=== led_bank_arbiter ===
Figure 1. Cell area per tile (led_bank_arbiter).
11 x 6 tiles, from white (low) to dark blue (high), 0 to 100% covered.
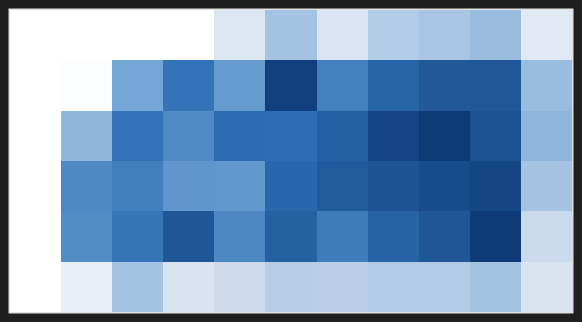

<file path="src/rtl/led_bank_arbiter.sv">
// Round-robin owner arbitration for a shared 4-bit LED bank, with a hold-time
// limit under contention and per-owner PWM dimming of the driven pattern.
module led_bank_arbiter #(
  parameter int         NUM_REQ      = 4,
  parameter int         MAX_HOLD     = 1000000,
  parameter int         PWM_BITS     = 4,
  parameter logic [3:0] IDLE_PATTERN = 4'b0000
) (
  input  logic                          clk,
  input  logic                          reset,
  input  logic [NUM_REQ-1:0]            req,
  input  logic [4*NUM_REQ-1:0]          pattern,
  input  logic [PWM_BITS*NUM_REQ-1:0]   duty,
  output logic [NUM_REQ-1:0]            gnt,
  output logic [$clog2(NUM_REQ)-1:0]    owner,
  output logic                          busy,
  output logic [3:0]                    leds
);

  localparam int OW = $clog2(NUM_REQ);
  localparam int HW = $clog2(MAX_HOLD);
  localparam logic [HW-1:0] HOLD_LAST = HW'(MAX_HOLD - 1);
  localparam logic [NUM_REQ-1:0] ONE = {{(NUM_REQ-1){1'b0}}, 1'b1};

  typedef enum logic [1:0] {
    IDLE    = 2'd0,
    GRANT   = 2'd1,
    RELEASE = 2'd2
  } state_t;

  state_t                state;
  logic [OW-1:0]         last_ptr;
  logic [HW-1:0]         hold_cnt;
  logic [PWM_BITS-1:0]   pwm_cnt;

  logic [OW-1:0]         sel;
  logic                  any_req;
  logic                  others_waiting;
  logic [PWM_BITS-1:0]   duty_owner;
  logic [3:0]            pattern_owner;
  logic                  pwm_on;

  // Next owner: first requester after last_ptr, wrapping; scanned from the far
  // end so the nearest candidate is written last and wins.
  always_comb begin
    sel = {OW{1'b0}};
    for (int k = NUM_REQ; k >= 1; k--) begin
      sel = req[(int'(last_ptr) + k) % NUM_REQ] ? OW'((int'(last_ptr) + k) % NUM_REQ) : sel;
    end
    any_req        = |req;
    others_waiting = |(req & ~(ONE << owner));
    duty_owner     = duty[int'(owner)*PWM_BITS +: PWM_BITS];
    pattern_owner  = pattern[int'(owner)*4 +: 4];
    pwm_on         = (duty_owner == {PWM_BITS{1'b1}}) || (pwm_cnt < duty_owner);
  end

  // Ownership FSM: grant, hold with preemption, one-cycle release gap.
  always_ff @(posedge clk) begin
    if (reset) begin
      state    <= IDLE;
      gnt      <= {NUM_REQ{1'b0}};
      busy     <= 1'b0;
      owner    <= {OW{1'b0}};
      hold_cnt <= {HW{1'b0}};
      last_ptr <= OW'(NUM_REQ - 1);
    end else begin
      case (state)
        IDLE: begin
          if (any_req) begin
            owner    <= sel;
            gnt      <= ONE << sel;
            busy     <= 1'b1;
            hold_cnt <= {HW{1'b0}};
            state    <= GRANT;
          end
        end
        GRANT: begin
          if (!req[owner]) begin
            gnt   <= {NUM_REQ{1'b0}};
            busy  <= 1'b0;
            state <= RELEASE;
          end else if (hold_cnt == HOLD_LAST && others_waiting) begin
            gnt   <= {NUM_REQ{1'b0}};
            busy  <= 1'b0;
            state <= RELEASE;
          end else if (hold_cnt != HOLD_LAST) begin
            hold_cnt <= hold_cnt + HW'(1);
          end
        end
        RELEASE: begin
          last_ptr <= owner;
          state    <= IDLE;
        end
        default: begin
          gnt   <= {NUM_REQ{1'b0}};
          busy  <= 1'b0;
          state <= IDLE;
        end
      endcase
    end
  end

  // Free-running PWM counter and registered LED drive.
  always_ff @(posedge clk) begin
    if (reset) begin
      pwm_cnt <= {PWM_BITS{1'b0}};
      leds    <= IDLE_PATTERN;
    end else begin
      pwm_cnt <= pwm_cnt + PWM_BITS'(1);
      if (state == GRANT) begin
        leds <= pwm_on ? pattern_owner : 4'b0000;
      end else begin
        leds <= IDLE_PATTERN;
      end
    end
  end

endmodule
</file>
<file path="config.mk">
export PLATFORM = sky130hd
export DESIGN_NAME = led_bank_arbiter
export DESIGN_NICKNAME = d
export VERILOG_FILES = /design/src/rtl/led_bank_arbiter.sv
export SDC_FILE = /design/constraint.sdc
export NUM_CORES = 1
export LEC_CHECK = 0
export CAP_MARGIN = 20
export CORE_ASPECT_RATIO = 0.5
export CORE_MARGIN = 4
export CORE_UTILIZATION = 45
export CTS_BUF_LIST = sky130_fd_sc_hd__clkbuf_16
export DETAILED_ROUTE_END_ITERATION = 10
export PLACE_DENSITY = 0.78
export SETUP_SLACK_MARGIN = 0.15
export SKIP_CTS_REPAIR_TIMING = 1
export SLEW_MARGIN = 20
export SYNTH_ARGS = -nofsm -noshare
export SYNTH_HDL_FRONTEND = slang
export SYNTH_SLANG_ARGS = --single-unit
</file>
<file path="constraint.sdc">
create_clock -name clk -period 2.5 [get_ports clk]
set_clock_uncertainty 0.15 [all_clocks]
set_input_delay 0.5 -clock clk [delete_from_list [all_inputs] [get_ports clk]]
set_output_delay 0.5 -clock clk [all_outputs]
set_load 0.02 [all_outputs]
</file>
=== dmem_arbiter_flat ===
### src/rtl/dmem_arb_pkg.sv
// Shared definitions for the data-memory arbiter: owner encodings, default
// widths, default starvation limit and the per-port request bundle.
package dmem_arb_pkg;

  localparam int ARB_ADDR_W       = 11;
  localparam int ARB_DATA_W       = 32;
  localparam int DEF_STARVE_LIMIT = 4;

  // Read-return owner encoding
  localparam logic PORT_CPU = 1'b0;
  localparam logic PORT_DMA = 1'b1;

  // One requester's access bundle, sized by the default widths above
  typedef struct packed {
    logic                  req;
    logic                  we;
    logic [ARB_ADDR_W-1:0] addr;
    logic [ARB_DATA_W-1:0] wdata;
  } arb_req_t;

endpackage

### src/rtl/dmem_arbiter_if.sv
// Bus bundle between the CPU/DMA requesters, the arbiter and the dmem.
// The arbiter uses the slave modport; requesters plus the memory side use
// the master modport.
interface dmem_arbiter_if #(
  parameter int ADDR_W = 11,
  parameter int DATA_W = 32
);

  // CPU data port (port 0)
  logic              cpu_req;
  logic              cpu_we;
  logic [ADDR_W-1:0] cpu_addr;
  logic [DATA_W-1:0] cpu_wdata;
  logic              cpu_gnt;
  logic [DATA_W-1:0] cpu_rdata;
  logic              cpu_rvalid;

  // DMA/display fetch port (port 1)
  logic              dma_req;
  logic              dma_we;
  logic [ADDR_W-1:0] dma_addr;
  logic [DATA_W-1:0] dma_wdata;
  logic              dma_gnt;
  logic [DATA_W-1:0] dma_rdata;
  logic              dma_rvalid;

  // Single-port dmem drive
  logic [ADDR_W-1:0] mem_addr;
  logic [DATA_W-1:0] mem_wdata;
  logic              mem_we;
  logic [DATA_W-1:0] mem_rdata;

  modport slave (
    input  cpu_req, cpu_we, cpu_addr, cpu_wdata,
    output cpu_gnt, cpu_rdata, cpu_rvalid,
    input  dma_req, dma_we, dma_addr, dma_wdata,
    output dma_gnt, dma_rdata, dma_rvalid,
    output mem_addr, mem_wdata, mem_we,
    input  mem_rdata
  );

  modport master (
    output cpu_req, cpu_we, cpu_addr, cpu_wdata,
    input  cpu_gnt, cpu_rdata, cpu_rvalid,
    output dma_req, dma_we, dma_addr, dma_wdata,
    input  dma_gnt, dma_rdata, dma_rvalid,
    input  mem_addr, mem_wdata, mem_we,
    output mem_rdata
  );

endinterface

### src/rtl/dmem_arb_starve_cnt.sv
// DMA starvation counter: counts consecutive cycles in which DMA asks but
// is not granted, saturating at STARVE_LIMIT. force_dma_o tells the grant
// logic that DMA must win the next conflict.
module dmem_arb_starve_cnt #(
  parameter int STARVE_LIMIT = 4,
  parameter int CNT_W        = 3
) (
  input  logic clk,
  input  logic reset,
  input  logic dma_req_i,
  input  logic dma_gnt_i,
  output logic force_dma_o
);

  localparam logic [CNT_W-1:0] LIMIT_C = CNT_W'(STARVE_LIMIT);

  logic [CNT_W-1:0] cnt_q;
  logic [CNT_W-1:0] cnt_d;
  logic             at_limit;

  // A zero limit means DMA always wins; skip the compare entirely there
  generate
    if (STARVE_LIMIT == 0) begin : g_always_force
      assign at_limit = 1'b1;
    end else begin : g_compare
      assign at_limit = (cnt_q >= LIMIT_C);
    end
  endgenerate

  assign force_dma_o = at_limit;

  // Next count: clear on grant or idle, otherwise saturating increment
  always_comb begin
    cnt_d = cnt_q;
    if (!dma_req_i || dma_gnt_i) begin
      cnt_d = {CNT_W{1'b0}};
    end else if (!at_limit) begin
      cnt_d = cnt_q + {{(CNT_W-1){1'b0}}, 1'b1};
    end else begin
      cnt_d = cnt_q;
    end
  end

  // Counter register with synchronous reset
  always_ff @(posedge clk) begin
    if (reset) begin
      cnt_q <= {CNT_W{1'b0}};
    end else begin
      cnt_q <= cnt_d;
    end
  end

endmodule

### src/rtl/dmem_arbiter.sv
// Two-port arbiter for the single-port data memory. CPU has fixed priority;
// the starvation counter forces a DMA grant after a bounded wait. Grants and
// the dmem drive are combinational; read data returns one cycle after the
// grant with a registered valid strobe for the issuing port.
// Optional build macro: DMEM_ARB_STATS_EN adds grant/conflict counters and a
// request-stability assertion.
module dmem_arbiter
  import dmem_arb_pkg::*;
#(
  parameter int ADDR_W       = ARB_ADDR_W,
  parameter int DATA_W       = ARB_DATA_W,
  parameter int STARVE_LIMIT = DEF_STARVE_LIMIT,
  parameter int CNT_W        = 3
) (
  input  logic              clk,
  input  logic              reset,
  dmem_arbiter_if.slave     bus
`ifdef DMEM_ARB_STATS_EN
  ,
  output logic [DATA_W-1:0] stat_cpu_grants,
  output logic [DATA_W-1:0] stat_dma_grants,
  output logic [DATA_W-1:0] stat_conflicts
`endif
);

  // The request bundle carries package widths; ADDR_W/DATA_W track them.
  arb_req_t cpu_rq;
  arb_req_t dma_rq;
  arb_req_t win_rq;

  logic cpu_gnt;
  logic dma_gnt;
  logic force_dma;

  logic rd_pend_q;
  logic rd_pend_d;
  logic rd_owner_q;
  logic rd_owner_d;
  logic cpu_rvalid_q;
  logic cpu_rvalid_d;
  logic dma_rvalid_q;
  logic dma_rvalid_d;

  assign cpu_rq = '{req: bus.cpu_req, we: bus.cpu_we, addr: bus.cpu_addr, wdata: bus.cpu_wdata};
  assign dma_rq = '{req: bus.dma_req, we: bus.dma_we, addr: bus.dma_addr, wdata: bus.dma_wdata};

  dmem_arb_starve_cnt #(
    .STARVE_LIMIT (STARVE_LIMIT),
    .CNT_W        (CNT_W)
  ) u_starve_cnt (
    .clk         (clk),
    .reset       (reset),
    .dma_req_i   (bus.dma_req),
    .dma_gnt_i   (dma_gnt),
    .force_dma_o (force_dma)
  );

  // Grant decision: CPU priority unless the starvation counter forces DMA
  always_comb begin
    cpu_gnt = 1'b0;
    dma_gnt = 1'b0;
    if (reset) begin
      cpu_gnt = 1'b0;
      dma_gnt = 1'b0;
    end else if (cpu_rq.req && dma_rq.req) begin
      if (force_dma) begin
        dma_gnt = 1'b1;
      end else begin
        cpu_gnt = 1'b1;
      end
    end else if (cpu_rq.req) begin
      cpu_gnt = 1'b1;
    end else if (dma_rq.req) begin
      dma_gnt = 1'b1;
    end else begin
      cpu_gnt = 1'b0;
      dma_gnt = 1'b0;
    end
  end

  // dmem drive follows the winner; idle cycles drive all zeros
  always_comb begin
    win_rq = '0;
    if (cpu_gnt) begin
      win_rq = cpu_rq;
    end else if (dma_gnt) begin
      win_rq = dma_rq;
    end else begin
      win_rq = '0;
    end
  end

  assign bus.cpu_gnt   = cpu_gnt;
  assign bus.dma_gnt   = dma_gnt;
  assign bus.mem_addr  = win_rq.addr;
  assign bus.mem_wdata = win_rq.wdata;
  assign bus.mem_we    = win_rq.we & (cpu_gnt | dma_gnt);

  // Read-return next state: a granted read marks the owner for next cycle
  always_comb begin
    rd_pend_d    = (cpu_gnt | dma_gnt) & ~win_rq.we;
    rd_owner_d   = rd_owner_q;
    if (rd_pend_d) begin
      rd_owner_d = dma_gnt ? PORT_DMA : PORT_CPU;
    end else begin
      rd_owner_d = rd_owner_q;
    end
    cpu_rvalid_d = rd_pend_d & (rd_owner_d == PORT_CPU);
    dma_rvalid_d = rd_pend_d & (rd_owner_d == PORT_DMA);
  end

  // Read-return pipeline registers
  always_ff @(posedge clk) begin
    if (reset) begin
      rd_pend_q    <= 1'b0;
      rd_owner_q   <= PORT_CPU;
      cpu_rvalid_q <= 1'b0;
      dma_rvalid_q <= 1'b0;
    end else begin
      rd_pend_q    <= rd_pend_d;
      rd_owner_q   <= rd_owner_d;
      cpu_rvalid_q <= cpu_rvalid_d;
      dma_rvalid_q <= dma_rvalid_d;
    end
  end

  // Both ports see the memory data; only rvalid qualifies it
  assign bus.cpu_rdata  = bus.mem_rdata;
  assign bus.dma_rdata  = bus.mem_rdata;
  assign bus.cpu_rvalid = cpu_rvalid_q;
  assign bus.dma_rvalid = dma_rvalid_q;

`ifdef DMEM_ARB_STATS_EN
  logic [DATA_W-1:0] st_cpu_q;
  logic [DATA_W-1:0] st_dma_q;
  logic [DATA_W-1:0] st_cfl_q;

  // Saturating grant and conflict counters
  always_ff @(posedge clk) begin
    if (reset) begin
      st_cpu_q <= {DATA_W{1'b0}};
      st_dma_q <= {DATA_W{1'b0}};
      st_cfl_q <= {DATA_W{1'b0}};
    end else begin
      if (cpu_gnt && (st_cpu_q != {DATA_W{1'b1}})) begin
        st_cpu_q <= st_cpu_q + {{(DATA_W-1){1'b0}}, 1'b1};
      end
      if (dma_gnt && (st_dma_q != {DATA_W{1'b1}})) begin
        st_dma_q <= st_dma_q + {{(DATA_W-1){1'b0}}, 1'b1};
      end
      if (cpu_rq.req && dma_rq.req && (st_cfl_q != {DATA_W{1'b1}})) begin
        st_cfl_q <= st_cfl_q + {{(DATA_W-1){1'b0}}, 1'b1};
      end
    end
  end

  assign stat_cpu_grants = st_cpu_q;
  assign stat_dma_grants = st_dma_q;
  assign stat_conflicts  = st_cfl_q;

`ifndef SYNTHESIS
  // A waiting requester must hold its access fields until granted
  a_cpu_hold: assert property (@(posedge clk) disable iff (reset)
    (bus.cpu_req && !cpu_gnt) |=>
      ($stable(bus.cpu_we) && $stable(bus.cpu_addr) && $stable(bus.cpu_wdata)));
  a_dma_hold: assert property (@(posedge clk) disable iff (reset)
    (bus.dma_req && !dma_gnt) |=>
      ($stable(bus.dma_we) && $stable(bus.dma_addr) && $stable(bus.dma_wdata)));
`endif
`endif

endmodule
### src/flat_wrapper.sv
// flat-port wrapper written by rule: the top's interface ports become plain ports
module dmem_arbiter_flat import dmem_arb_pkg::*;
#(
  parameter int ADDR_W       = ARB_ADDR_W,
  parameter int DATA_W       = ARB_DATA_W,
  parameter int STARVE_LIMIT = DEF_STARVE_LIMIT,
  parameter int CNT_W        = 3
)
  (clk, reset, bus_cpu_req, bus_cpu_we, bus_cpu_addr, bus_cpu_wdata, bus_cpu_gnt, bus_cpu_rdata, bus_cpu_rvalid, bus_dma_req, bus_dma_we, bus_dma_addr, bus_dma_wdata, bus_dma_gnt, bus_dma_rdata, bus_dma_rvalid, bus_mem_addr, bus_mem_wdata, bus_mem_we, bus_mem_rdata);
  dmem_arbiter_if #(.ADDR_W(ADDR_W), .DATA_W(DATA_W)) bus_i ();
  input  logic clk;
  input  logic reset;
  input wire logic [$bits(bus_i.cpu_req)-1:0] bus_cpu_req;
  input wire logic [$bits(bus_i.cpu_we)-1:0] bus_cpu_we;
  input wire logic [$bits(bus_i.cpu_addr)-1:0] bus_cpu_addr;
  input wire logic [$bits(bus_i.cpu_wdata)-1:0] bus_cpu_wdata;
  output wire logic [$bits(bus_i.cpu_gnt)-1:0] bus_cpu_gnt;
  output wire logic [$bits(bus_i.cpu_rdata)-1:0] bus_cpu_rdata;
  output wire logic [$bits(bus_i.cpu_rvalid)-1:0] bus_cpu_rvalid;
  input wire logic [$bits(bus_i.dma_req)-1:0] bus_dma_req;
  input wire logic [$bits(bus_i.dma_we)-1:0] bus_dma_we;
  input wire logic [$bits(bus_i.dma_addr)-1:0] bus_dma_addr;
  input wire logic [$bits(bus_i.dma_wdata)-1:0] bus_dma_wdata;
  output wire logic [$bits(bus_i.dma_gnt)-1:0] bus_dma_gnt;
  output wire logic [$bits(bus_i.dma_rdata)-1:0] bus_dma_rdata;
  output wire logic [$bits(bus_i.dma_rvalid)-1:0] bus_dma_rvalid;
  output wire logic [$bits(bus_i.mem_addr)-1:0] bus_mem_addr;
  output wire logic [$bits(bus_i.mem_wdata)-1:0] bus_mem_wdata;
  output wire logic [$bits(bus_i.mem_we)-1:0] bus_mem_we;
  input wire logic [$bits(bus_i.mem_rdata)-1:0] bus_mem_rdata;
  assign bus_i.cpu_req = bus_cpu_req;
  assign bus_i.cpu_we = bus_cpu_we;
  assign bus_i.cpu_addr = bus_cpu_addr;
  assign bus_i.cpu_wdata = bus_cpu_wdata;
  assign bus_cpu_gnt = bus_i.cpu_gnt;
  assign bus_cpu_rdata = bus_i.cpu_rdata;
  assign bus_cpu_rvalid = bus_i.cpu_rvalid;
  assign bus_i.dma_req = bus_dma_req;
  assign bus_i.dma_we = bus_dma_we;
  assign bus_i.dma_addr = bus_dma_addr;
  assign bus_i.dma_wdata = bus_dma_wdata;
  assign bus_dma_gnt = bus_i.dma_gnt;
  assign bus_dma_rdata = bus_i.dma_rdata;
  assign bus_dma_rvalid = bus_i.dma_rvalid;
  assign bus_mem_addr = bus_i.mem_addr;
  assign bus_mem_wdata = bus_i.mem_wdata;
  assign bus_mem_we = bus_i.mem_we;
  assign bus_i.mem_rdata = bus_mem_rdata;
  dmem_arbiter #(.ADDR_W(ADDR_W), .DATA_W(DATA_W), .STARVE_LIMIT(STARVE_LIMIT), .CNT_W(CNT_W)) u_core (.clk(clk), .reset(reset), .bus(bus_i));
endmodule
### config.mk
export PLATFORM = sky130hd
export DESIGN_NAME = dmem_arbiter_flat
export DESIGN_NICKNAME = d
export VERILOG_FILES = /design/src/rtl/dmem_arb_pkg.sv /design/src/rtl/dmem_arbiter_if.sv /design/src/rtl/dmem_arb_starve_cnt.sv /design/src/rtl/dmem_arbiter.sv /design/src/flat_wrapper.sv
export SDC_FILE = /design/constraint.sdc
export NUM_CORES = 1
export LEC_CHECK = 0
export CAP_MARGIN = 20
export CORE_MARGIN = 8
export CORE_UTILIZATION = 18
export CTS_CLUSTER_DIAMETER = 200
export DETAILED_ROUTE_END_ITERATION = 8
export PLACE_DENSITY = 0.88
export SYNTH_ARGS = -nofsm -noshare
export SYNTH_HDL_FRONTEND = slang
export SYNTH_HIERARCHICAL = 1
export SYNTH_SLANG_ARGS = --single-unit
### constraint.sdc
create_clock -name clk -period 1.48 [get_ports clk]
set_input_delay 0.296 -clock clk [delete_from_list [all_inputs] [get_ports clk]]
set_output_delay 0.296 -clock clk [all_outputs]
set_load 0.01 [all_outputs]
=== traffic_fsm ===
**config.mk**
```make
export PLATFORM = sky130hd
export DESIGN_NAME = traffic_fsm
export DESIGN_NICKNAME = d
export VERILOG_FILES = /design/src/rtl/traffic_fsm_pkg.sv /design/src/rtl/traffic_fsm_phase_timer.sv /design/src/rtl/traffic_fsm.sv
export SDC_FILE = /design/constraint.sdc
export NUM_CORES = 1
export LEC_CHECK = 0
export ABC_AREA = 1
export CAP_MARGIN = 20
export CORE_ASPECT_RATIO = 0.8
export CORE_MARGIN = 2
export CORE_UTILIZATION = 56
export CTS_CLUSTER_SIZE = 10
export DETAILED_ROUTE_END_ITERATION = 12
export GPL_ROUTABILITY_DRIVEN = 0
export GPL_TIMING_DRIVEN = 0
export PLACE_DENSITY_LB_ADDON = 0.12
export SLEW_MARGIN = 20
export SYNTH_ARGS = -nofsm -noshare
export SYNTH_HDL_FRONTEND = slang
export SYNTH_SLANG_ARGS = --single-unit
```
**constraint.sdc**
```tcl
create_clock -name clk -period 2.4 [get_ports clk]
set_input_delay 0.24 -clock clk [delete_from_list [all_inputs] [get_ports clk]]
set_output_delay 0.24 -clock clk [all_outputs]
set_load 0.01 [all_outputs]
```
**src/rtl/traffic_fsm_pkg.sv**
```systemverilog
// Shared types and constants for the intersection phase controller.
package traffic_pkg;

    typedef enum logic [2:0] {
        ST_MAIN_GRN = 3'd0,
        ST_MAIN_YEL = 3'd1,
        ST_WALK     = 3'd2,
        ST_SIDE_GRN = 3'd3,
        ST_SIDE_YEL = 3'd4
    } state_e;

    // Lamp encodings are {R,Y,G}
    localparam logic [2:0] LIGHT_RED = 3'b100;
    localparam logic [2:0] LIGHT_YEL = 3'b010;
    localparam logic [2:0] LIGHT_GRN = 3'b001;

    localparam logic [1:0] SEL_BASE = 2'd0;
    localparam logic [1:0] SEL_EXT  = 2'd1;
    localparam logic [1:0] SEL_YEL  = 2'd2;

    localparam int         DEF_TICK_DIV = 4;
    localparam logic [3:0] DEF_BASE     = 4'd6;
    localparam logic [3:0] DEF_EXT      = 4'd3;
    localparam logic [3:0] DEF_YEL      = 4'd2;

endpackage

```
**src/rtl/traffic_fsm_phase_timer.sv**
```systemverilog
// Tick divider plus 4-bit phase down-counter; expire marks the last cycle of a phase.
module phase_timer #(
    parameter int TICK_DIV = 4
) (
    input  logic       clk,
    input  logic       reset,
    input  logic       load,
    input  logic [3:0] load_val,
    output logic       expire
);

    localparam int            DW       = (TICK_DIV > 1) ? $clog2(TICK_DIV) : 1;
    localparam logic [DW-1:0] DIV_LAST = DW'(TICK_DIV - 1);

    logic [DW-1:0] div_q, div_d;
    logic [3:0]    rem_q, rem_d;
    logic          tick;

    assign tick   = (div_q == DIV_LAST);
    assign expire = tick && (rem_q == 4'd1);

    // A zero count only exists straight out of reset: it adopts load_val on the first tick.
    always_comb begin
        div_d = tick ? '0 : div_q + 1'b1;
        rem_d = rem_q;
        if (tick) begin
            rem_d = (rem_q == 4'd0) ? load_val - 4'd1 : rem_q - 4'd1;
        end
        if (load) begin
            div_d = '0;
            rem_d = load_val;
        end
    end

    always_ff @(posedge clk or negedge reset) begin
        if (!reset) begin
            div_q <= '0;
            rem_q <= 4'd0;
        end else begin
            div_q <= div_d;
            rem_q <= rem_d;
        end
    end

endmodule

```
**src/rtl/traffic_fsm.sv**
```systemverilog
// Intersection phase sequencer with programmable durations.
// state | meaning: MAIN_GRN main go | MAIN_YEL main clearing | WALK pedestrians | SIDE_GRN side go | SIDE_YEL side clearing
module traffic_fsm
    import traffic_pkg::*;
#(
    parameter int         TICK_DIV   = DEF_TICK_DIV,
    parameter logic [3:0] T_BASE_DEF = DEF_BASE,
    parameter logic [3:0] T_EXT_DEF  = DEF_EXT,
    parameter logic [3:0] T_YEL_DEF  = DEF_YEL
) (
    input  logic       clk,
    input  logic       reset,
    input  logic       sensor_sync,
    input  logic       wr_sync,
    input  logic       prog_sync,
    input  logic [1:0] param_sel,
    input  logic [3:0] time_value,
    output logic [2:0] main_light,
    output logic [2:0] side_light,
    output logic       walk_lamp
);

    state_e     state_q, state_d;
    logic       walk_pend_q, walk_pend_d;
    logic [3:0] t_base_q, t_base_d, t_ext_q, t_ext_d, t_yel_q, t_yel_d;
    logic [3:0] load_val;
    logic       load, expire;

    always_comb begin
        t_base_d = t_base_q;
        t_ext_d  = t_ext_q;
        t_yel_d  = t_yel_q;
        if (prog_sync && (time_value != 4'd0)) begin
            case (param_sel)
                SEL_BASE: t_base_d = time_value;
                SEL_EXT:  t_ext_d  = time_value;
                SEL_YEL:  t_yel_d  = time_value;
                default:  ;
            endcase
        end
    end

    always_comb begin
        state_d = state_q;
        if (prog_sync) begin
            state_d = ST_MAIN_GRN;
        end else if (expire) begin
            case (state_q)
                ST_MAIN_GRN: state_d = ST_MAIN_YEL;
                ST_MAIN_YEL: state_d = walk_pend_q ? ST_WALK : ST_SIDE_GRN;
                ST_WALK:     state_d = ST_SIDE_GRN;
                ST_SIDE_GRN: state_d = ST_SIDE_YEL;
                default:     state_d = ST_MAIN_GRN;
            endcase
        end
    end

    // Duration of the phase being entered; a write on this edge is already visible here.
    always_comb begin
        case (state_d)
            ST_MAIN_YEL, ST_SIDE_YEL: load_val = t_yel_d;
            ST_WALK:                  load_val = t_ext_d;
            ST_SIDE_GRN:              load_val = sensor_sync ? t_base_d : t_ext_d;
            default:                  load_val = t_base_d;
        endcase
    end

    assign load        = prog_sync | expire;
    assign walk_pend_d = wr_sync |
                         (walk_pend_q & ~((state_d == ST_WALK) && (state_q != ST_WALK)));

    always_ff @(posedge clk or negedge reset) begin
        if (!reset) begin
            state_q     <= ST_MAIN_GRN;
            walk_pend_q <= 1'b0;
            t_base_q    <= T_BASE_DEF;
            t_ext_q     <= T_EXT_DEF;
            t_yel_q     <= T_YEL_DEF;
        end else begin
            state_q     <= state_d;
            walk_pend_q <= walk_pend_d;
            t_base_q    <= t_base_d;
            t_ext_q     <= t_ext_d;
            t_yel_q     <= t_yel_d;
        end
    end

    always_comb begin
        main_light = LIGHT_RED;
        side_light = LIGHT_RED;
        walk_lamp  = 1'b0;
        case (state_q)
            ST_MAIN_GRN: main_light = LIGHT_GRN;
            ST_MAIN_YEL: main_light = LIGHT_YEL;
            ST_WALK:     walk_lamp  = 1'b1;
            ST_SIDE_GRN: side_light = LIGHT_GRN;
            ST_SIDE_YEL: side_light = LIGHT_YEL;
            default:     ;
        endcase
    end

    phase_timer #(
        .TICK_DIV (TICK_DIV)
    ) u_timer (
        .clk      (clk),
        .reset    (reset),
        .load     (load),
        .load_val (load_val),
        .expire   (expire)
    );

endmodule
```

==> notes/layouts.md <==
Pictures saved along the way, in no particular order.

Met1 routing.
Supply wires on this layer in grey.
image #1
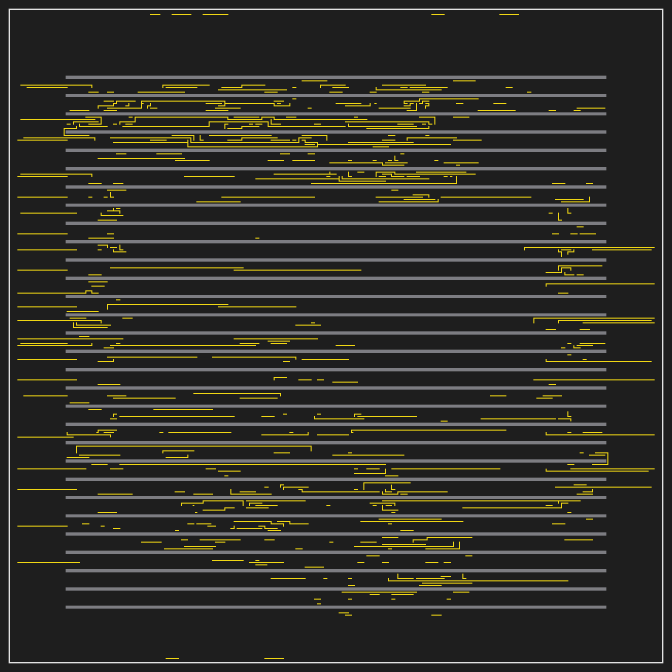
image #2
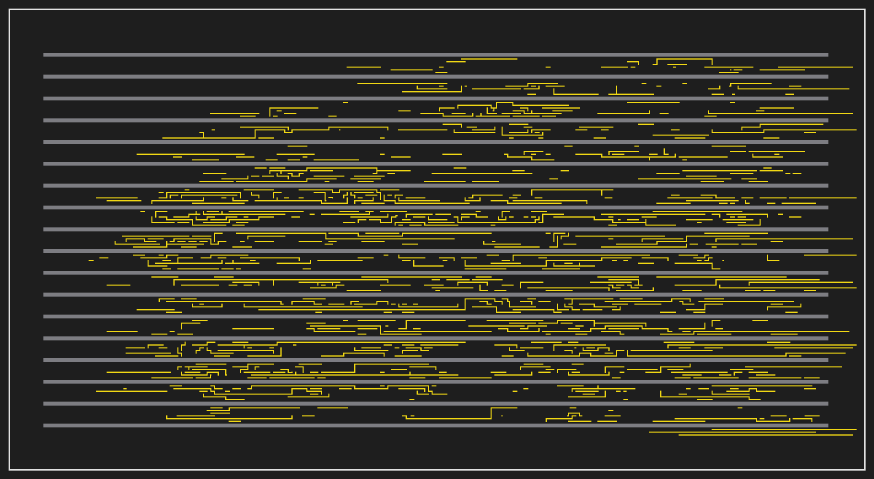
image #3
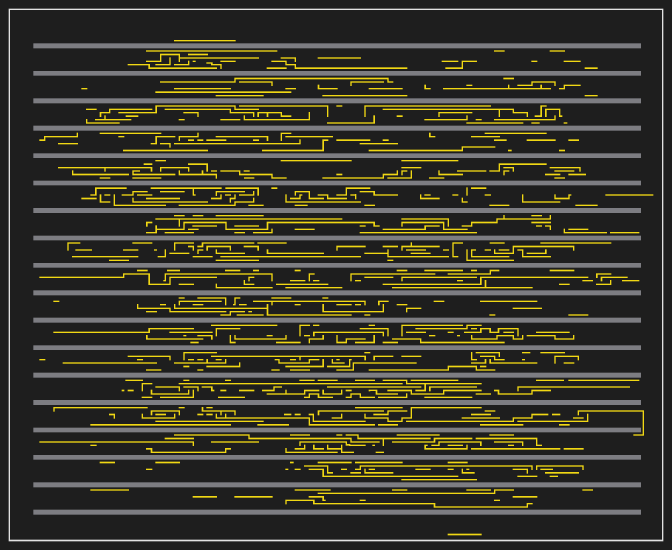
dmem_arbiter_flat -> image #1
traffic_fsm -> image #3
led_bank_arbiter -> image #2

Figure 2. Cell area per tile (traffic_fsm).
6 x 5 tiles, from white (low) to dark blue (high), 0 to 100% covered.
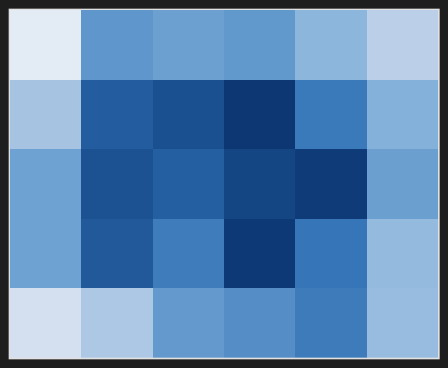
densest ninth of the die	middle
tiles over 75% full	30%
mean over tiles	61%
fullest tile	97%
Final Core Density: 76.2%
starting density of the core: 59.1%
core box area: 2790 um^2

Figure 3. Routing congestion map (traffic_fsm).
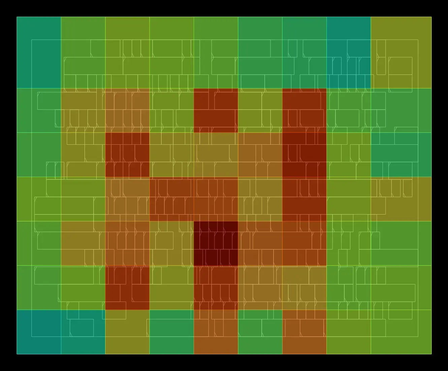
GR met1 Demand/Resource: 35.4%
GRT met3 Usage: 4.52%
GRT busiest layer: met2
GR Util met2: 40.3%
wire per inst: 13.0 um

==> impl_metrics.json, traffic_fsm <==
{
  "yosys-top-cells-count": "nand2_1, inv_1, nand3_1",
  "drive_above_1_share_pct": 23.9,
  "wl_um": 4030,
  "status": "finished, final reports clean",
  "antenna_cells": 0,
  "synth_stat.cells": 244,
  "ys_warn_count": 0,
  "worst_hold_path_type": "register to register",
  "hold_viol_final": 0,
  "first_global_vias": 1428,
  "drv_cap": 0,
  "via_per_inst": 5.31,
  "dominant_cells": "combinational gates",
  "cp_num_buf_inv": 2,
  "flops": 22,
  "period_minus_slack_ps": 2330
}
## traffic_fsm: where the power goes
group	leakage, nW	switching, mW	total [mW]	internal (mW)
sequential	0.263	0.0363	0.473	0.437
clock	0.0228	0.120	0.238	0.119
combinational	0.817	0.247	0.401	0.154
total	1.10	0.403	1.11	0.709
## traffic_fsm: sequential cells by signal, indices dropped and copies added, names as in the netlist
name / flops
state_q: 3
t_base_q: 4
t_ext_q: 4
t_yel_q: 4
u_timer.div_q: 2
u_timer.rem_q: 4
walk_pend_q: 1
Figure 4. Port wiring (led_bank_arbiter).
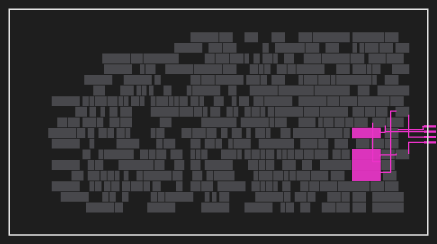
colour	port	bits	direction	end cells	buffers	wire
magenta	leds	4	output	4	4	75.5 um

## Picture notes: Figure 1
emptiest ninth of the die	top left
fullest tile	97%
nearly empty tiles	15%
mean over tiles	49%
tiles over 75% full	30%

==> impl_metrics.json, led_bank_arbiter <==
{
  "mux_share_pct": 10.8,
  "gp_congestion": 0.844,
  "edf_count": 0,
  "use_met1_pct": 24.3,
  "dp.final_hpwl_um": 4570,
  "crit_path_start_kind": "primary input",
  "p_sw_uw": 467,
  "clk_path_buf_depth": 2,
  "p_leak_nw": 1.31,
  "drv_slew": 0,
  "initial_core_util_pct": 48.2,
  "ys_warn_count": 0,
  "inverters": 7,
  "sh_seq_area_pct": 25.4,
  "synth_cell_types": 52,
  "mi_logic_area_um2": 1380,
  "grt_first_pass_wirelength_um": 9820,
  "path_class": "primary input to register",
  "nets": 352,
  "timing.rr.end": "leds[0]",
  "status": "finished, final reports clean"
}
## led_bank_arbiter: worst min-delay path by stage
stage | start | endpoint | cells past startpoint
2_1_floorplan | pwm_cnt[0] | pwm_cnt[0] | 1
3_3_place_gp | pwm_cnt[0] | pwm_cnt[0] | 1
3_5_place_dp | pwm_cnt[0] | pwm_cnt[0] | 1
4_1_cts | pwm_cnt[0] | pwm_cnt[0] | 1
5_1_grt | hold_cnt[11] | hold_cnt[11] | 1
6_report | pwm_cnt[0] | pwm_cnt[0] | 1
Figure 5. Cell area per tile (dmem_arbiter_flat).
10 x 10 tiles, from white (low) to dark blue (high), 0 to 100% covered.
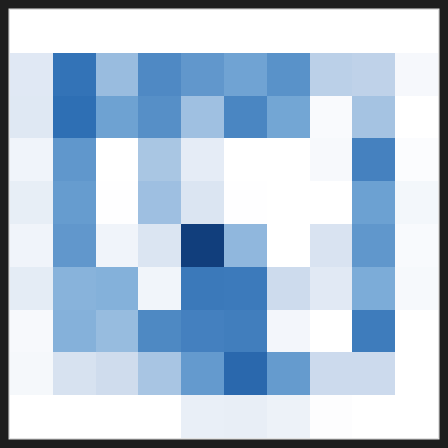
mean over tiles	25%
densest ninth of the die	bottom middle
fullest tile	94%
tiles over 75% full	2.0%
nearly empty tiles	30%
starting density of the core: 18.6%
Final Core Density: 39.2%
core box area: 6350 um^2

==> impl_metrics.json, dmem_arbiter_flat <==
{
  "clkCellAreaFrac_pct": 1.81,
  "ios": 236,
  "io_buffers": 139,
  "inverters": 3,
  "timing.final.crit_share_pct": 125,
  "setup_viol": 49,
  "ys_sh_simple_pct": 5.71,
  "worstPathRequired_ps": 1180,
  "gr-max-usage-layer": "met2",
  "cp_slowest_cell": "dfxtp_4",
  "final.setup.worst_slack_ps": -370,
  "sh_seq_area_pct": 4.18,
  "violations": "setup timing",
  "status": "complete, but fails checks",
  "rsz0062_at_grt": "yes",
  "wl_met1_um": 2120
}
dmem_arbiter_flat: per-stage QoR:
stage	setup WS (ps)	cells	hold WS (ps)	utilization, %
5_1_grt	-431	318	586	39.2
4_1_cts	-370	316	560	38.4
2_1_floorplan	19.5	141	373	-
3_5_place_dp	-943	292	535	35.1
6_report	-370	318	550	39.2
3_3_place_gp	-899	292	504	35.1
dmem_arbiter_flat: worst min-delay path, stage by stage, from the launching register on:
cell	delay, ps
dfxtp_1	340
mux2i_1	80
nor2_1	90

=== lmsm_sequencer ===
### src/rtl/lmsm_sequencer.sv
`default_nettype none
// =============================================================================
// Module   : lmsm_sequencer
// Brief    : Expands LM/SM into one data-memory access per set mask bit,
//            stalling upstream until the last access; other ops pass through.
//            Optional macro LMSM_ADDR_CHECK_EN aborts a sequence on address wrap.
// Revision : 1.0 - initial release
// =============================================================================
module lmsm_sequencer #(
  parameter int         AW    = 16,
  parameter int         DW    = 16,
  parameter logic [3:0] LM_OP = 4'd6,
  parameter logic [3:0] SM_OP = 4'd7
) (
  input  logic          clk,
  input  logic          rst,
  input  logic          in_valid,
  input  logic [3:0]    opcode_in,
  input  logic [7:0]    reg_mask,
  input  logic [AW-1:0] base_addr,
  input  logic          in_mem_r,
  input  logic          in_mem_w,
  input  logic [DW-1:0] in_store,
  input  logic [2:0]    in_rc_addr,
  input  logic          in_rc_wv,
  input  logic          flush,
  input  logic [DW-1:0] rs_data,
  output logic          stall,
  output logic          busy,
  output logic [2:0]    rs_addr,
  output logic          mem_r,
  output logic          mem_w,
  output logic [AW-1:0] ls_addr,
  output logic [DW-1:0] store_data,
  output logic [3:0]    opcode_out,
  output logic [2:0]    rc_addr,
  output logic          rc_w_valid,
  output logic          valid_out,
  output logic          addr_err
);

  typedef enum logic [0:0] {
    ST_IDLE = 1'b0,
    ST_XFER = 1'b1
  } state_t;

  state_t        r_state;
  logic [7:0]    r_mask;
  logic [AW-1:0] r_base;
  logic [3:0]    r_offset;
  logic [3:0]    r_opcode;

  logic          w_is_multi;
  logic          w_start;
  logic          w_last;
  logic          w_wrap;
  logic [2:0]    w_k;
  logic [7:0]    w_rest;
  logic [AW-1:0] w_addr;

  assign w_is_multi = (opcode_in == LM_OP) || (opcode_in == SM_OP);
  assign w_start    = (r_state == ST_IDLE) && in_valid && w_is_multi && (reg_mask != 8'd0);

  // Scanning downward leaves the lowest set bit as the final assignment.
  always_comb begin
    w_k = 3'd0;
    for (int i = 7; i >= 0; i--) begin
      if (r_mask[i]) w_k = 3'(i);
    end
  end

  assign w_rest = r_mask & ~(8'd1 << w_k);
  assign w_last = (w_rest == 8'd0);
  assign w_addr = r_base + AW'(r_offset);

`ifdef LMSM_ADDR_CHECK_EN
  logic r_addr_err;

  // With the check on, the address never passes all-ones, so equality is enough.
  assign w_wrap = !w_last && (w_addr == {AW{1'b1}});

  always_ff @(posedge clk) begin
    if (rst) begin
      r_addr_err <= 1'b0;
    end else if (!flush && (r_state == ST_XFER) && w_wrap) begin
      r_addr_err <= 1'b1;
    end
  end

  assign addr_err = r_addr_err & ~rst;
`else
  assign w_wrap   = 1'b0;
  assign addr_err = 1'b0;
`endif

  always_ff @(posedge clk) begin
    if (rst) begin
      r_state  <= ST_IDLE;
      r_mask   <= 8'd0;
      r_base   <= '0;
      r_offset <= 4'd0;
      r_opcode <= 4'd0;
    end else if (flush) begin
      r_state  <= ST_IDLE;
      r_mask   <= 8'd0;
      r_offset <= 4'd0;
    end else begin
      case (r_state)
        ST_IDLE: begin
          if (w_start) begin
            r_state  <= ST_XFER;
            r_mask   <= reg_mask;
            r_base   <= base_addr;
            r_offset <= 4'd0;
            r_opcode <= opcode_in;
          end
        end
        ST_XFER: begin
          r_mask   <= w_rest;
          r_offset <= r_offset + 4'd1;
          if (w_last || w_wrap) begin
            r_state <= ST_IDLE;
            r_mask  <= 8'd0;
          end
        end
        default: r_state <= ST_IDLE;
      endcase
    end
  end

  always_comb begin
    stall      = 1'b0;
    busy       = 1'b0;
    rs_addr    = 3'd0;
    mem_r      = 1'b0;
    mem_w      = 1'b0;
    ls_addr    = '0;
    store_data = '0;
    opcode_out = 4'd0;
    rc_addr    = 3'd0;
    rc_w_valid = 1'b0;
    valid_out  = 1'b0;
    if (!rst) begin
      if (r_state == ST_XFER) begin
        busy       = 1'b1;
        valid_out  = 1'b1;
        opcode_out = r_opcode;
        ls_addr    = w_addr;
        stall      = !w_last && !w_wrap;
        if (r_opcode == LM_OP) begin
          mem_r      = 1'b1;
          rc_addr    = w_k;
          rc_w_valid = 1'b1;
        end else begin
          mem_w      = 1'b1;
          rs_addr    = w_k;
          store_data = rs_data;
        end
      end else if (in_valid && !w_is_multi) begin
        valid_out  = 1'b1;
        mem_r      = in_mem_r;
        mem_w      = in_mem_w;
        ls_addr    = base_addr;
        store_data = in_store;
        opcode_out = opcode_in;
        rc_addr    = in_rc_addr;
        rc_w_valid = in_rc_wv;
      end else if (w_start) begin
        stall = 1'b1;
      end
      // Flush kills the access and releases upstream in the same cycle.
      if (flush) begin
        mem_r      = 1'b0;
        mem_w      = 1'b0;
        valid_out  = 1'b0;
        rc_w_valid = 1'b0;
        stall      = 1'b0;
      end
    end
  end

endmodule
`default_nettype wire

### config.mk
export PLATFORM = sky130hd
export DESIGN_NAME = lmsm_sequencer
export DESIGN_NICKNAME = d
export VERILOG_FILES = /design/src/rtl/lmsm_sequencer.sv
export SDC_FILE = /design/constraint.sdc
export NUM_CORES = 1
export LEC_CHECK = 0
export ABC_AREA = 0
export CAP_MARGIN = 15
export CORE_MARGIN = 2
export CORE_UTILIZATION = 43
export DETAILED_ROUTE_END_ITERATION = 16
export GPL_TIMING_DRIVEN = 0
export HOLD_SLACK_MARGIN = 0.1
export PLACE_DENSITY = 0.85
export SYNTH_ARGS = -nofsm -noshare
export SYNTH_HDL_FRONTEND = slang
export SYNTH_SLANG_ARGS = --single-unit
### constraint.sdc
create_clock -name clk -period 6.3 [get_ports clk]
set_input_delay 1.575 -clock clk [delete_from_list [all_inputs] [get_ports clk]]
set_output_delay 1.575 -clock clk [all_outputs]
set_load 0.02 [all_outputs]
=== seq_divider_flat ===
[src/rtl/seq_divider_if.sv]
// Handshake and operand/result bundle for the sequential divider.
// The master drives start and the operands; the slave returns status and results.
interface seq_divider_if #(
  parameter int unsigned WIDTH = 8
);
  logic             start;
  logic [WIDTH-1:0] dividend;
  logic [WIDTH-1:0] divisor;
  logic             busy;
  logic             done;
  logic [WIDTH-1:0] QUOT;
  logic [WIDTH-1:0] REM;
  logic             div_zero;

  modport master (
    output start, dividend, divisor,
    input  busy, done, QUOT, REM, div_zero
  );

  modport slave (
    input  start, dividend, divisor,
    output busy, done, QUOT, REM, div_zero
  );
endinterface

[src/rtl/seq_divider.sv]
// Sequential restoring unsigned divider: one trial subtraction per cycle.
// Divide by zero completes immediately with an all-ones quotient and the dividend as remainder.
module seq_divider #(
  parameter int unsigned WIDTH = 8
) (
  input  logic         clk,
  input  logic         rst_n,
  seq_divider_if.slave bus
);
  localparam int unsigned CW = $clog2(WIDTH + 1);
  localparam int unsigned RW = WIDTH + 1;
  localparam int unsigned SW = RW + 1;

  typedef enum logic [1:0] {IDLE, RUN, DONE} state_e;

  state_e           state_q, state_d;
  logic [CW-1:0]    cnt_q, cnt_d;
  logic [RW-1:0]    r_q, r_d;
  logic [WIDTH-1:0] q_q, q_d;
  logic [WIDTH-1:0] divisor_q, divisor_d;
  logic [WIDTH-1:0] quot_q, quot_d;
  logic [WIDTH-1:0] rem_q, rem_d;
  logic             busy_q, busy_d;
  logic             done_q, done_d;
  logic             dz_q, dz_d;

  logic [RW-1:0]    r_shift;
  logic [SW-1:0]    sum;
  logic [RW-1:0]    trial;
  logic             no_borrow;

  // Trial subtract as add of the inverted divisor with carry-in; carry-out means no borrow.
  always_comb begin
    r_shift   = {r_q[WIDTH-1:0], q_q[WIDTH-1]};
    sum       = {1'b0, r_shift} + {1'b0, ~{1'b0, divisor_q}} + SW'(1);
    no_borrow = sum[SW-1];
    trial     = sum[RW-1:0];
  end

  always_comb begin
    state_d   = state_q;
    cnt_d     = cnt_q;
    r_d       = r_q;
    q_d       = q_q;
    divisor_d = divisor_q;
    quot_d    = quot_q;
    rem_d     = rem_q;
    dz_d      = dz_q;

    case (state_q)
      IDLE, DONE: begin
        state_d = IDLE;
        if (bus.start) begin
          divisor_d = bus.divisor;
          if (bus.divisor == '0) begin
            state_d = DONE;
            cnt_d   = '0;
            quot_d  = '1;
            rem_d   = bus.dividend;
            dz_d    = 1'b1;
          end else begin
            state_d = RUN;
            cnt_d   = CW'(WIDTH);
            r_d     = '0;
            q_d     = bus.dividend;
          end
        end
      end
      RUN: begin
        cnt_d = cnt_q - CW'(1);
        q_d   = {q_q[WIDTH-2:0], no_borrow};
        r_d   = no_borrow ? trial : r_shift;
        // Results are published only as the last iteration retires.
        if (cnt_q == CW'(1)) begin
          state_d = DONE;
          quot_d  = {q_q[WIDTH-2:0], no_borrow};
          rem_d   = no_borrow ? trial[WIDTH-1:0] : r_shift[WIDTH-1:0];
          dz_d    = 1'b0;
        end
      end
      default: state_d = IDLE;
    endcase

    busy_d = (state_d == RUN);
    done_d = (state_d == DONE);
  end

  always_ff @(posedge clk or negedge rst_n) begin
    if (!rst_n) begin
      state_q   <= IDLE;
      cnt_q     <= '0;
      r_q       <= '0;
      q_q       <= '0;
      divisor_q <= '0;
      quot_q    <= '0;
      rem_q     <= '0;
      busy_q    <= 1'b0;
      done_q    <= 1'b0;
      dz_q      <= 1'b0;
    end else begin
      state_q   <= state_d;
      cnt_q     <= cnt_d;
      r_q       <= r_d;
      q_q       <= q_d;
      divisor_q <= divisor_d;
      quot_q    <= quot_d;
      rem_q     <= rem_d;
      busy_q    <= busy_d;
      done_q    <= done_d;
      dz_q      <= dz_d;
    end
  end

  assign bus.busy     = busy_q;
  assign bus.done     = done_q;
  assign bus.QUOT     = quot_q;
  assign bus.REM      = rem_q;
  assign bus.div_zero = dz_q;
endmodule

[src/flat_wrapper.sv]
// flat-port wrapper written by rule: the top's interface ports become plain ports
module seq_divider_flat 
#(
  parameter int unsigned WIDTH = 8
)
  (clk, rst_n, bus_start, bus_dividend, bus_divisor, bus_busy, bus_done, bus_QUOT, bus_REM, bus_div_zero);
  seq_divider_if #(.WIDTH(WIDTH)) bus_i ();
  input  logic clk;
  input  logic rst_n;
  input wire logic [$bits(bus_i.start)-1:0] bus_start;
  input wire logic [$bits(bus_i.dividend)-1:0] bus_dividend;
  input wire logic [$bits(bus_i.divisor)-1:0] bus_divisor;
  output wire logic [$bits(bus_i.busy)-1:0] bus_busy;
  output wire logic [$bits(bus_i.done)-1:0] bus_done;
  output wire logic [$bits(bus_i.QUOT)-1:0] bus_QUOT;
  output wire logic [$bits(bus_i.REM)-1:0] bus_REM;
  output wire logic [$bits(bus_i.div_zero)-1:0] bus_div_zero;
  assign bus_i.start = bus_start;
  assign bus_i.dividend = bus_dividend;
  assign bus_i.divisor = bus_divisor;
  assign bus_busy = bus_i.busy;
  assign bus_done = bus_i.done;
  assign bus_QUOT = bus_i.QUOT;
  assign bus_REM = bus_i.REM;
  assign bus_div_zero = bus_i.div_zero;
  seq_divider #(.WIDTH(WIDTH)) u_core (.clk(clk), .rst_n(rst_n), .bus(bus_i));
endmodule
[config.mk]
export PLATFORM = sky130hd
export DESIGN_NAME = seq_divider_flat
export DESIGN_NICKNAME = d
export VERILOG_FILES = /design/src/rtl/seq_divider_if.sv /design/src/rtl/seq_divider.sv /design/src/flat_wrapper.sv
export SDC_FILE = /design/constraint.sdc
export NUM_CORES = 1
export LEC_CHECK = 0
export CORE_MARGIN = 2
export CORE_UTILIZATION = 58
export CTS_CLUSTER_DIAMETER = 120
export DETAILED_ROUTE_END_ITERATION = 12
export PLACE_DENSITY = 0.85
export RECOVER_POWER = 25
export SKIP_CTS_REPAIR_TIMING = 1
export SLEW_MARGIN = 5
export SYNTH_ARGS = -nofsm -noshare
export SYNTH_HDL_FRONTEND = slang
export SYNTH_SLANG_ARGS = --single-unit
[constraint.sdc]
create_clock -name clk -period 4.1 [get_ports clk]
set_input_delay 0.82 -clock clk [delete_from_list [all_inputs] [get_ports clk]]
set_output_delay 0.82 -clock clk [all_outputs]
set_load 0.03 [all_outputs]
Figure 6. Placed cells, one colour a class (lmsm_sequencer).
Scale bar: 20 um. Fill, decap, tap and diode cells in grey.
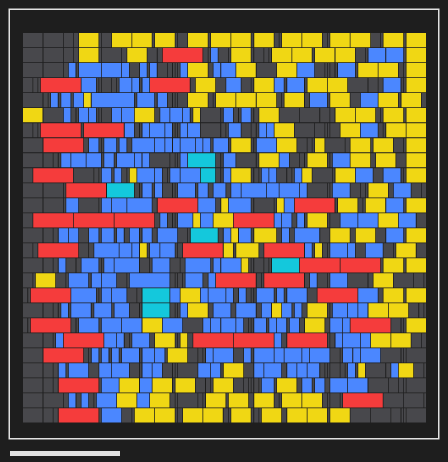
colour	class	cells	share of their area
yellow	other buffers and delay cells	135	35%
cyan	clock drivers and dummy loads	7	2.5%
blue	all other logic	243	44%
red	flip-flops	33	18%
Seq area share: 18.0%
core box area: 5170 um^2
Final Core Density: 70.9%

Figure 7. Routing congestion map (lmsm_sequencer).
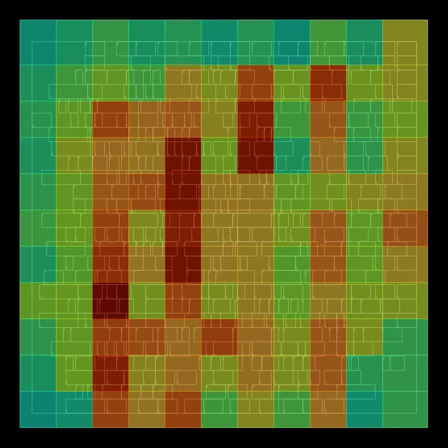
GRT met3 Usage: 5.23%
wire per inst: 16.3 um
GR Util met2: 44.2%
GR met1 Demand/Resource: 32.8%
GRT busiest layer: met2

==> impl_metrics.json, lmsm_sequencer <==
{
  "first_global_vias": 2541,
  "dominant_cells": "combinational gates",
  "ctsRootBufferMaster": "clkbuf_8",
  "hold_start": "r_offset[3]",
  "nonClkBufAreaFrac_pct": 34.3,
  "maxSlewHeadroom_pct": 59.8,
  "timing.final.crit_share_pct": 91.7,
  "highest_layer": "met4",
  "pg_seq_uw": 213,
  "buffers": 135,
  "drive_above_1_share_pct": 5.98,
  "rr_startpoint": "r_state",
  "ir_drop_mv": 0.103,
  "mux_share_pct": 8.18,
  "htree_levels": 2,
  "antenna_found_initial": 0,
  "max_freq_mhz": 173,
  "power_frac_clock_pct": 33.0,
  "hold_buffers": 0,
  "crit_path_start_kind": "primary input",
  "top_cells_by_area": "dfxtp_1, mux2i_1, nor2_1",
  "ys_top_logic_family": "AND-OR/OR-AND gates",
  "drv_slew": 0,
  "post_cts_buffers": 0,
  "dieArea_um2": 6010,
  "status": "finished, final reports clean",
  "tightest_slew_ps": 604,
  "cts_num_sinks": 33,
  "wl_met1_um": 3330
}
lmsm_sequencer: how the worst max path moves through the flow:
stage	from	to	slack [ps]
after floorplan	rst	ls_addr[10]	1660
after global placement	opcode_in[3]	ls_addr[13]	580
after detailed placement	opcode_in[3]	ls_addr[0]	570
after CTS	opcode_in[3]	ls_addr[0]	520
after global routing	opcode_in[3]	ls_addr[0]	400
final	opcode_in[3]	ls_addr[0]	520
lmsm_sequencer: sequential cells by signal, summed over array words and instances (netlist names):
name	count
r_mask	8
r_opcode	4
r_base	16
r_state	1
r_offset	4
Figure 8. Cell area per tile (seq_divider_flat).
7 x 7 tiles, from white (low) to dark blue (high), 0 to 100% covered.
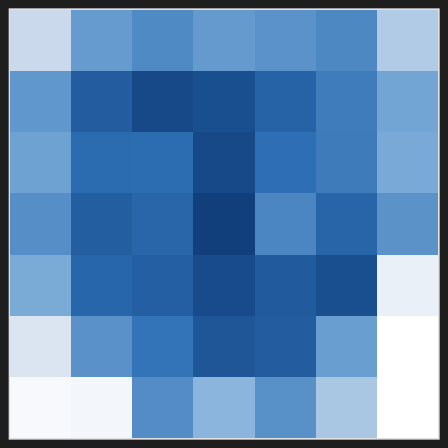
fullest tile	94%
nearly empty tiles	4.1%
mean over tiles	60%
starting density of the core: 59.4%
core box area: 4320 um^2

==> impl_metrics.json, seq_divider_flat <==
{
  "drtPass1Iterations": 4,
  "violations": "capacitance limit, slew limit",
  "clkCellAreaFrac_pct": 2.99,
  "nets": 323,
  "numSynthFlops": 49,
  "drv_slew": 50,
  "hold_viol_final": 0,
  "ff_type": "dfrtp_1",
  "wl_met1_um": 2550,
  "flops": 49,
  "hold_ws_ps": 498,
  "drv_cap": 1,
  "drive_above_1_share_pct": 7.48,
  "status": "complete, but fails checks",
  "nClkBuffers": 5,
  "antenna_found_initial": 0,
  "dominant_cells": "combinational gates",
  "total_power_mw": 2.92,
  "ys_sh_simple_pct": 17.9,
  "cpLargestDelayFamily": "buffers and inverters",
  "gp_congestion": 0.815,
  "cp-end-kind": "register"
}
## seq_divider_flat: worst min path at each step
stage	slack [ps]	to
final	500	u_core.bus.QUOT[7]
after global routing	530	u_core.bus.QUOT[3]
after CTS	500	u_core.bus.QUOT[2]
after detailed placement	480	u_core.bus.QUOT[2]
after global placement	480	u_core.bus.QUOT[3]
after floorplan	450	u_core.divisor_q[0]
## seq_divider_flat: report_power, final
part	switching (mW)	internal, mW
Sequential	0.154	0.720
Clock	0.171	0.121
Combinational	1.02	0.731
Total	1.34	1.57

=== ps2_host_tx ===
Figure 9. Placed cells, one colour a class (ps2_host_tx).
Scale bar: 20 um. Fill, decap, tap and diode cells in grey.
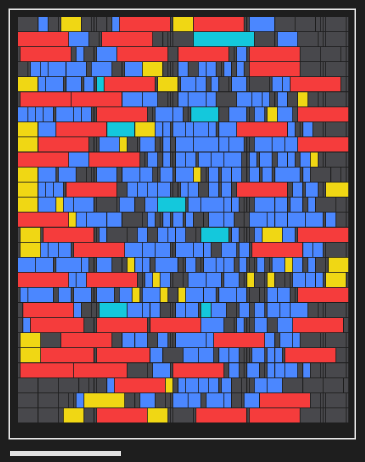

==> src/rtl/ps2_host_tx.sv <==
// PS/2 host-to-device transmitter: request-to-send, clocks one byte out on
// device-generated falling edges, checks the device acknowledge.
module ps2_host_tx #(
  parameter int INHIBIT_CYCLES = 6000,
  parameter int SETUP_CYCLES   = 250,
  parameter int START_TIMEOUT  = 750000,
  parameter int BIT_TIMEOUT    = 100000
) (
  input  logic       clk,
  input  logic       rst,
  input  logic [7:0] tx_data,
  input  logic       tx_valid,
  output logic       tx_ready,
  input  logic       ps2_clk_in,
  input  logic       ps2_data_in,
  output logic       ps2_clk_oe,
  output logic       ps2_data_oe,
  output logic       busy,
  output logic       done,
  output logic       err,
  output logic [1:0] err_code
);

  localparam int MAX_A = (INHIBIT_CYCLES > SETUP_CYCLES) ? INHIBIT_CYCLES : SETUP_CYCLES;
  localparam int MAX_B = (START_TIMEOUT > BIT_TIMEOUT) ? START_TIMEOUT : BIT_TIMEOUT;
  localparam int MAX_C = (MAX_A > MAX_B) ? MAX_A : MAX_B;
  localparam int CNT_W = $clog2(MAX_C + 1);

  localparam logic [CNT_W-1:0] LD_INH   = CNT_W'(INHIBIT_CYCLES - 1);
  localparam logic [CNT_W-1:0] LD_SET   = CNT_W'(SETUP_CYCLES - 1);
  localparam logic [CNT_W-1:0] LD_START = CNT_W'(START_TIMEOUT - 1);
  localparam logic [CNT_W-1:0] LD_BIT   = CNT_W'(BIT_TIMEOUT - 1);

  typedef enum logic [2:0] {
    S_IDLE,
    S_INHIBIT,
    S_RTS,
    S_SEND,
    S_ACK,
    S_RELEASE
  } state_t;

  state_t           r_state;
  state_t           w_next_state;
  logic [CNT_W-1:0] r_cnt;
  logic [CNT_W-1:0] w_cnt_next;
  logic [CNT_W-1:0] w_cnt_dec;
  logic             w_cnt_zero;
  logic [9:0]       r_shift;
  logic [3:0]       r_bit_cnt;
  logic             r_ack_bad;
  logic             r_clk_oe;
  logic             r_data_oe;
  logic             r_done;
  logic             r_err;
  logic [1:0]       r_err_code;
  logic             w_finish;
  logic [1:0]       w_code;
  logic             w_fe;

  logic r_clk_s1, r_clk_s2, r_clk_prev;
  logic r_data_s1, r_data_s2;

  // Pin synchronizers; idle-high lines so they reset to 1.
  always_ff @(posedge clk or posedge rst) begin
    if (rst) begin
      r_clk_s1   <= 1'b1;
      r_clk_s2   <= 1'b1;
      r_clk_prev <= 1'b1;
      r_data_s1  <= 1'b1;
      r_data_s2  <= 1'b1;
    end else begin
      r_clk_s1   <= ps2_clk_in;
      r_clk_s2   <= r_clk_s1;
      r_clk_prev <= r_clk_s2;
      r_data_s1  <= ps2_data_in;
      r_data_s2  <= r_data_s1;
    end
  end

  assign w_fe       = r_clk_prev & ~r_clk_s2;
  assign w_cnt_zero = (r_cnt == '0);
  assign w_cnt_dec  = r_cnt - CNT_W'(1);

  always_ff @(posedge clk or posedge rst) begin
    if (rst) begin
      r_state <= S_IDLE;
      r_cnt   <= '0;
    end else begin
      r_state <= w_next_state;
      r_cnt   <= w_cnt_next;
    end
  end

  always_comb begin
    w_next_state = r_state;
    w_cnt_next   = r_cnt;
    w_finish     = 1'b0;
    w_code       = 2'b00;
    case (r_state)
      S_IDLE: begin
        if (tx_valid) begin
          w_next_state = S_INHIBIT;
          w_cnt_next   = LD_INH;
        end
      end
      S_INHIBIT: begin
        if (w_cnt_zero) begin
          w_next_state = S_RTS;
          w_cnt_next   = LD_SET;
        end else begin
          w_cnt_next = w_cnt_dec;
        end
      end
      S_RTS: begin
        if (w_cnt_zero) begin
          w_next_state = S_SEND;
          w_cnt_next   = LD_START;
        end else begin
          w_cnt_next = w_cnt_dec;
        end
      end
      // A falling edge in the expiry cycle wins over the timeout.
      S_SEND: begin
        if (w_fe) begin
          w_cnt_next = LD_BIT;
          if (r_bit_cnt == 4'd9) w_next_state = S_ACK;
        end else if (w_cnt_zero) begin
          w_next_state = S_IDLE;
          w_finish     = 1'b1;
          w_code       = 2'b10;
        end else begin
          w_cnt_next = w_cnt_dec;
        end
      end
      S_ACK: begin
        if (w_fe) begin
          w_next_state = S_RELEASE;
          w_cnt_next   = LD_BIT;
        end else if (w_cnt_zero) begin
          w_next_state = S_IDLE;
          w_finish     = 1'b1;
          w_code       = 2'b10;
        end else begin
          w_cnt_next = w_cnt_dec;
        end
      end
      S_RELEASE: begin
        if (r_clk_s2 && r_data_s2) begin
          w_next_state = S_IDLE;
          w_finish     = 1'b1;
          w_code       = r_ack_bad ? 2'b01 : 2'b00;
        end else if (w_cnt_zero) begin
          w_next_state = S_IDLE;
          w_finish     = 1'b1;
          w_code       = 2'b10;
        end else begin
          w_cnt_next = w_cnt_dec;
        end
      end
      default: w_next_state = S_IDLE;
    endcase
  end

  // Line drivers are registered from next state so the pins never glitch.
  always_ff @(posedge clk or posedge rst) begin
    if (rst) begin
      r_shift    <= '0;
      r_bit_cnt  <= '0;
      r_ack_bad  <= 1'b0;
      r_clk_oe   <= 1'b0;
      r_data_oe  <= 1'b0;
      r_done     <= 1'b0;
      r_err      <= 1'b0;
      r_err_code <= 2'b00;
    end else begin
      if (r_state == S_IDLE && tx_valid) begin
        r_shift   <= {1'b1, ~^tx_data, tx_data};
        r_bit_cnt <= '0;
        r_ack_bad <= 1'b0;
      end else if (r_state == S_SEND && w_fe) begin
        r_shift   <= {1'b0, r_shift[9:1]};
        r_bit_cnt <= r_bit_cnt + 4'd1;
      end

      if (r_state == S_ACK && w_fe) r_ack_bad <= r_data_s2;

      r_clk_oe <= (w_next_state == S_INHIBIT) || (w_next_state == S_RTS);

      if (w_next_state == S_RTS) begin
        r_data_oe <= 1'b1;
      end else if (w_next_state == S_SEND) begin
        if (r_state == S_SEND && w_fe) r_data_oe <= ~r_shift[0];
      end else begin
        r_data_oe <= 1'b0;
      end

      r_done <= w_finish;
      r_err  <= w_finish && (w_code != 2'b00);
      if (w_finish) r_err_code <= w_code;
    end
  end

  assign tx_ready    = (r_state == S_IDLE);
  assign busy        = (r_state != S_IDLE);
  assign ps2_clk_oe  = r_clk_oe;
  assign ps2_data_oe = r_data_oe;
  assign done        = r_done;
  assign err         = r_err;
  assign err_code    = r_err_code;

endmodule

==> config.mk <==
export PLATFORM = sky130hd
export DESIGN_NAME = ps2_host_tx
export DESIGN_NICKNAME = d
export VERILOG_FILES = /design/src/rtl/ps2_host_tx.sv
export SDC_FILE = /design/constraint.sdc
export NUM_CORES = 1
export LEC_CHECK = 0
export CORE_ASPECT_RATIO = 1.25
export CORE_UTILIZATION = 63
export DETAILED_ROUTE_END_ITERATION = 8
export GPL_TIMING_DRIVEN = 0
export PLACE_DENSITY = 0.93
export SYNTH_ARGS = -nofsm -noshare
export SYNTH_HDL_FRONTEND = slang
export SYNTH_SLANG_ARGS = --single-unit
==> constraint.sdc <==
create_clock -name clk -period 8.05 [get_ports clk]
set_input_delay 2.415 -clock clk [delete_from_list [all_inputs] [get_ports clk]]
set_output_delay 2.415 -clock clk [all_outputs]
set_load 0.05 [all_outputs]
=== multi_operand_accum_flat ===
**config.mk**
```make
export PLATFORM = sky130hd
export DESIGN_NAME = multi_operand_accum_flat
export DESIGN_NICKNAME = d
export VERILOG_FILES = /design/src/rtl/multi_operand_accum_if.sv /design/src/rtl/multi_operand_accum.sv /design/src/flat_wrapper.sv
export SDC_FILE = /design/constraint.sdc
export NUM_CORES = 1
export LEC_CHECK = 0
export ABC_AREA = 1
export ABC_CLOCK_PERIOD_IN_PS = 2300
export CAP_MARGIN = 20
export CORE_UTILIZATION = 35
export CTS_CLUSTER_SIZE = 8
export DETAILED_ROUTE_END_ITERATION = 8
export GPL_TIMING_DRIVEN = 0
export PLACE_DENSITY = 0.53
export SETUP_SLACK_MARGIN = 0.3
export SLEW_MARGIN = 40
export SYNTH_ARGS = -nofsm -noshare
export SYNTH_HDL_FRONTEND = slang
export SYNTH_SLANG_ARGS = --single-unit
export TNS_END_PERCENT = 20
```
**constraint.sdc**
```tcl
create_clock -name clk -period 2.3 [get_ports clk]
set_clock_uncertainty 0.15 [all_clocks]
set_input_delay 0.46 -clock clk [delete_from_list [all_inputs] [get_ports clk]]
set_output_delay 0.46 -clock clk [all_outputs]
set_load 0.02 [all_outputs]
```
**src/rtl/multi_operand_accum_if.sv**
```systemverilog
// ============================================================================
// Module   : multi_operand_accum_if
// Brief    : Operand-in / sum-out handshake bundle for multi_operand_accum.
//            The ov signal exists only when MOA_OVF_EN is defined.
// Revision : 1.0
// ============================================================================
`default_nettype none

interface multi_operand_accum_if #(
  parameter int WIDTH   = 8,
  parameter int NUM_OPS = 4
);
  localparam int SW = WIDTH + $clog2(NUM_OPS);
  localparam int CW = $clog2(NUM_OPS) + 1;

  logic             in_valid;
  logic             in_ready;
  logic [WIDTH-1:0] in_data;
  logic             ci;
  logic             out_valid;
  logic             out_ready;
  logic [SW-1:0]    out_sum;
  logic [CW-1:0]    out_cnt;
`ifdef MOA_OVF_EN
  logic             ov;
`endif

  // master: operand source plus result consumer; slave: the accumulator
  modport master (
    output in_valid, in_data, ci, out_ready,
    input  in_ready, out_valid, out_sum, out_cnt
`ifdef MOA_OVF_EN
    , input ov
`endif
  );

  modport slave (
    input  in_valid, in_data, ci, out_ready,
    output in_ready, out_valid, out_sum, out_cnt
`ifdef MOA_OVF_EN
    , output ov
`endif
  );
endinterface : multi_operand_accum_if

`default_nettype wire

```
**src/rtl/multi_operand_accum.sv**
```systemverilog
// ============================================================================
// Module   : multi_operand_accum
// Brief    : Sequential adder summing NUM_OPS unsigned operands plus carry-in,
//            one operand per cycle, one widened sum per group.
//            Optional overflow flag ov is enabled by defining MOA_OVF_EN.
// Revision : 1.0
// ============================================================================
`default_nettype none

module multi_operand_accum #(
  parameter int WIDTH   = 8,
  parameter int NUM_OPS = 4
) (
  input  wire logic              clk,
  input  wire logic              rst,
  multi_operand_accum_if.slave   bus
);

  localparam int SW = WIDTH + $clog2(NUM_OPS);
  localparam int CW = $clog2(NUM_OPS) + 1;

  localparam logic [CW-1:0] c_LAST_IDX = CW'(NUM_OPS - 1);
  localparam logic [CW-1:0] c_CNT_ZERO = '0;

  typedef enum logic [0:0] {
    ST_ACC  = 1'b0,
    ST_DONE = 1'b1
  } state_t;

  state_t        r_state;
  state_t        w_state_next;

  logic [SW-1:0] r_acc;
  logic [CW-1:0] r_cnt;
  logic [SW-1:0] r_out_sum;
  logic          r_out_valid;

  logic          w_in_ready;
  logic          w_accept;
  logic          w_last;
  logic          w_out_fire;
  logic [SW-1:0] w_data_ext;
  logic [SW-1:0] w_acc_next;

`ifdef MOA_OVF_EN
  logic          r_ov;
  logic          w_ov_next;
`endif

  // --------------------------------------------------------------------------
  // Datapath helpers
  // --------------------------------------------------------------------------
  always_comb begin
    w_data_ext = {{(SW-WIDTH){1'b0}}, bus.in_data};
    // The first operand of a group restarts the sum and folds in the carry-in
    if (r_cnt == c_CNT_ZERO) begin
      w_acc_next = w_data_ext + {{(SW-1){1'b0}}, bus.ci};
    end else begin
      w_acc_next = r_acc + w_data_ext;
    end
  end

`ifdef MOA_OVF_EN
  assign w_ov_next = |w_acc_next[SW-1:WIDTH];
`endif

  // --------------------------------------------------------------------------
  // FSM: state register
  // --------------------------------------------------------------------------
  always_ff @(posedge clk or posedge rst) begin
    if (rst) begin
      r_state <= ST_ACC;
    end else begin
      r_state <= w_state_next;
    end
  end

  // --------------------------------------------------------------------------
  // FSM: next state and handshake decode
  // --------------------------------------------------------------------------
  always_comb begin
    w_state_next = r_state;
    w_in_ready   = 1'b0;
    w_accept     = 1'b0;
    w_last       = 1'b0;
    w_out_fire   = 1'b0;

    case (r_state)
      ST_ACC: begin
        w_in_ready = 1'b1;
        w_accept   = bus.in_valid;
        w_last     = bus.in_valid && (r_cnt == c_LAST_IDX);
        if (w_last) begin
          w_state_next = ST_DONE;
        end
      end
      ST_DONE: begin
        w_out_fire = r_out_valid && bus.out_ready;
        if (w_out_fire) begin
          w_state_next = ST_ACC;
        end
      end
      default: begin
        w_state_next = ST_ACC;
      end
    endcase
  end

  // --------------------------------------------------------------------------
  // Accumulator, operand counter and result registers
  // --------------------------------------------------------------------------
  always_ff @(posedge clk or posedge rst) begin
    if (rst) begin
      r_acc       <= '0;
      r_cnt       <= '0;
      r_out_sum   <= '0;
      r_out_valid <= 1'b0;
    end else begin
      if (w_accept) begin
        r_acc <= w_acc_next;
        r_cnt <= w_last ? c_CNT_ZERO : (r_cnt + 1'b1);
      end
      // Result register only moves on the edge that raises out_valid
      if (w_last) begin
        r_out_sum   <= w_acc_next;
        r_out_valid <= 1'b1;
      end else if (w_out_fire) begin
        r_out_valid <= 1'b0;
      end
    end
  end

`ifdef MOA_OVF_EN
  always_ff @(posedge clk or posedge rst) begin
    if (rst) begin
      r_ov <= 1'b0;
    end else if (w_last) begin
      r_ov <= w_ov_next;
    end
  end

  assign bus.ov = r_ov;
`endif

  // --------------------------------------------------------------------------
  // Outputs
  // --------------------------------------------------------------------------
  assign bus.in_ready  = w_in_ready;
  assign bus.out_valid = r_out_valid;
  assign bus.out_sum   = r_out_sum;
  assign bus.out_cnt   = r_cnt;

endmodule : multi_operand_accum

`default_nettype wire

```
**src/flat_wrapper.sv**
```systemverilog
// flat-port wrapper written by rule: the top's interface ports become plain ports
module multi_operand_accum_flat 
#(
  parameter int WIDTH   = 8,
  parameter int NUM_OPS = 4
)
  (clk, rst, bus_in_valid, bus_in_data, bus_ci, bus_out_ready, bus_in_ready, bus_out_valid, bus_out_sum, bus_out_cnt);
  multi_operand_accum_if #(.WIDTH(WIDTH), .NUM_OPS(NUM_OPS)) bus_i ();
  input  wire logic clk;
  input  wire logic rst;
  input wire logic [$bits(bus_i.in_valid)-1:0] bus_in_valid;
  input wire logic [$bits(bus_i.in_data)-1:0] bus_in_data;
  input wire logic [$bits(bus_i.ci)-1:0] bus_ci;
  input wire logic [$bits(bus_i.out_ready)-1:0] bus_out_ready;
  output wire logic [$bits(bus_i.in_ready)-1:0] bus_in_ready;
  output wire logic [$bits(bus_i.out_valid)-1:0] bus_out_valid;
  output wire logic [$bits(bus_i.out_sum)-1:0] bus_out_sum;
  output wire logic [$bits(bus_i.out_cnt)-1:0] bus_out_cnt;
  assign bus_i.in_valid = bus_in_valid;
  assign bus_i.in_data = bus_in_data;
  assign bus_i.ci = bus_ci;
  assign bus_i.out_ready = bus_out_ready;
  assign bus_in_ready = bus_i.in_ready;
  assign bus_out_valid = bus_i.out_valid;
  assign bus_out_sum = bus_i.out_sum;
  assign bus_out_cnt = bus_i.out_cnt;
  multi_operand_accum #(.WIDTH(WIDTH), .NUM_OPS(NUM_OPS)) u_core (.clk(clk), .rst(rst), .bus(bus_i));
endmodule
```
Figure 10. Cell area per tile (multi_operand_accum_flat).
7 x 7 tiles, from white (low) to dark blue (high), 0 to 100% covered.
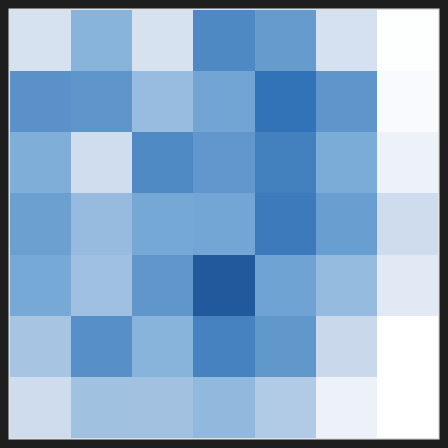
densest ninth of the die	middle
tiles over 75% full	2.0%
emptiest ninth of the die	bottom right
fullest tile	83%
nearly empty tiles	6.1%
Final Core Density: 47.6%
core box area: 4720 um^2
starting density of the core: 36.5%

Figure 11. Port wiring (multi_operand_accum_flat).
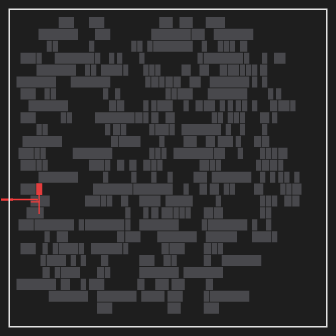
colour	port	bits	direction	end cells	buffers	wire
red	bus_in_ready	1	output	1	1	12.5 um

==> impl_metrics.json, multi_operand_accum_flat <==
{
  "wl_um": 4040,
  "p_leak_nw": 1.15,
  "wl_met1_um": 2070,
  "grt_first_pass_wirelength_um": 6820,
  "min_path_cells": 2,
  "floorplan.rows": 25,
  "aoi_share_pct": 4.21,
  "area_growth_pct": 30.2,
  "worstPathRequired_ps": 2370,
  "status": "finished, final reports clean",
  "path_class": "primary input to register",
  "antenna_found_initial": 0,
  "ys_warn_count": 0,
  "clkLatencyLatePin_ps": 280,
  "post_cts_buffers": 0
}
multi_operand_accum_flat: timing repair:
item	CTS	global route
setup endpoints to repair	16	11
resized	15	14
cloned	0	0
hold endpoints to repair	0	0
pin swaps	2	9
multi_operand_accum_flat: critical path, stage by stage:
cell,delay (ps)
clkdlybuf4s50_1,470
ha_2,210
ha_4,160
nand3_4,90
nor2_2,150
nand3_2,70
nand3b_1,180
nand2_2,90
nand2_1,60
nand2_1,60
Figure 12. Routing congestion map (ps2_host_tx).
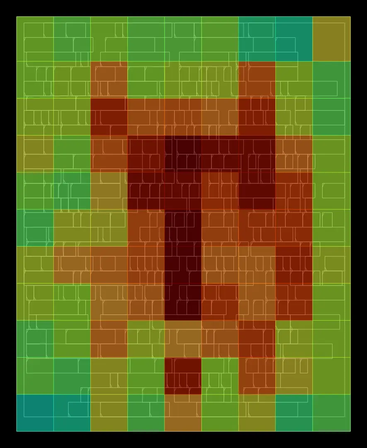
GRT met3 Usage: 5.88%
GR met1 Demand/Resource: 36.0%
GR Util met2: 55.1%

Figure 13. Met1 routing (ps2_host_tx).
Supply wires on this layer in grey.
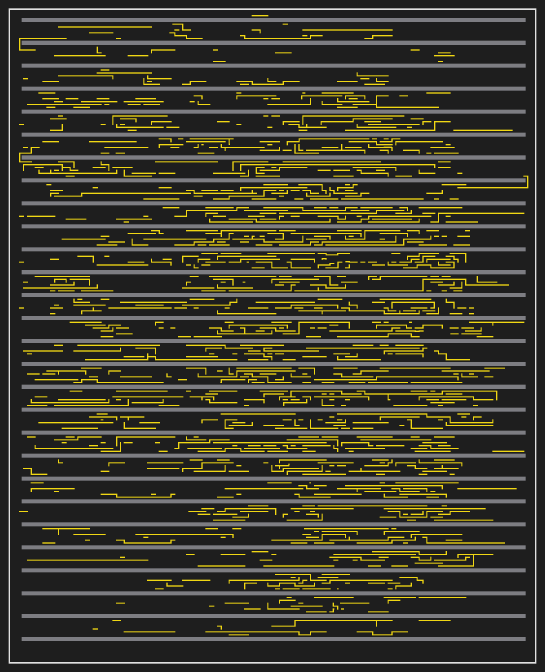
share of all routed wire	38%
longest straight run	23.0 um
nets with wire on the layer	343
main direction	horizontal
wire length on this layer	2740 um
Routed WL: 7260 um
Vias: 2748

About Figure 9:
colour	class	cells	share of their area
blue	all other logic	254	49%
red	flip-flops	49	39%
cyan	clock drivers and dummy loads	8	3.4%
yellow	other buffers and delay cells	38	9.2%
Final Core Density: 74.2%
Std-Cell Rows: 27

==> impl_metrics.json, ps2_host_tx <==
{
  "largestRegisters": "r_cnt x20, r_shift x10, r_bit_cnt x4",
  "dominant_cells": "combinational gates",
  "hold_viol_final": 0,
  "htree_levels": 2,
  "cts_resized": 0,
  "ys_area_um2": 2860,
  "design_area_um2": 3260,
  "power_frac_clock_pct": 38.1,
  "cp_num_buf_inv": 4,
  "status": "finished, final reports clean",
  "drive_above_1_share_pct": 7.45,
  "cpLargestDelayFamily": "buffers and inverters",
  "grt_first_pass_wirelength_um": 12100,
  "seq_area_um2": 1230,
  "p_comb_uw": 28.0,
  "first_global_vias": 2672
}
-- ps2_host_tx: cell families after synthesis --
| group | count (synthesis) | share of synthesized area (%) |
|---|---|---|
| mux | 9 | 3.15 |
| simple gates | 108 | 19.6 |
| fa+ha+maj | 4 | 1.75 |
| flops | 49 | 43.1 |
| compound gates | 110 | 24.7 |
| buf+inv | 28 | 4.02 |
| xor+xnor | 12 | 3.67 |
-- ps2_host_tx: stage by stage --
step	setup WS, ps	instances
after floorplan	4200	320
after global placement	3530	398
after detailed placement	3530	399
after CTS	3500	407
after global routing	3350	407
final	3450	407

=== multi_product_vend_ctrl ===
Figure 14. Placed cells, one colour a class (multi_product_vend_ctrl).
Scale bar: 20 um. Fill, decap, tap and diode cells in grey.
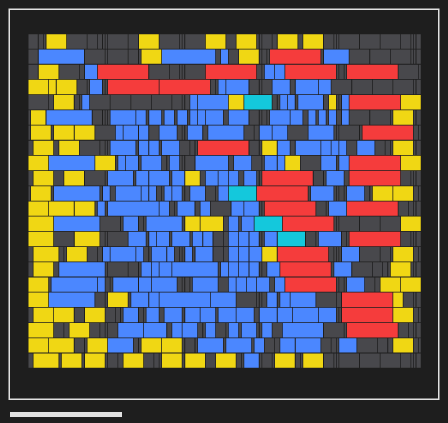

`src/rtl/vend_pkg.sv`:
```
// vend_pkg: state encoding, clog2 helper and price-table slice macro shared by the vending controller.
// Rev 1.0
`default_nettype none

`define VEND_PRICE(tbl, k, w) tbl[(k)*(w) +: (w)]

package vend_pkg;

   typedef enum logic [1:0] {
      ST_COLLECT = 2'd0,
      ST_VEND    = 2'd1,
      ST_CHANGE  = 2'd2
   } state_t;

   function automatic int clog2(input int n);
      int r;
      r = 0;
      for (int i = 0; i < 31; i++) begin
         if ((1 << i) < n) r = i + 1;
      end
      return r;
   endfunction

endpackage

`default_nettype wire

```
`src/rtl/vend_credit_acc.sv`:
```
// vend_credit_acc: credit register with overflow-checked coin add, vend subtract and change clear.
// Rev 1.0
`default_nettype none

module vend_credit_acc
   import vend_pkg::*;
#(
   parameter int AMT_W      = 8,
   parameter int MAX_CREDIT = 255
) (
   input  logic             clk,
   input  logic             reset,
   input  logic             add_en,
   input  logic [AMT_W-1:0] add_val,
   input  logic             sub_en,
   input  logic [AMT_W-1:0] sub_val,
   input  logic             clr,
   output logic [AMT_W-1:0] credit,
   output logic             ovf
);

   localparam logic [AMT_W:0] MAX_EXT = MAX_CREDIT[AMT_W:0];

   logic [AMT_W:0] sum;

   // One extra bit so a wrapping add can never look like a small credit.
   assign sum = {1'b0, credit} + {1'b0, add_val};
   assign ovf = (sum > MAX_EXT);

   always_ff @(posedge clk or negedge reset) begin
      if (!reset) begin
         credit <= '0;
      end else if (clr) begin
         credit <= '0;
      end else if (sub_en) begin
         credit <= credit - sub_val;
      end else if (add_en && !ovf) begin
         credit <= sum[AMT_W-1:0];
      end
   end

endmodule

`default_nettype wire

```
`src/rtl/multi_product_vend_ctrl.sv`:
```
// multi_product_vend_ctrl: coin-credit vending FSM for N products with price table and change handshake.
// Rev 1.0
`default_nettype none

module multi_product_vend_ctrl
   import vend_pkg::*;
#(
   parameter  int AMT_W      = 8,
   parameter  int N_PROD     = 4,
   parameter  int MAX_CREDIT = 255,
   parameter  int AUTO_VEND  = 0,
   localparam int SEL_W      = clog2(N_PROD)
) (
   input  logic                    clk,
   input  logic                    reset,
   input  logic                    c,
   input  logic [AMT_W-1:0]        a,
   input  logic [SEL_W-1:0]        sel,
   input  logic                    req,
   input  logic                    cancel,
   input  logic [N_PROD*AMT_W-1:0] prices,
   output logic                    d,
   output logic [SEL_W-1:0]        d_prod,
   output logic [AMT_W-1:0]        credit,
   output logic                    coin_rej,
   output logic                    req_nack,
   output logic                    chg_valid,
   output logic [AMT_W-1:0]        chg_amt,
   input  logic                    chg_ready
);

   state_t           state, state_nxt;
   logic [AMT_W-1:0] price;
   logic             ovf;
   logic             add_en, sub_en, clr;
   logic             vend_ok;
   logic             d_nxt, rej_nxt, nack_nxt, chg_valid_nxt;
   logic [SEL_W-1:0] d_prod_nxt;
   logic [AMT_W-1:0] chg_amt_nxt;

   assign price   = `VEND_PRICE(prices, sel, AMT_W);
   // Auto-vend never fires on zero credit, so a free product is only vended on an explicit req.
   assign vend_ok = (req || ((AUTO_VEND != 0) && (credit != '0))) && (credit >= price);

   vend_credit_acc #(
      .AMT_W      (AMT_W),
      .MAX_CREDIT (MAX_CREDIT)
   ) u_acc (
      .clk     (clk),
      .reset   (reset),
      .add_en  (add_en),
      .add_val (a),
      .sub_en  (sub_en),
      .sub_val (price),
      .clr     (clr),
      .credit  (credit),
      .ovf     (ovf)
   );

   always_comb begin
      state_nxt     = state;
      d_nxt         = 1'b0;
      d_prod_nxt    = '0;
      rej_nxt       = 1'b0;
      nack_nxt      = 1'b0;
      chg_valid_nxt = 1'b0;
      chg_amt_nxt   = '0;
      add_en        = 1'b0;
      sub_en        = 1'b0;
      clr           = 1'b0;
      case (state)
         ST_COLLECT: begin
            if (cancel && (credit != '0)) begin
               state_nxt     = ST_CHANGE;
               chg_valid_nxt = 1'b1;
               chg_amt_nxt   = credit;
               rej_nxt       = c;
            end else if (vend_ok) begin
               state_nxt  = ST_VEND;
               d_nxt      = 1'b1;
               d_prod_nxt = sel;
               sub_en     = 1'b1;
               rej_nxt    = c;
            end else begin
               nack_nxt = req;
               if (c) begin
                  rej_nxt = ovf;
                  add_en  = !ovf;
               end
            end
         end
         ST_VEND: begin
            if (credit != '0) begin
               state_nxt     = ST_CHANGE;
               chg_valid_nxt = 1'b1;
               chg_amt_nxt   = credit;
            end else begin
               state_nxt = ST_COLLECT;
            end
            rej_nxt  = c;
            nack_nxt = req;
         end
         ST_CHANGE: begin
            if (chg_ready) begin
               clr       = 1'b1;
               state_nxt = ST_COLLECT;
            end else begin
               chg_valid_nxt = 1'b1;
               chg_amt_nxt   = chg_amt;
            end
            rej_nxt  = c;
            nack_nxt = req;
         end
         default: state_nxt = ST_COLLECT;
      endcase
   end

   always_ff @(posedge clk or negedge reset) begin
      if (!reset) begin
         state     <= ST_COLLECT;
         d         <= 1'b0;
         d_prod    <= '0;
         coin_rej  <= 1'b0;
         req_nack  <= 1'b0;
         chg_valid <= 1'b0;
         chg_amt   <= '0;
      end else begin
         state     <= state_nxt;
         d         <= d_nxt;
         d_prod    <= d_prod_nxt;
         coin_rej  <= rej_nxt;
         req_nack  <= nack_nxt;
         chg_valid <= chg_valid_nxt;
         chg_amt   <= chg_amt_nxt;
      end
   end

endmodule

`default_nettype wire

```
`config.mk`:
```
export PLATFORM = sky130hd
export DESIGN_NAME = multi_product_vend_ctrl
export DESIGN_NICKNAME = d
export VERILOG_FILES = /design/src/rtl/vend_pkg.sv /design/src/rtl/vend_credit_acc.sv /design/src/rtl/multi_product_vend_ctrl.sv
export SDC_FILE = /design/constraint.sdc
export NUM_CORES = 1
export LEC_CHECK = 0
export ABC_CLOCK_PERIOD_IN_PS = 3050
export CORE_ASPECT_RATIO = 0.9
export CORE_MARGIN = 3
export CORE_UTILIZATION = 46
export DETAILED_ROUTE_END_ITERATION = 16
export GPL_TIMING_DRIVEN = 0
export PLACE_DENSITY_LB_ADDON = 0.25
export SLEW_MARGIN = 20
export SYNTH_ARGS = -nofsm -noshare
export SYNTH_HDL_FRONTEND = slang
export SYNTH_SLANG_ARGS = --single-unit
```
`constraint.sdc`:
```
create_clock -name clk -period 3.05 [get_ports clk]
set_input_delay 0.61 -clock clk [delete_from_list [all_inputs] [get_ports clk]]
set_output_delay 0.61 -clock clk [all_outputs]
set_load 0.01 [all_outputs]
```
=== glitch_cmd_master ===
`src/rtl/glitch_cmd_master_pkg.sv`:
```
// rtl/glitch_cmd_master_pkg.sv - opcodes, FSM encoding and frame lookup for the glitcher command master
package glitch_cmd_master_pkg;

  localparam logic [7:0] CMD_POWER_CYCLE = 8'd66;  // 'B'
  localparam logic [7:0] CMD_SET_DELAY   = 8'd67;  // 'C'
  localparam logic [7:0] CMD_SET_WIDTH   = 8'd68;  // 'D'
  localparam logic [7:0] CMD_SET_COUNT   = 8'd69;  // 'E'
  localparam logic [7:0] CMD_ARM         = 8'd70;  // 'F'
  localparam logic [7:0] CMD_GET_STATUS  = 8'd71;  // 'G'
  localparam logic [7:0] CMD_SET_OFFSET  = 8'd72;  // 'H'
  localparam logic [7:0] CMD_GET_STATE   = 8'd73;  // 'I'

  typedef enum logic [2:0] {
    ST_IDLE,
    ST_LOAD,
    ST_SEND,
    ST_HOLD,
    ST_WAIT_TX,
    ST_WAIT_RSP
  } state_t;

  typedef struct packed {
    logic [2:0] payload_len;
    logic       expects_rsp;
  } frame_info_t;

  function automatic frame_info_t opcode_info(input logic [7:0] op);
    frame_info_t fi;
    fi.payload_len = 3'd0;
    fi.expects_rsp = 1'b0;
    case (op)
      CMD_SET_DELAY, CMD_SET_WIDTH, CMD_SET_COUNT: fi.payload_len = 3'd4;
      CMD_SET_OFFSET:                              fi.payload_len = 3'd1;
      CMD_GET_STATUS, CMD_GET_STATE:               fi.expects_rsp = 1'b1;
      default: ;
    endcase
    return fi;
  endfunction

endpackage

```
`src/rtl/glitch_cmd_master_rsp_timer.sv`:
```
// rtl/glitch_cmd_master_rsp_timer.sv - response wait timer with clear, enable and terminal-count compare
module rsp_timer #(
  parameter logic [31:0] TIMEOUT_CYCLES = 32'd1_000_000
) (
  input  logic clk,
  input  logic reset,
  input  logic clear,
  input  logic enable,
  output logic expired
);

  logic [31:0] count_q;

  always_ff @(posedge clk) begin
    if (!reset) begin
      count_q <= 32'd0;
    end else if (clear) begin
      count_q <= 32'd0;
    end else if (enable) begin
      count_q <= count_q + 32'd1;
    end
  end

  // First enabled cycle sees count 0, so expiry lands on the TIMEOUT_CYCLES-th one.
  assign expired = enable && (count_q == TIMEOUT_CYCLES - 32'd1);

endmodule

```
`src/rtl/glitch_cmd_master.sv`:
```
// rtl/glitch_cmd_master.sv - UART command initiator; response timeout built only with GLITCH_CMD_TIMEOUT_EN
module glitch_cmd_master
  import glitch_cmd_master_pkg::*;
#(
  parameter logic [31:0] TIMEOUT_CYCLES = 32'd1_000_000
) (
  input  logic        clk,
  input  logic        reset,
  input  logic        cmd_valid,
  output logic        cmd_ready,
  input  logic [7:0]  cmd_opcode,
  input  logic [31:0] cmd_arg,
  output logic        rsp_valid,
  output logic [7:0]  rsp_data,
  output logic        rsp_timeout,
  output logic        busy,
  output logic [7:0]  tx_data,
  output logic        tx_enable,
  input  logic        tx_ready,
  input  logic [7:0]  rx_data,
  input  logic        rx_valid
);

  state_t      state_q, state_d;
  logic [7:0]  op_q;
  logic [31:0] arg_q;
  frame_info_t info_q;
  logic [2:0]  idx_q;
  logic [7:0]  tx_data_q;
  logic [7:0]  rsp_data_q;
  logic        rsp_valid_q;
  logic        rsp_timeout_q;
  logic [7:0]  next_byte;
  logic        accept;
  logic        byte_sent;
  logic        timer_expired;

  assign accept    = cmd_valid && (state_q == ST_IDLE);
  assign byte_sent = (state_q == ST_SEND) && tx_ready;

  // idx_q counts bytes already handed to the transmitter; byte 0 is the opcode.
  always_comb begin
    next_byte = op_q;
    case (idx_q)
      3'd0:    next_byte = op_q;
      3'd1:    next_byte = (info_q.payload_len == 3'd4) ? arg_q[31:24] : arg_q[7:0];
      3'd2:    next_byte = arg_q[23:16];
      3'd3:    next_byte = arg_q[15:8];
      default: next_byte = arg_q[7:0];
    endcase
  end

  always_comb begin
    state_d = state_q;
    case (state_q)
      ST_IDLE:  if (cmd_valid) state_d = ST_LOAD;
      ST_LOAD:  state_d = ST_SEND;
      ST_SEND:  if (tx_ready) state_d = ST_HOLD;
      ST_HOLD:  state_d = ST_WAIT_TX;
      ST_WAIT_TX: begin
        if (tx_ready) begin
          if (idx_q <= info_q.payload_len) begin
            state_d = ST_LOAD;
          end else if (info_q.expects_rsp) begin
            state_d = ST_WAIT_RSP;
          end else begin
            state_d = ST_IDLE;
          end
        end
      end
      ST_WAIT_RSP: if (rx_valid || timer_expired) state_d = ST_IDLE;
      default:  state_d = ST_IDLE;
    endcase
  end

  always_ff @(posedge clk) begin
    if (!reset) begin
      state_q       <= ST_IDLE;
      op_q          <= 8'd0;
      arg_q         <= 32'd0;
      info_q        <= '0;
      idx_q         <= 3'd0;
      tx_data_q     <= 8'd0;
      rsp_data_q    <= 8'd0;
      rsp_valid_q   <= 1'b0;
      rsp_timeout_q <= 1'b0;
    end else begin
      state_q       <= state_d;
      rsp_valid_q   <= 1'b0;
      rsp_timeout_q <= 1'b0;
      if (accept) begin
        op_q   <= cmd_opcode;
        arg_q  <= cmd_arg;
        info_q <= opcode_info(cmd_opcode);
        idx_q  <= 3'd0;
      end
      if (state_q == ST_LOAD) tx_data_q <= next_byte;
      if (byte_sent) idx_q <= idx_q + 3'd1;
      // A receiver strobe beats a simultaneous expiry.
      if (state_q == ST_WAIT_RSP) begin
        if (rx_valid) begin
          rsp_data_q  <= rx_data;
          rsp_valid_q <= 1'b1;
        end else if (timer_expired) begin
          rsp_timeout_q <= 1'b1;
        end
      end
    end
  end

`ifdef GLITCH_CMD_TIMEOUT_EN
  logic timer_clear;

  assign timer_clear = (state_q == ST_WAIT_TX) && (state_d == ST_WAIT_RSP);

  rsp_timer #(
    .TIMEOUT_CYCLES(TIMEOUT_CYCLES)
  ) u_rsp_timer (
    .clk    (clk),
    .reset  (reset),
    .clear  (timer_clear),
    .enable (state_q == ST_WAIT_RSP),
    .expired(timer_expired)
  );
`else
  logic [31:0] unused_timeout_cycles;

  assign unused_timeout_cycles = TIMEOUT_CYCLES;
  assign timer_expired         = 1'b0;
`endif

  assign cmd_ready   = (state_q == ST_IDLE);
  assign busy        = (state_q != ST_IDLE);
  assign tx_data     = tx_data_q;
  assign tx_enable   = reset && byte_sent;
  assign rsp_valid   = rsp_valid_q;
  assign rsp_data    = rsp_data_q;
  assign rsp_timeout = rsp_timeout_q;

endmodule

```
`config.mk`:
```
export PLATFORM = sky130hd
export DESIGN_NAME = glitch_cmd_master
export DESIGN_NICKNAME = d
export VERILOG_FILES = /design/src/rtl/glitch_cmd_master_pkg.sv /design/src/rtl/glitch_cmd_master_rsp_timer.sv /design/src/rtl/glitch_cmd_master.sv
export SDC_FILE = /design/constraint.sdc
export NUM_CORES = 1
export LEC_CHECK = 0
export ABC_AREA = 1
export CELL_PAD_IN_SITES_DETAIL_PLACEMENT = 1
export CELL_PAD_IN_SITES_GLOBAL_PLACEMENT = 1
export CORE_ASPECT_RATIO = 0.5
export CORE_MARGIN = 3
export CORE_UTILIZATION = 25
export DETAILED_ROUTE_END_ITERATION = 10
export PLACE_DENSITY_LB_ADDON = 0.1
export RECOVER_POWER = 100
export SETUP_SLACK_MARGIN = 0.3
export SKIP_LAST_GASP = 1
export SLEW_MARGIN = 20
export SYNTH_ARGS = -nofsm -noshare
export SYNTH_HDL_FRONTEND = slang
export SYNTH_SLANG_ARGS = --single-unit
export TNS_END_PERCENT = 50
```
`constraint.sdc`:
```
create_clock -name clk -period 1.3 [get_ports clk]
set_input_delay 0.195 -clock clk [delete_from_list [all_inputs] [get_ports clk]]
set_output_delay 0.195 -clock clk [all_outputs]
set_load 0.005 [all_outputs]
```
=== inst_loader ===
$ cat config.mk
export PLATFORM = sky130hd
export DESIGN_NAME = inst_loader
export DESIGN_NICKNAME = d
export VERILOG_FILES = /design/src/rtl/inst_loader.sv
export SDC_FILE = /design/constraint.sdc
export NUM_CORES = 1
export LEC_CHECK = 0
export CORE_AREA = 2 2 78 155
export DETAILED_ROUTE_END_ITERATION = 12
export DIE_AREA = 0 0 80 157
export PLACE_DENSITY = 0.78
export SLEW_MARGIN = 20
export SYNTH_ARGS = -nofsm -noshare
export SYNTH_HDL_FRONTEND = slang
export SYNTH_SLANG_ARGS = --single-unit
export TNS_END_PERCENT = 30
$ cat constraint.sdc
create_clock -name clk -period 2.3 [get_ports clk]
set_input_delay 0.46 -clock clk [delete_from_list [all_inputs] [get_ports clk]]
set_output_delay 0.46 -clock clk [all_outputs]
set_load 0.01 [all_outputs]
$ cat src/rtl/inst_loader.sv
// Collects three host words into one packed instruction and writes it to instruction memory.
// Optional INST_LOADER_CHECKSUM_EN adds checksum_out, the XOR of every written word.
module inst_loader #(
  parameter int unsigned          AXI4L_DATA_WIDTH = 32,
  parameter int unsigned          CMD_WIDTH        = 8,
  parameter logic [CMD_WIDTH-1:0] CMD_END          = CMD_WIDTH'(3)
) (
  input  logic                          clk,
  input  logic                          reset,
  input  logic [AXI4L_DATA_WIDTH-1:0]   word_in,
  input  logic                          word_valid_in,
  output logic                          word_ready_out,
  input  logic                          restart_in,
  output logic [3*AXI4L_DATA_WIDTH-1:0] inst_out,
  output logic [AXI4L_DATA_WIDTH-1:0]   inst_addr_out,
  output logic                          inst_wr_en_out,
  output logic [11:0]                   inst_count_out,
  output logic                          loaded_out,
  output logic                          error_out,
`ifdef INST_LOADER_CHECKSUM_EN
  output logic [AXI4L_DATA_WIDTH-1:0]   checksum_out,
`endif
  output logic [3:0]                    state_vec_out
);

  localparam int unsigned W = AXI4L_DATA_WIDTH;

  typedef enum logic [2:0] {
    StIdle    = 3'd0,
    StCollect = 3'd1,
    StWrite   = 3'd2,
    StLoaded  = 3'd3,
    StError   = 3'd4
  } state_e;

  state_e         state_q, state_d;
  logic [1:0]     idx_q, idx_d;
  logic [10:0]    addr_q, addr_d;
  logic [11:0]    count_q, count_d;
  logic           loaded_q, loaded_d;
  logic           error_q, error_d;
  logic [3*W-1:0] inst_q, inst_d;
  logic           accept;
  logic           wr_en;

  always_comb begin
    state_d  = state_q;
    idx_d    = idx_q;
    addr_d   = addr_q;
    count_d  = count_q;
    loaded_d = loaded_q;
    error_d  = error_q;
    inst_d   = inst_q;

    word_ready_out = (state_q == StIdle) || (state_q == StCollect);
    accept         = word_valid_in && word_ready_out;
    // A coincident restart or reset cancels the pending write strobe.
    wr_en          = (state_q == StWrite) && !restart_in && !reset;

    if (restart_in) begin
      state_d  = StIdle;
      idx_d    = 2'd0;
      addr_d   = 11'd0;
      count_d  = 12'd0;
      loaded_d = 1'b0;
      error_d  = 1'b0;
    end else begin
      unique case (state_q)
        StIdle, StCollect: begin
          if (accept) begin
            case (idx_q)
              2'd0:    inst_d[W-1:0]     = word_in;
              2'd1:    inst_d[2*W-1:W]   = word_in;
              default: inst_d[3*W-1:2*W] = word_in;
            endcase
            if (idx_q == 2'd2) begin
              idx_d   = 2'd0;
              state_d = StWrite;
            end else begin
              idx_d   = idx_q + 2'd1;
              state_d = StCollect;
            end
          end
        end
        StWrite: begin
          addr_d  = addr_q + 11'd1;
          count_d = (count_q == 12'd2048) ? count_q : count_q + 12'd1;
          if (inst_q[CMD_WIDTH-1:0] == CMD_END) begin
            loaded_d = 1'b1;
            state_d  = StLoaded;
          end else if (addr_q == 11'h7FF) begin
            error_d = 1'b1;
            state_d = StError;
          end else begin
            state_d = StIdle;
          end
        end
        default: ;
      endcase
    end
  end

  always_ff @(posedge clk) begin
    if (reset) begin
      state_q  <= StIdle;
      idx_q    <= 2'd0;
      addr_q   <= 11'd0;
      count_q  <= 12'd0;
      loaded_q <= 1'b0;
      error_q  <= 1'b0;
      inst_q   <= '0;
    end else begin
      state_q  <= state_d;
      idx_q    <= idx_d;
      addr_q   <= addr_d;
      count_q  <= count_d;
      loaded_q <= loaded_d;
      error_q  <= error_d;
      inst_q   <= inst_d;
    end
  end

`ifdef INST_LOADER_CHECKSUM_EN
  logic [W-1:0] checksum_q, checksum_d;

  always_comb begin
    checksum_d = checksum_q;
    if (restart_in) begin
      checksum_d = '0;
    end else if (wr_en) begin
      checksum_d = checksum_q ^ inst_q[W-1:0] ^ inst_q[2*W-1:W] ^ inst_q[3*W-1:2*W];
    end
  end

  always_ff @(posedge clk) begin
    if (reset) begin
      checksum_q <= '0;
    end else begin
      checksum_q <= checksum_d;
    end
  end

  assign checksum_out = checksum_q;
`endif

  assign inst_out       = inst_q;
  assign inst_addr_out  = {{(W-11){1'b0}}, addr_q};
  assign inst_wr_en_out = wr_en;
  assign inst_count_out = count_q;
  assign loaded_out     = loaded_q;
  assign error_out      = error_q;
  assign state_vec_out  = {1'b0, state_q};

endmodule

=== or_2x1 ===
## src/rtl/or_pkg.sv

```systemverilog
// Shared constants and helpers for the or_2x1 primitive.
package or_pkg;

    localparam int unsigned WIDTH_DEF = 1;
    localparam int unsigned CNT_W_DEF = 8;

    // Saturating increment of a w-bit counter carried in a 32-bit container (w <= 32).
    function automatic logic [31:0] sat_inc(input logic [31:0] cnt, input int unsigned w);
        logic [31:0] max_val;
        if (w >= 32) begin
            max_val = '1;
        end else begin
            max_val = (32'(1) << w) - 32'(1);
        end
        if (cnt >= max_val) begin
            return max_val;
        end
        return cnt + 32'(1);
    endfunction

endpackage

```

## src/rtl/or_2x1_cell.sv

```systemverilog
// Single-bit OR cell; leaf of the or_2x1 bit slice array.
module or_cell (
    input  logic a_i,
    input  logic b_i,
    output logic y_o
);

    assign y_o = a_i | b_i;

endmodule

```

## src/rtl/or_2x1.sv

```systemverilog
// Bitwise 2-input OR with a live combinational output plus a registered copy,
// a sticky ever-high accumulator and a saturating high-cycle counter.
module or_2x1
    import or_pkg::*;
#(
    parameter int unsigned WIDTH = WIDTH_DEF,
    parameter int unsigned CNT_W = CNT_W_DEF
) (
    input  logic             clk,
    input  logic             rst_n,
    input  logic [WIDTH-1:0] a,
    input  logic [WIDTH-1:0] b,
    input  logic             en,
    input  logic             clr,
    output logic [WIDTH-1:0] out,
    output logic [WIDTH-1:0] out_q,
    output logic             out_vld,
    output logic [WIDTH-1:0] sticky,
    output logic [CNT_W-1:0] hi_cnt
);

    logic [WIDTH-1:0] or_w;

    logic             run_q;
    logic [WIDTH-1:0] data_q,   data_d;
    logic             vld_q,    vld_d;
    logic [WIDTH-1:0] sticky_q, sticky_d;
    logic [CNT_W-1:0] cnt_q,    cnt_d;

    // One OR cell per bit; the result drives both the live output and the register stage.
    for (genvar i = 0; i < int'(WIDTH); i++) begin : g_cell
        or_cell u_cell (
            .a_i (a[i]),
            .b_i (b[i]),
            .y_o (or_w[i])
        );
    end

    assign out = or_w;

    // Next-state: capture on en, clr wins over en for sticky/counter; idle in the reset-release cycle.
    always_comb begin
        data_d   = data_q;
        vld_d    = vld_q;
        sticky_d = sticky_q;
        cnt_d    = cnt_q;
        if (run_q) begin
            if (en) begin
                data_d = or_w;
                vld_d  = 1'b1;
            end else begin
                vld_d  = 1'b0;
            end
            if (clr) begin
                sticky_d = '0;
                cnt_d    = '0;
            end else if (en) begin
                sticky_d = sticky_q | or_w;
                if (|or_w) begin
                    cnt_d = CNT_W'(sat_inc(32'(cnt_q), CNT_W));
                end
            end
        end
    end

    // Clocked state with asynchronous active-low reset; run_q marks the first edge after release.
    always_ff @(posedge clk or negedge rst_n) begin
        if (!rst_n) begin
            run_q    <= 1'b0;
            data_q   <= '0;
            vld_q    <= 1'b0;
            sticky_q <= '0;
            cnt_q    <= '0;
        end else begin
            run_q    <= 1'b1;
            data_q   <= data_d;
            vld_q    <= vld_d;
            sticky_q <= sticky_d;
            cnt_q    <= cnt_d;
        end
    end

    assign out_q   = data_q;
    assign out_vld = vld_q;
    assign sticky  = sticky_q;
    assign hi_cnt  = cnt_q;

endmodule

```

## config.mk

```make
export PLATFORM = sky130hd
export DESIGN_NAME = or_2x1
export DESIGN_NICKNAME = d
export VERILOG_FILES = /design/src/rtl/or_pkg.sv /design/src/rtl/or_2x1_cell.sv /design/src/rtl/or_2x1.sv
export SDC_FILE = /design/constraint.sdc
export NUM_CORES = 1
export LEC_CHECK = 0
export CORE_AREA = 2 2 39 41
export DETAILED_ROUTE_END_ITERATION = 7
export DIE_AREA = 0 0 41 43
export GPL_ROUTABILITY_DRIVEN = 0
export PLACE_DENSITY = 0.77
export SETUP_SLACK_MARGIN = 0.2
export SYNTH_ARGS = -nofsm -noshare
export SYNTH_HDL_FRONTEND = slang
export SYNTH_SLANG_ARGS = --single-unit
export TNS_END_PERCENT = 5
```

## constraint.sdc

```tcl
create_clock -name clk -period 2.75 [get_ports clk]
set_input_delay 0.4125 -clock clk [delete_from_list [all_inputs] [get_ports clk]]
set_output_delay 0.4125 -clock clk [all_outputs]
set_load 0.05 [all_outputs]
```

Figure 15. Routing congestion map (or_2x1).
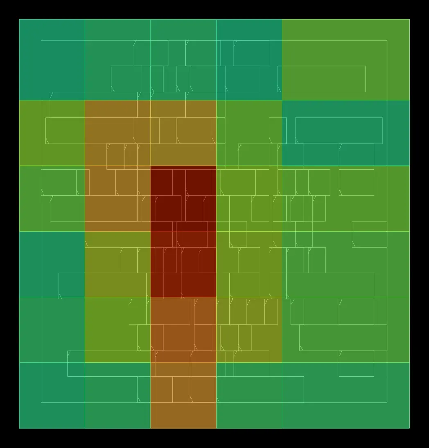
Final Core Density: 60.1%
total track usage: 19.2%
GR met1 Demand/Resource: 25.6%
GR Util met2: 26.9%

Figure 16. Placed cells, one colour a class (or_2x1).
Scale bar: 10 um. Fill, decap, tap and diode cells in grey.
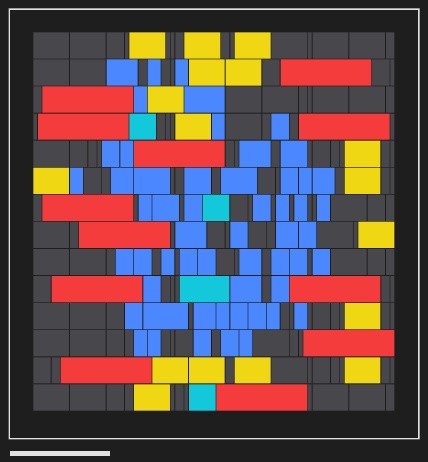
colour	class	cells	share of their area
blue	all other logic	55	38%
yellow	other buffers and delay cells	17	21%
cyan	clock drivers and dummy loads	4	4.5%
red	flip-flops	12	37%
core box area: 1380 um^2
Std-Cell Rows: 14
cell area after layout: 832 um^2

==> impl_metrics.json, or_2x1 <==
{
  "hold_buffers": 0,
  "final.setup.worst_slack_ps": 471,
  "max_stage_delay_ps": 700,
  "via_per_inst": 5.41,
  "place_area_um2": 796,
  "place_ws_ps": 463,
  "status": "finished, final reports clean",
  "postSynthSeqShare_pct": 49.6,
  "p_sw_uw": 126,
  "tightest_slew_ps": 536,
  "netSwitchingFraction_pct": 29.8,
  "cts_resized": 0,
  "cp.arrival_ps": 1870,
  "synth_stat.cells": 67,
  "synth_cells": 67,
  "comb_share_pct": 34.4,
  "final_layout_top_logic_cells": "clkdlybuf4s50_1, o21ai_0, dfrtp_1",
  "highest_layer": "met4",
  "die-height_um": 43,
  "grt_overflow_total": 0,
  "seq_area_um2": 300,
  "drive_above_1_share_pct": 10.2
}
==> or_2x1: logic make-up after synthesis <==
kind of cell,share of synthesized area [%]
AND/OR/NAND/NOR,20.2
buffers and inverters,3.10
adder cells (fa/ha/maj),2.07
flip-flops,49.6
AND-OR/OR-AND,24.4
other,0.619
==> or_2x1: final timing paths <==
check,startpoint,end,slack [ps],cells after the start
setup / recovery,b,out,470,4
hold / removal,rst_n,hi_cnt[6],480,1
setup reg to reg,hi_cnt[0],hi_cnt[5],1270,5
hold reg to reg,out_q,out_q,480,1
max in group asynchronous,rst_n,sticky,1920,1
min in group clk,out_q,out_q,480,1
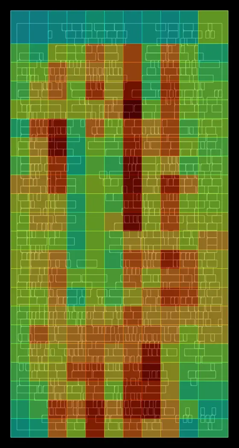
Figure 17: inst_loader, routing congestion map.
Final Core Density: 64.1%
wire per inst: 16.5 um
GR met1 Demand/Resource: 21.4%
GRT met3 Usage: 7.00%

Figure 18. Placed cells, one colour a class (inst_loader).
Scale bar: 20 um. Fill, decap, tap and diode cells in grey.
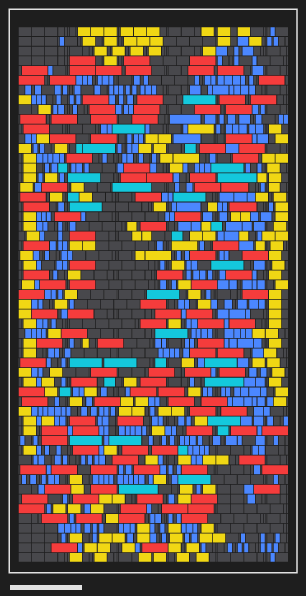
colour	class	cells	share of their area
cyan	clock drivers and dummy loads	32	9.0%
yellow	other buffers and delay cells	176	25%
red	flip-flops	126	36%
blue	all other logic	440	30%
cell area after layout: 7230 um^2
Std-Cell Rows: 55
Seq area share: 34.9%

==> impl_metrics.json, inst_loader <==
{
  "status": "finished, final reports clean",
  "grt_use_total_pct": 24.5,
  "ff_type": "dfxtp_1",
  "warning_count": 27,
  "netSwitchingFraction_pct": 22.6,
  "timing.final.crit_share_pct": 91.0,
  "rr_startpoint": "state_q[1]",
  "rsz0062_at_grt": "no",
  "largest_reg_flops": 96,
  "syn_area_per_cell_um2": 8.09,
  "initial_core_util_pct": 43.4,
  "maxSlewHeadroom_pct": 35.5,
  "worstPathRequired_ps": 1840,
  "drtPass1Iterations": 4,
  "fillers": 969
}
inst_loader: per-layer routing:
layer	global-route usage (%)	wire length (um)	share of wire, %	vias to the layer above
met5	0	0	0	-
met1	21.4	4850	32	2190
li1	-	-	-	2285
met4	14.0	682	4.5	0
met2	47.2	8770	58	165
met3	7.00	771	5.1	38
inst_loader: logic make-up after synthesis:
logic type,share of synthesized area [%]
AND/OR/NAND/NOR,24.7
flip-flops,51.5
AND-OR/OR-AND,12.8
buffers and inverters,7.53
XOR/XNOR,2.50
adder cells (fa/ha/maj),0.766
other,0.0765
multiplexers,0.230
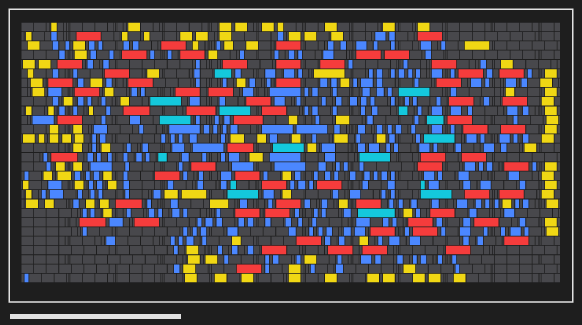
Figure 19: glitch_cmd_master, placed cells, one colour a class.
Scale bar: 50 um. Fill, decap, tap and diode cells in grey.
colour	class	cells	share of their area
red	flip-flops	66	28%
blue	all other logic	348	42%
yellow	other buffers and delay cells	119	23%
cyan	clock drivers and dummy loads	16	6.5%

Figure 20. Met1 routing (glitch_cmd_master).
Supply wires on this layer in grey.
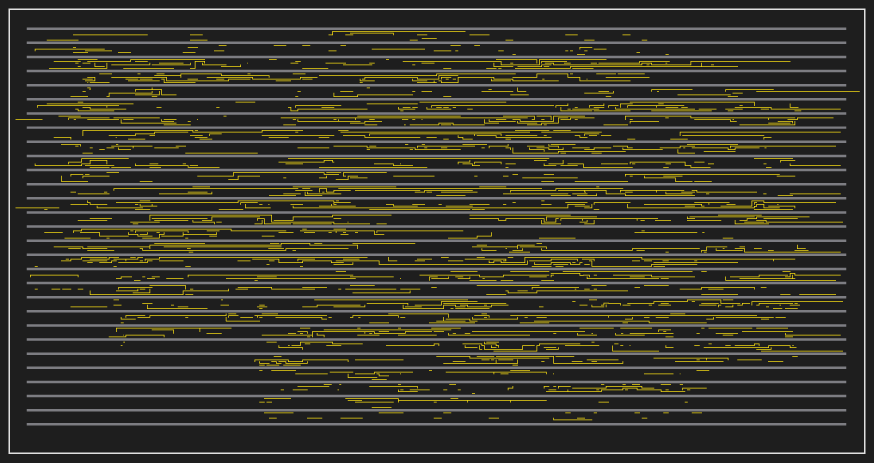
wire length on this layer	5820 um
share of all routed wire	56%
nets with wire on the layer	551

==> impl_metrics.json, glitch_cmd_master <==
{
  "violations": "setup timing",
  "status": "complete, but fails checks",
  "gp_congestion": 0.743,
  "most_common_cell": "nand2_1",
  "cts_resized": 93,
  "synth_nets": 495,
  "clkCellAreaFrac_pct": 6.26,
  "setup_viol": 62,
  "drv_slew": 0,
  "crit_path_end": "arg_q[0]",
  "sh_seq_area_pct": 27.3,
  "crit_top_cell": "nor2_4",
  "xor_share_pct": 0,
  "ir_drop_mv": 0.879,
  "period_minus_slack_ps": 1460,
  "p_per_area_nw_per_um2": 1860,
  "final.setup.worst_slack_ps": -157,
  "nWellTaps": 165,
  "p_leak_nw": 2.00
}
==> glitch_cmd_master: power by group <==
group          total [mW]  switching (mW)  internal [mW]
Clock                2.49           0.907           1.59
Sequential           2.81           0.241           2.57
Combinational        3.79            2.15           1.64
Total                9.10            3.30           5.79
==> glitch_cmd_master: layer usage <==
metal,wire length (um),share of wire (%),GRT usage [%],vias up
li1,-,-,-,1626
met1,5820,56,22.3,1455
met2,4050,39,20.0,53
met3,490,4.7,3.85,7
met4,72,0.69,3.20,0
met5,0,0,0,-
Figure 21. Routing congestion map (multi_product_vend_ctrl).
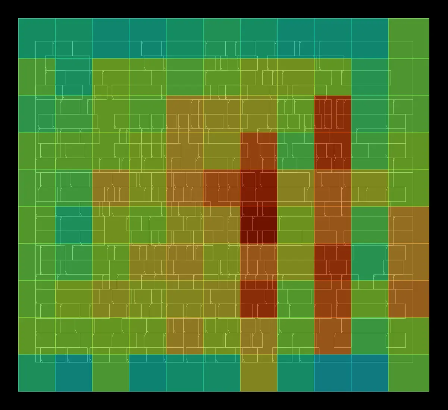
GR Util met2: 31.3%
wire per inst: 14.3 um
GR met1 Demand/Resource: 23.6%
Final Core Density: 70.9%

## Picture notes: Figure 14
colour	class	cells	share of their area
red	flip-flops	24	21%
blue	all other logic	180	51%
yellow	other buffers and delay cells	77	26%
cyan	clock drivers and dummy loads	4	1.9%
Std-Cell Rows: 22
core box area: 4210 um^2
Seq area share: 20.1%

==> impl_metrics.json, multi_product_vend_ctrl <==
{
  "antenna_cells": 0,
  "comb_share_pct": 47.8,
  "grt_use_total_pct": 18.2,
  "numSynthFlops": 24,
  "cpLargestDelayFamily": "AND-OR/OR-AND gates",
  "netSwitchingFraction_pct": 42.4,
  "grt_max_degree": 25,
  "cp-end-kind": "register",
  "flops": 24,
  "p_per_area_nw_per_um2": 791,
  "worst_hold_path_type": "primary input to async pin",
  "yosys.area.top_type": "dfrtp_1",
  "status": "finished, final reports clean",
  "grt.met3_usage_pct": 3.77,
  "drive_above_1_share_pct": 16.8,
  "total_power_mw": 2.36,
  "antenna_found_initial": 0,
  "p_leak_nw": 1.38
}
## multi_product_vend_ctrl: placed cells by master, fill, tap and decap left out, drive strengths merged, types with 2 or more instances in the layout
master / n
a211oi: 2
xor2: 3
o21ai: 18
and3: 4
buf: 8
nand3: 8
o211a: 2
o21bai: 4
a21o: 5
dfrtp: 24
a21boi: 2
mux2i: 2
dlymetal6s2s: 8
or2: 2
inv: 19
a22o: 8
nand2: 9
o31ai: 2
fa: 2
nor3: 3
or4: 2
a31oi: 8
nor2: 7
clkdlybuf4s50: 58
a21oi: 15
ha: 20
and2: 4
mux4: 8
nand2b: 4
xnor2: 7
clkbuf: 7

==> gallery <==
Port wiring.
shot_01.png
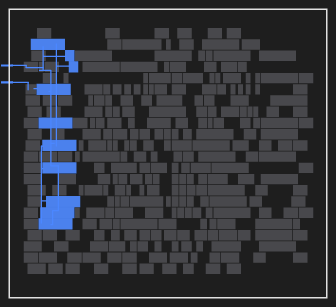
shot_02.png
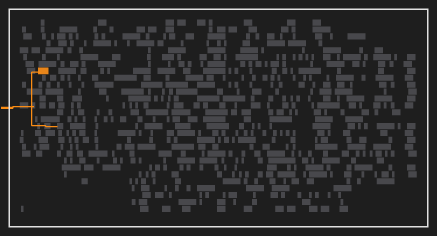
shot_03.png
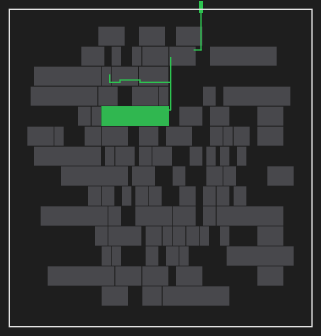
Of these, most cells: shot_02.png
| from | picture |
|---|---|
| or_2x1 | shot_03.png |
| glitch_cmd_master | shot_02.png |
| multi_product_vend_ctrl | shot_01.png |

Key to shot_01.png:
colour	port	bits	direction	end cells	buffers	wire
blue	sel	2	input	10	2	120 um



==> layout pictures side by side <==
Routing congestion map.
picture 1
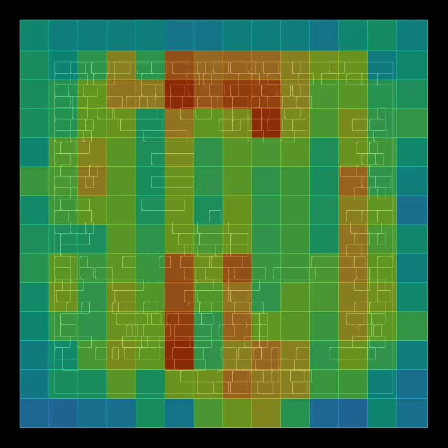
picture 2
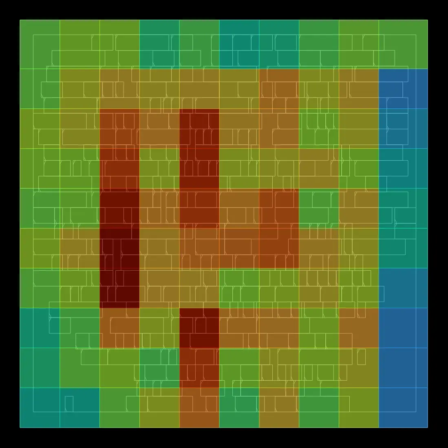
picture 3
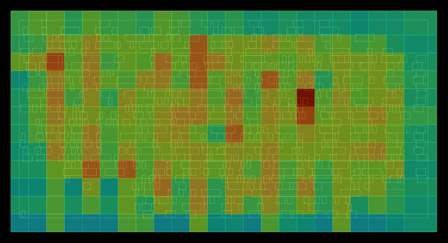
picture 4
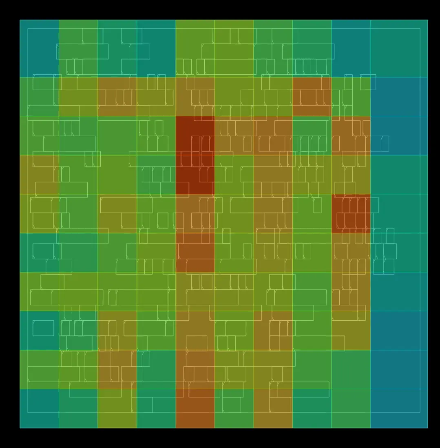
Picture 4 is multi_operand_accum_flat.
Picture 3 is glitch_cmd_master.
Picture 2 is seq_divider_flat.
Picture 1 is dmem_arbiter_flat.


==> notes/layouts.md <==
Pictures saved along the way, in no particular order.

Met4 routing.
Scale bar: 20 um. Supply wires on this layer in grey. Cells faint in the background.
Plate I
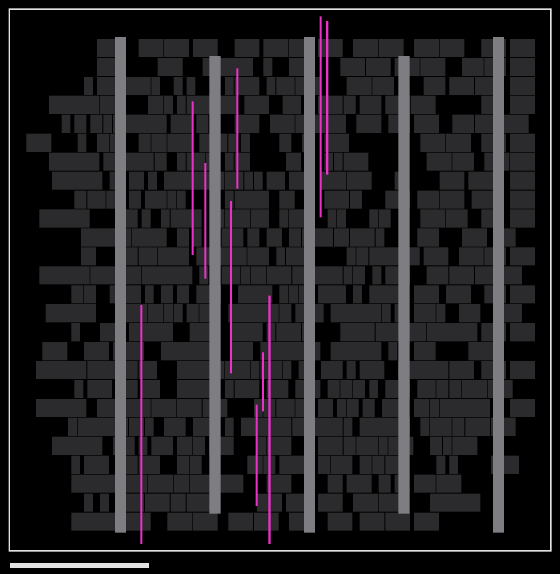
Plate II
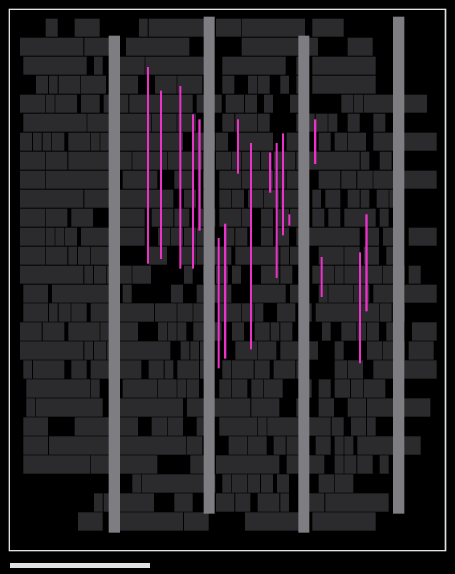
Plate III
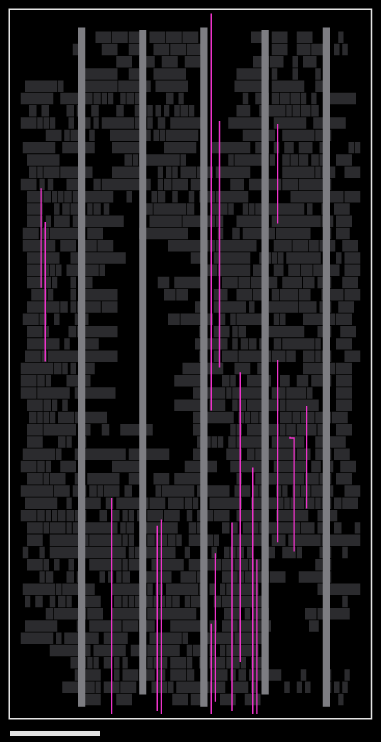
Plate IV
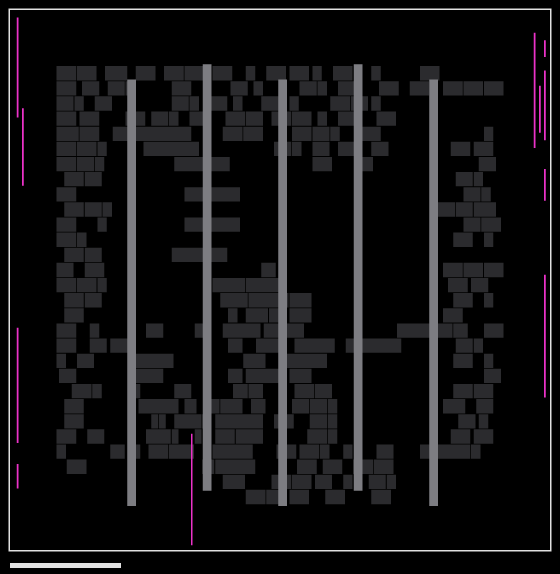
Plate V
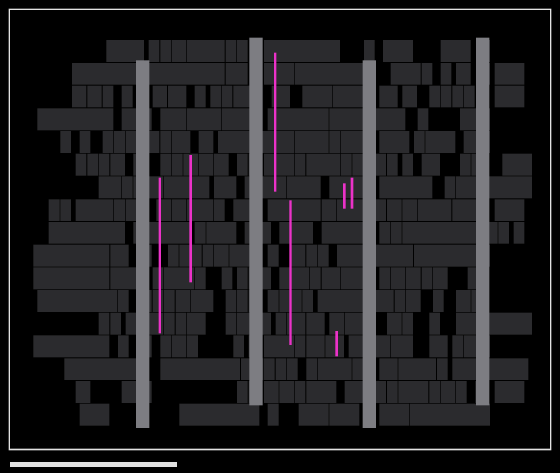
- largest die: Plate III
- smallest die: Plate V
- lmsm_sequencer = Plate I
- dmem_arbiter_flat = Plate IV
- inst_loader = Plate III
- ps2_host_tx = Plate II
- traffic_fsm = Plate V

Power figures rest on the tool's default switching activity, not on a simulated workload.
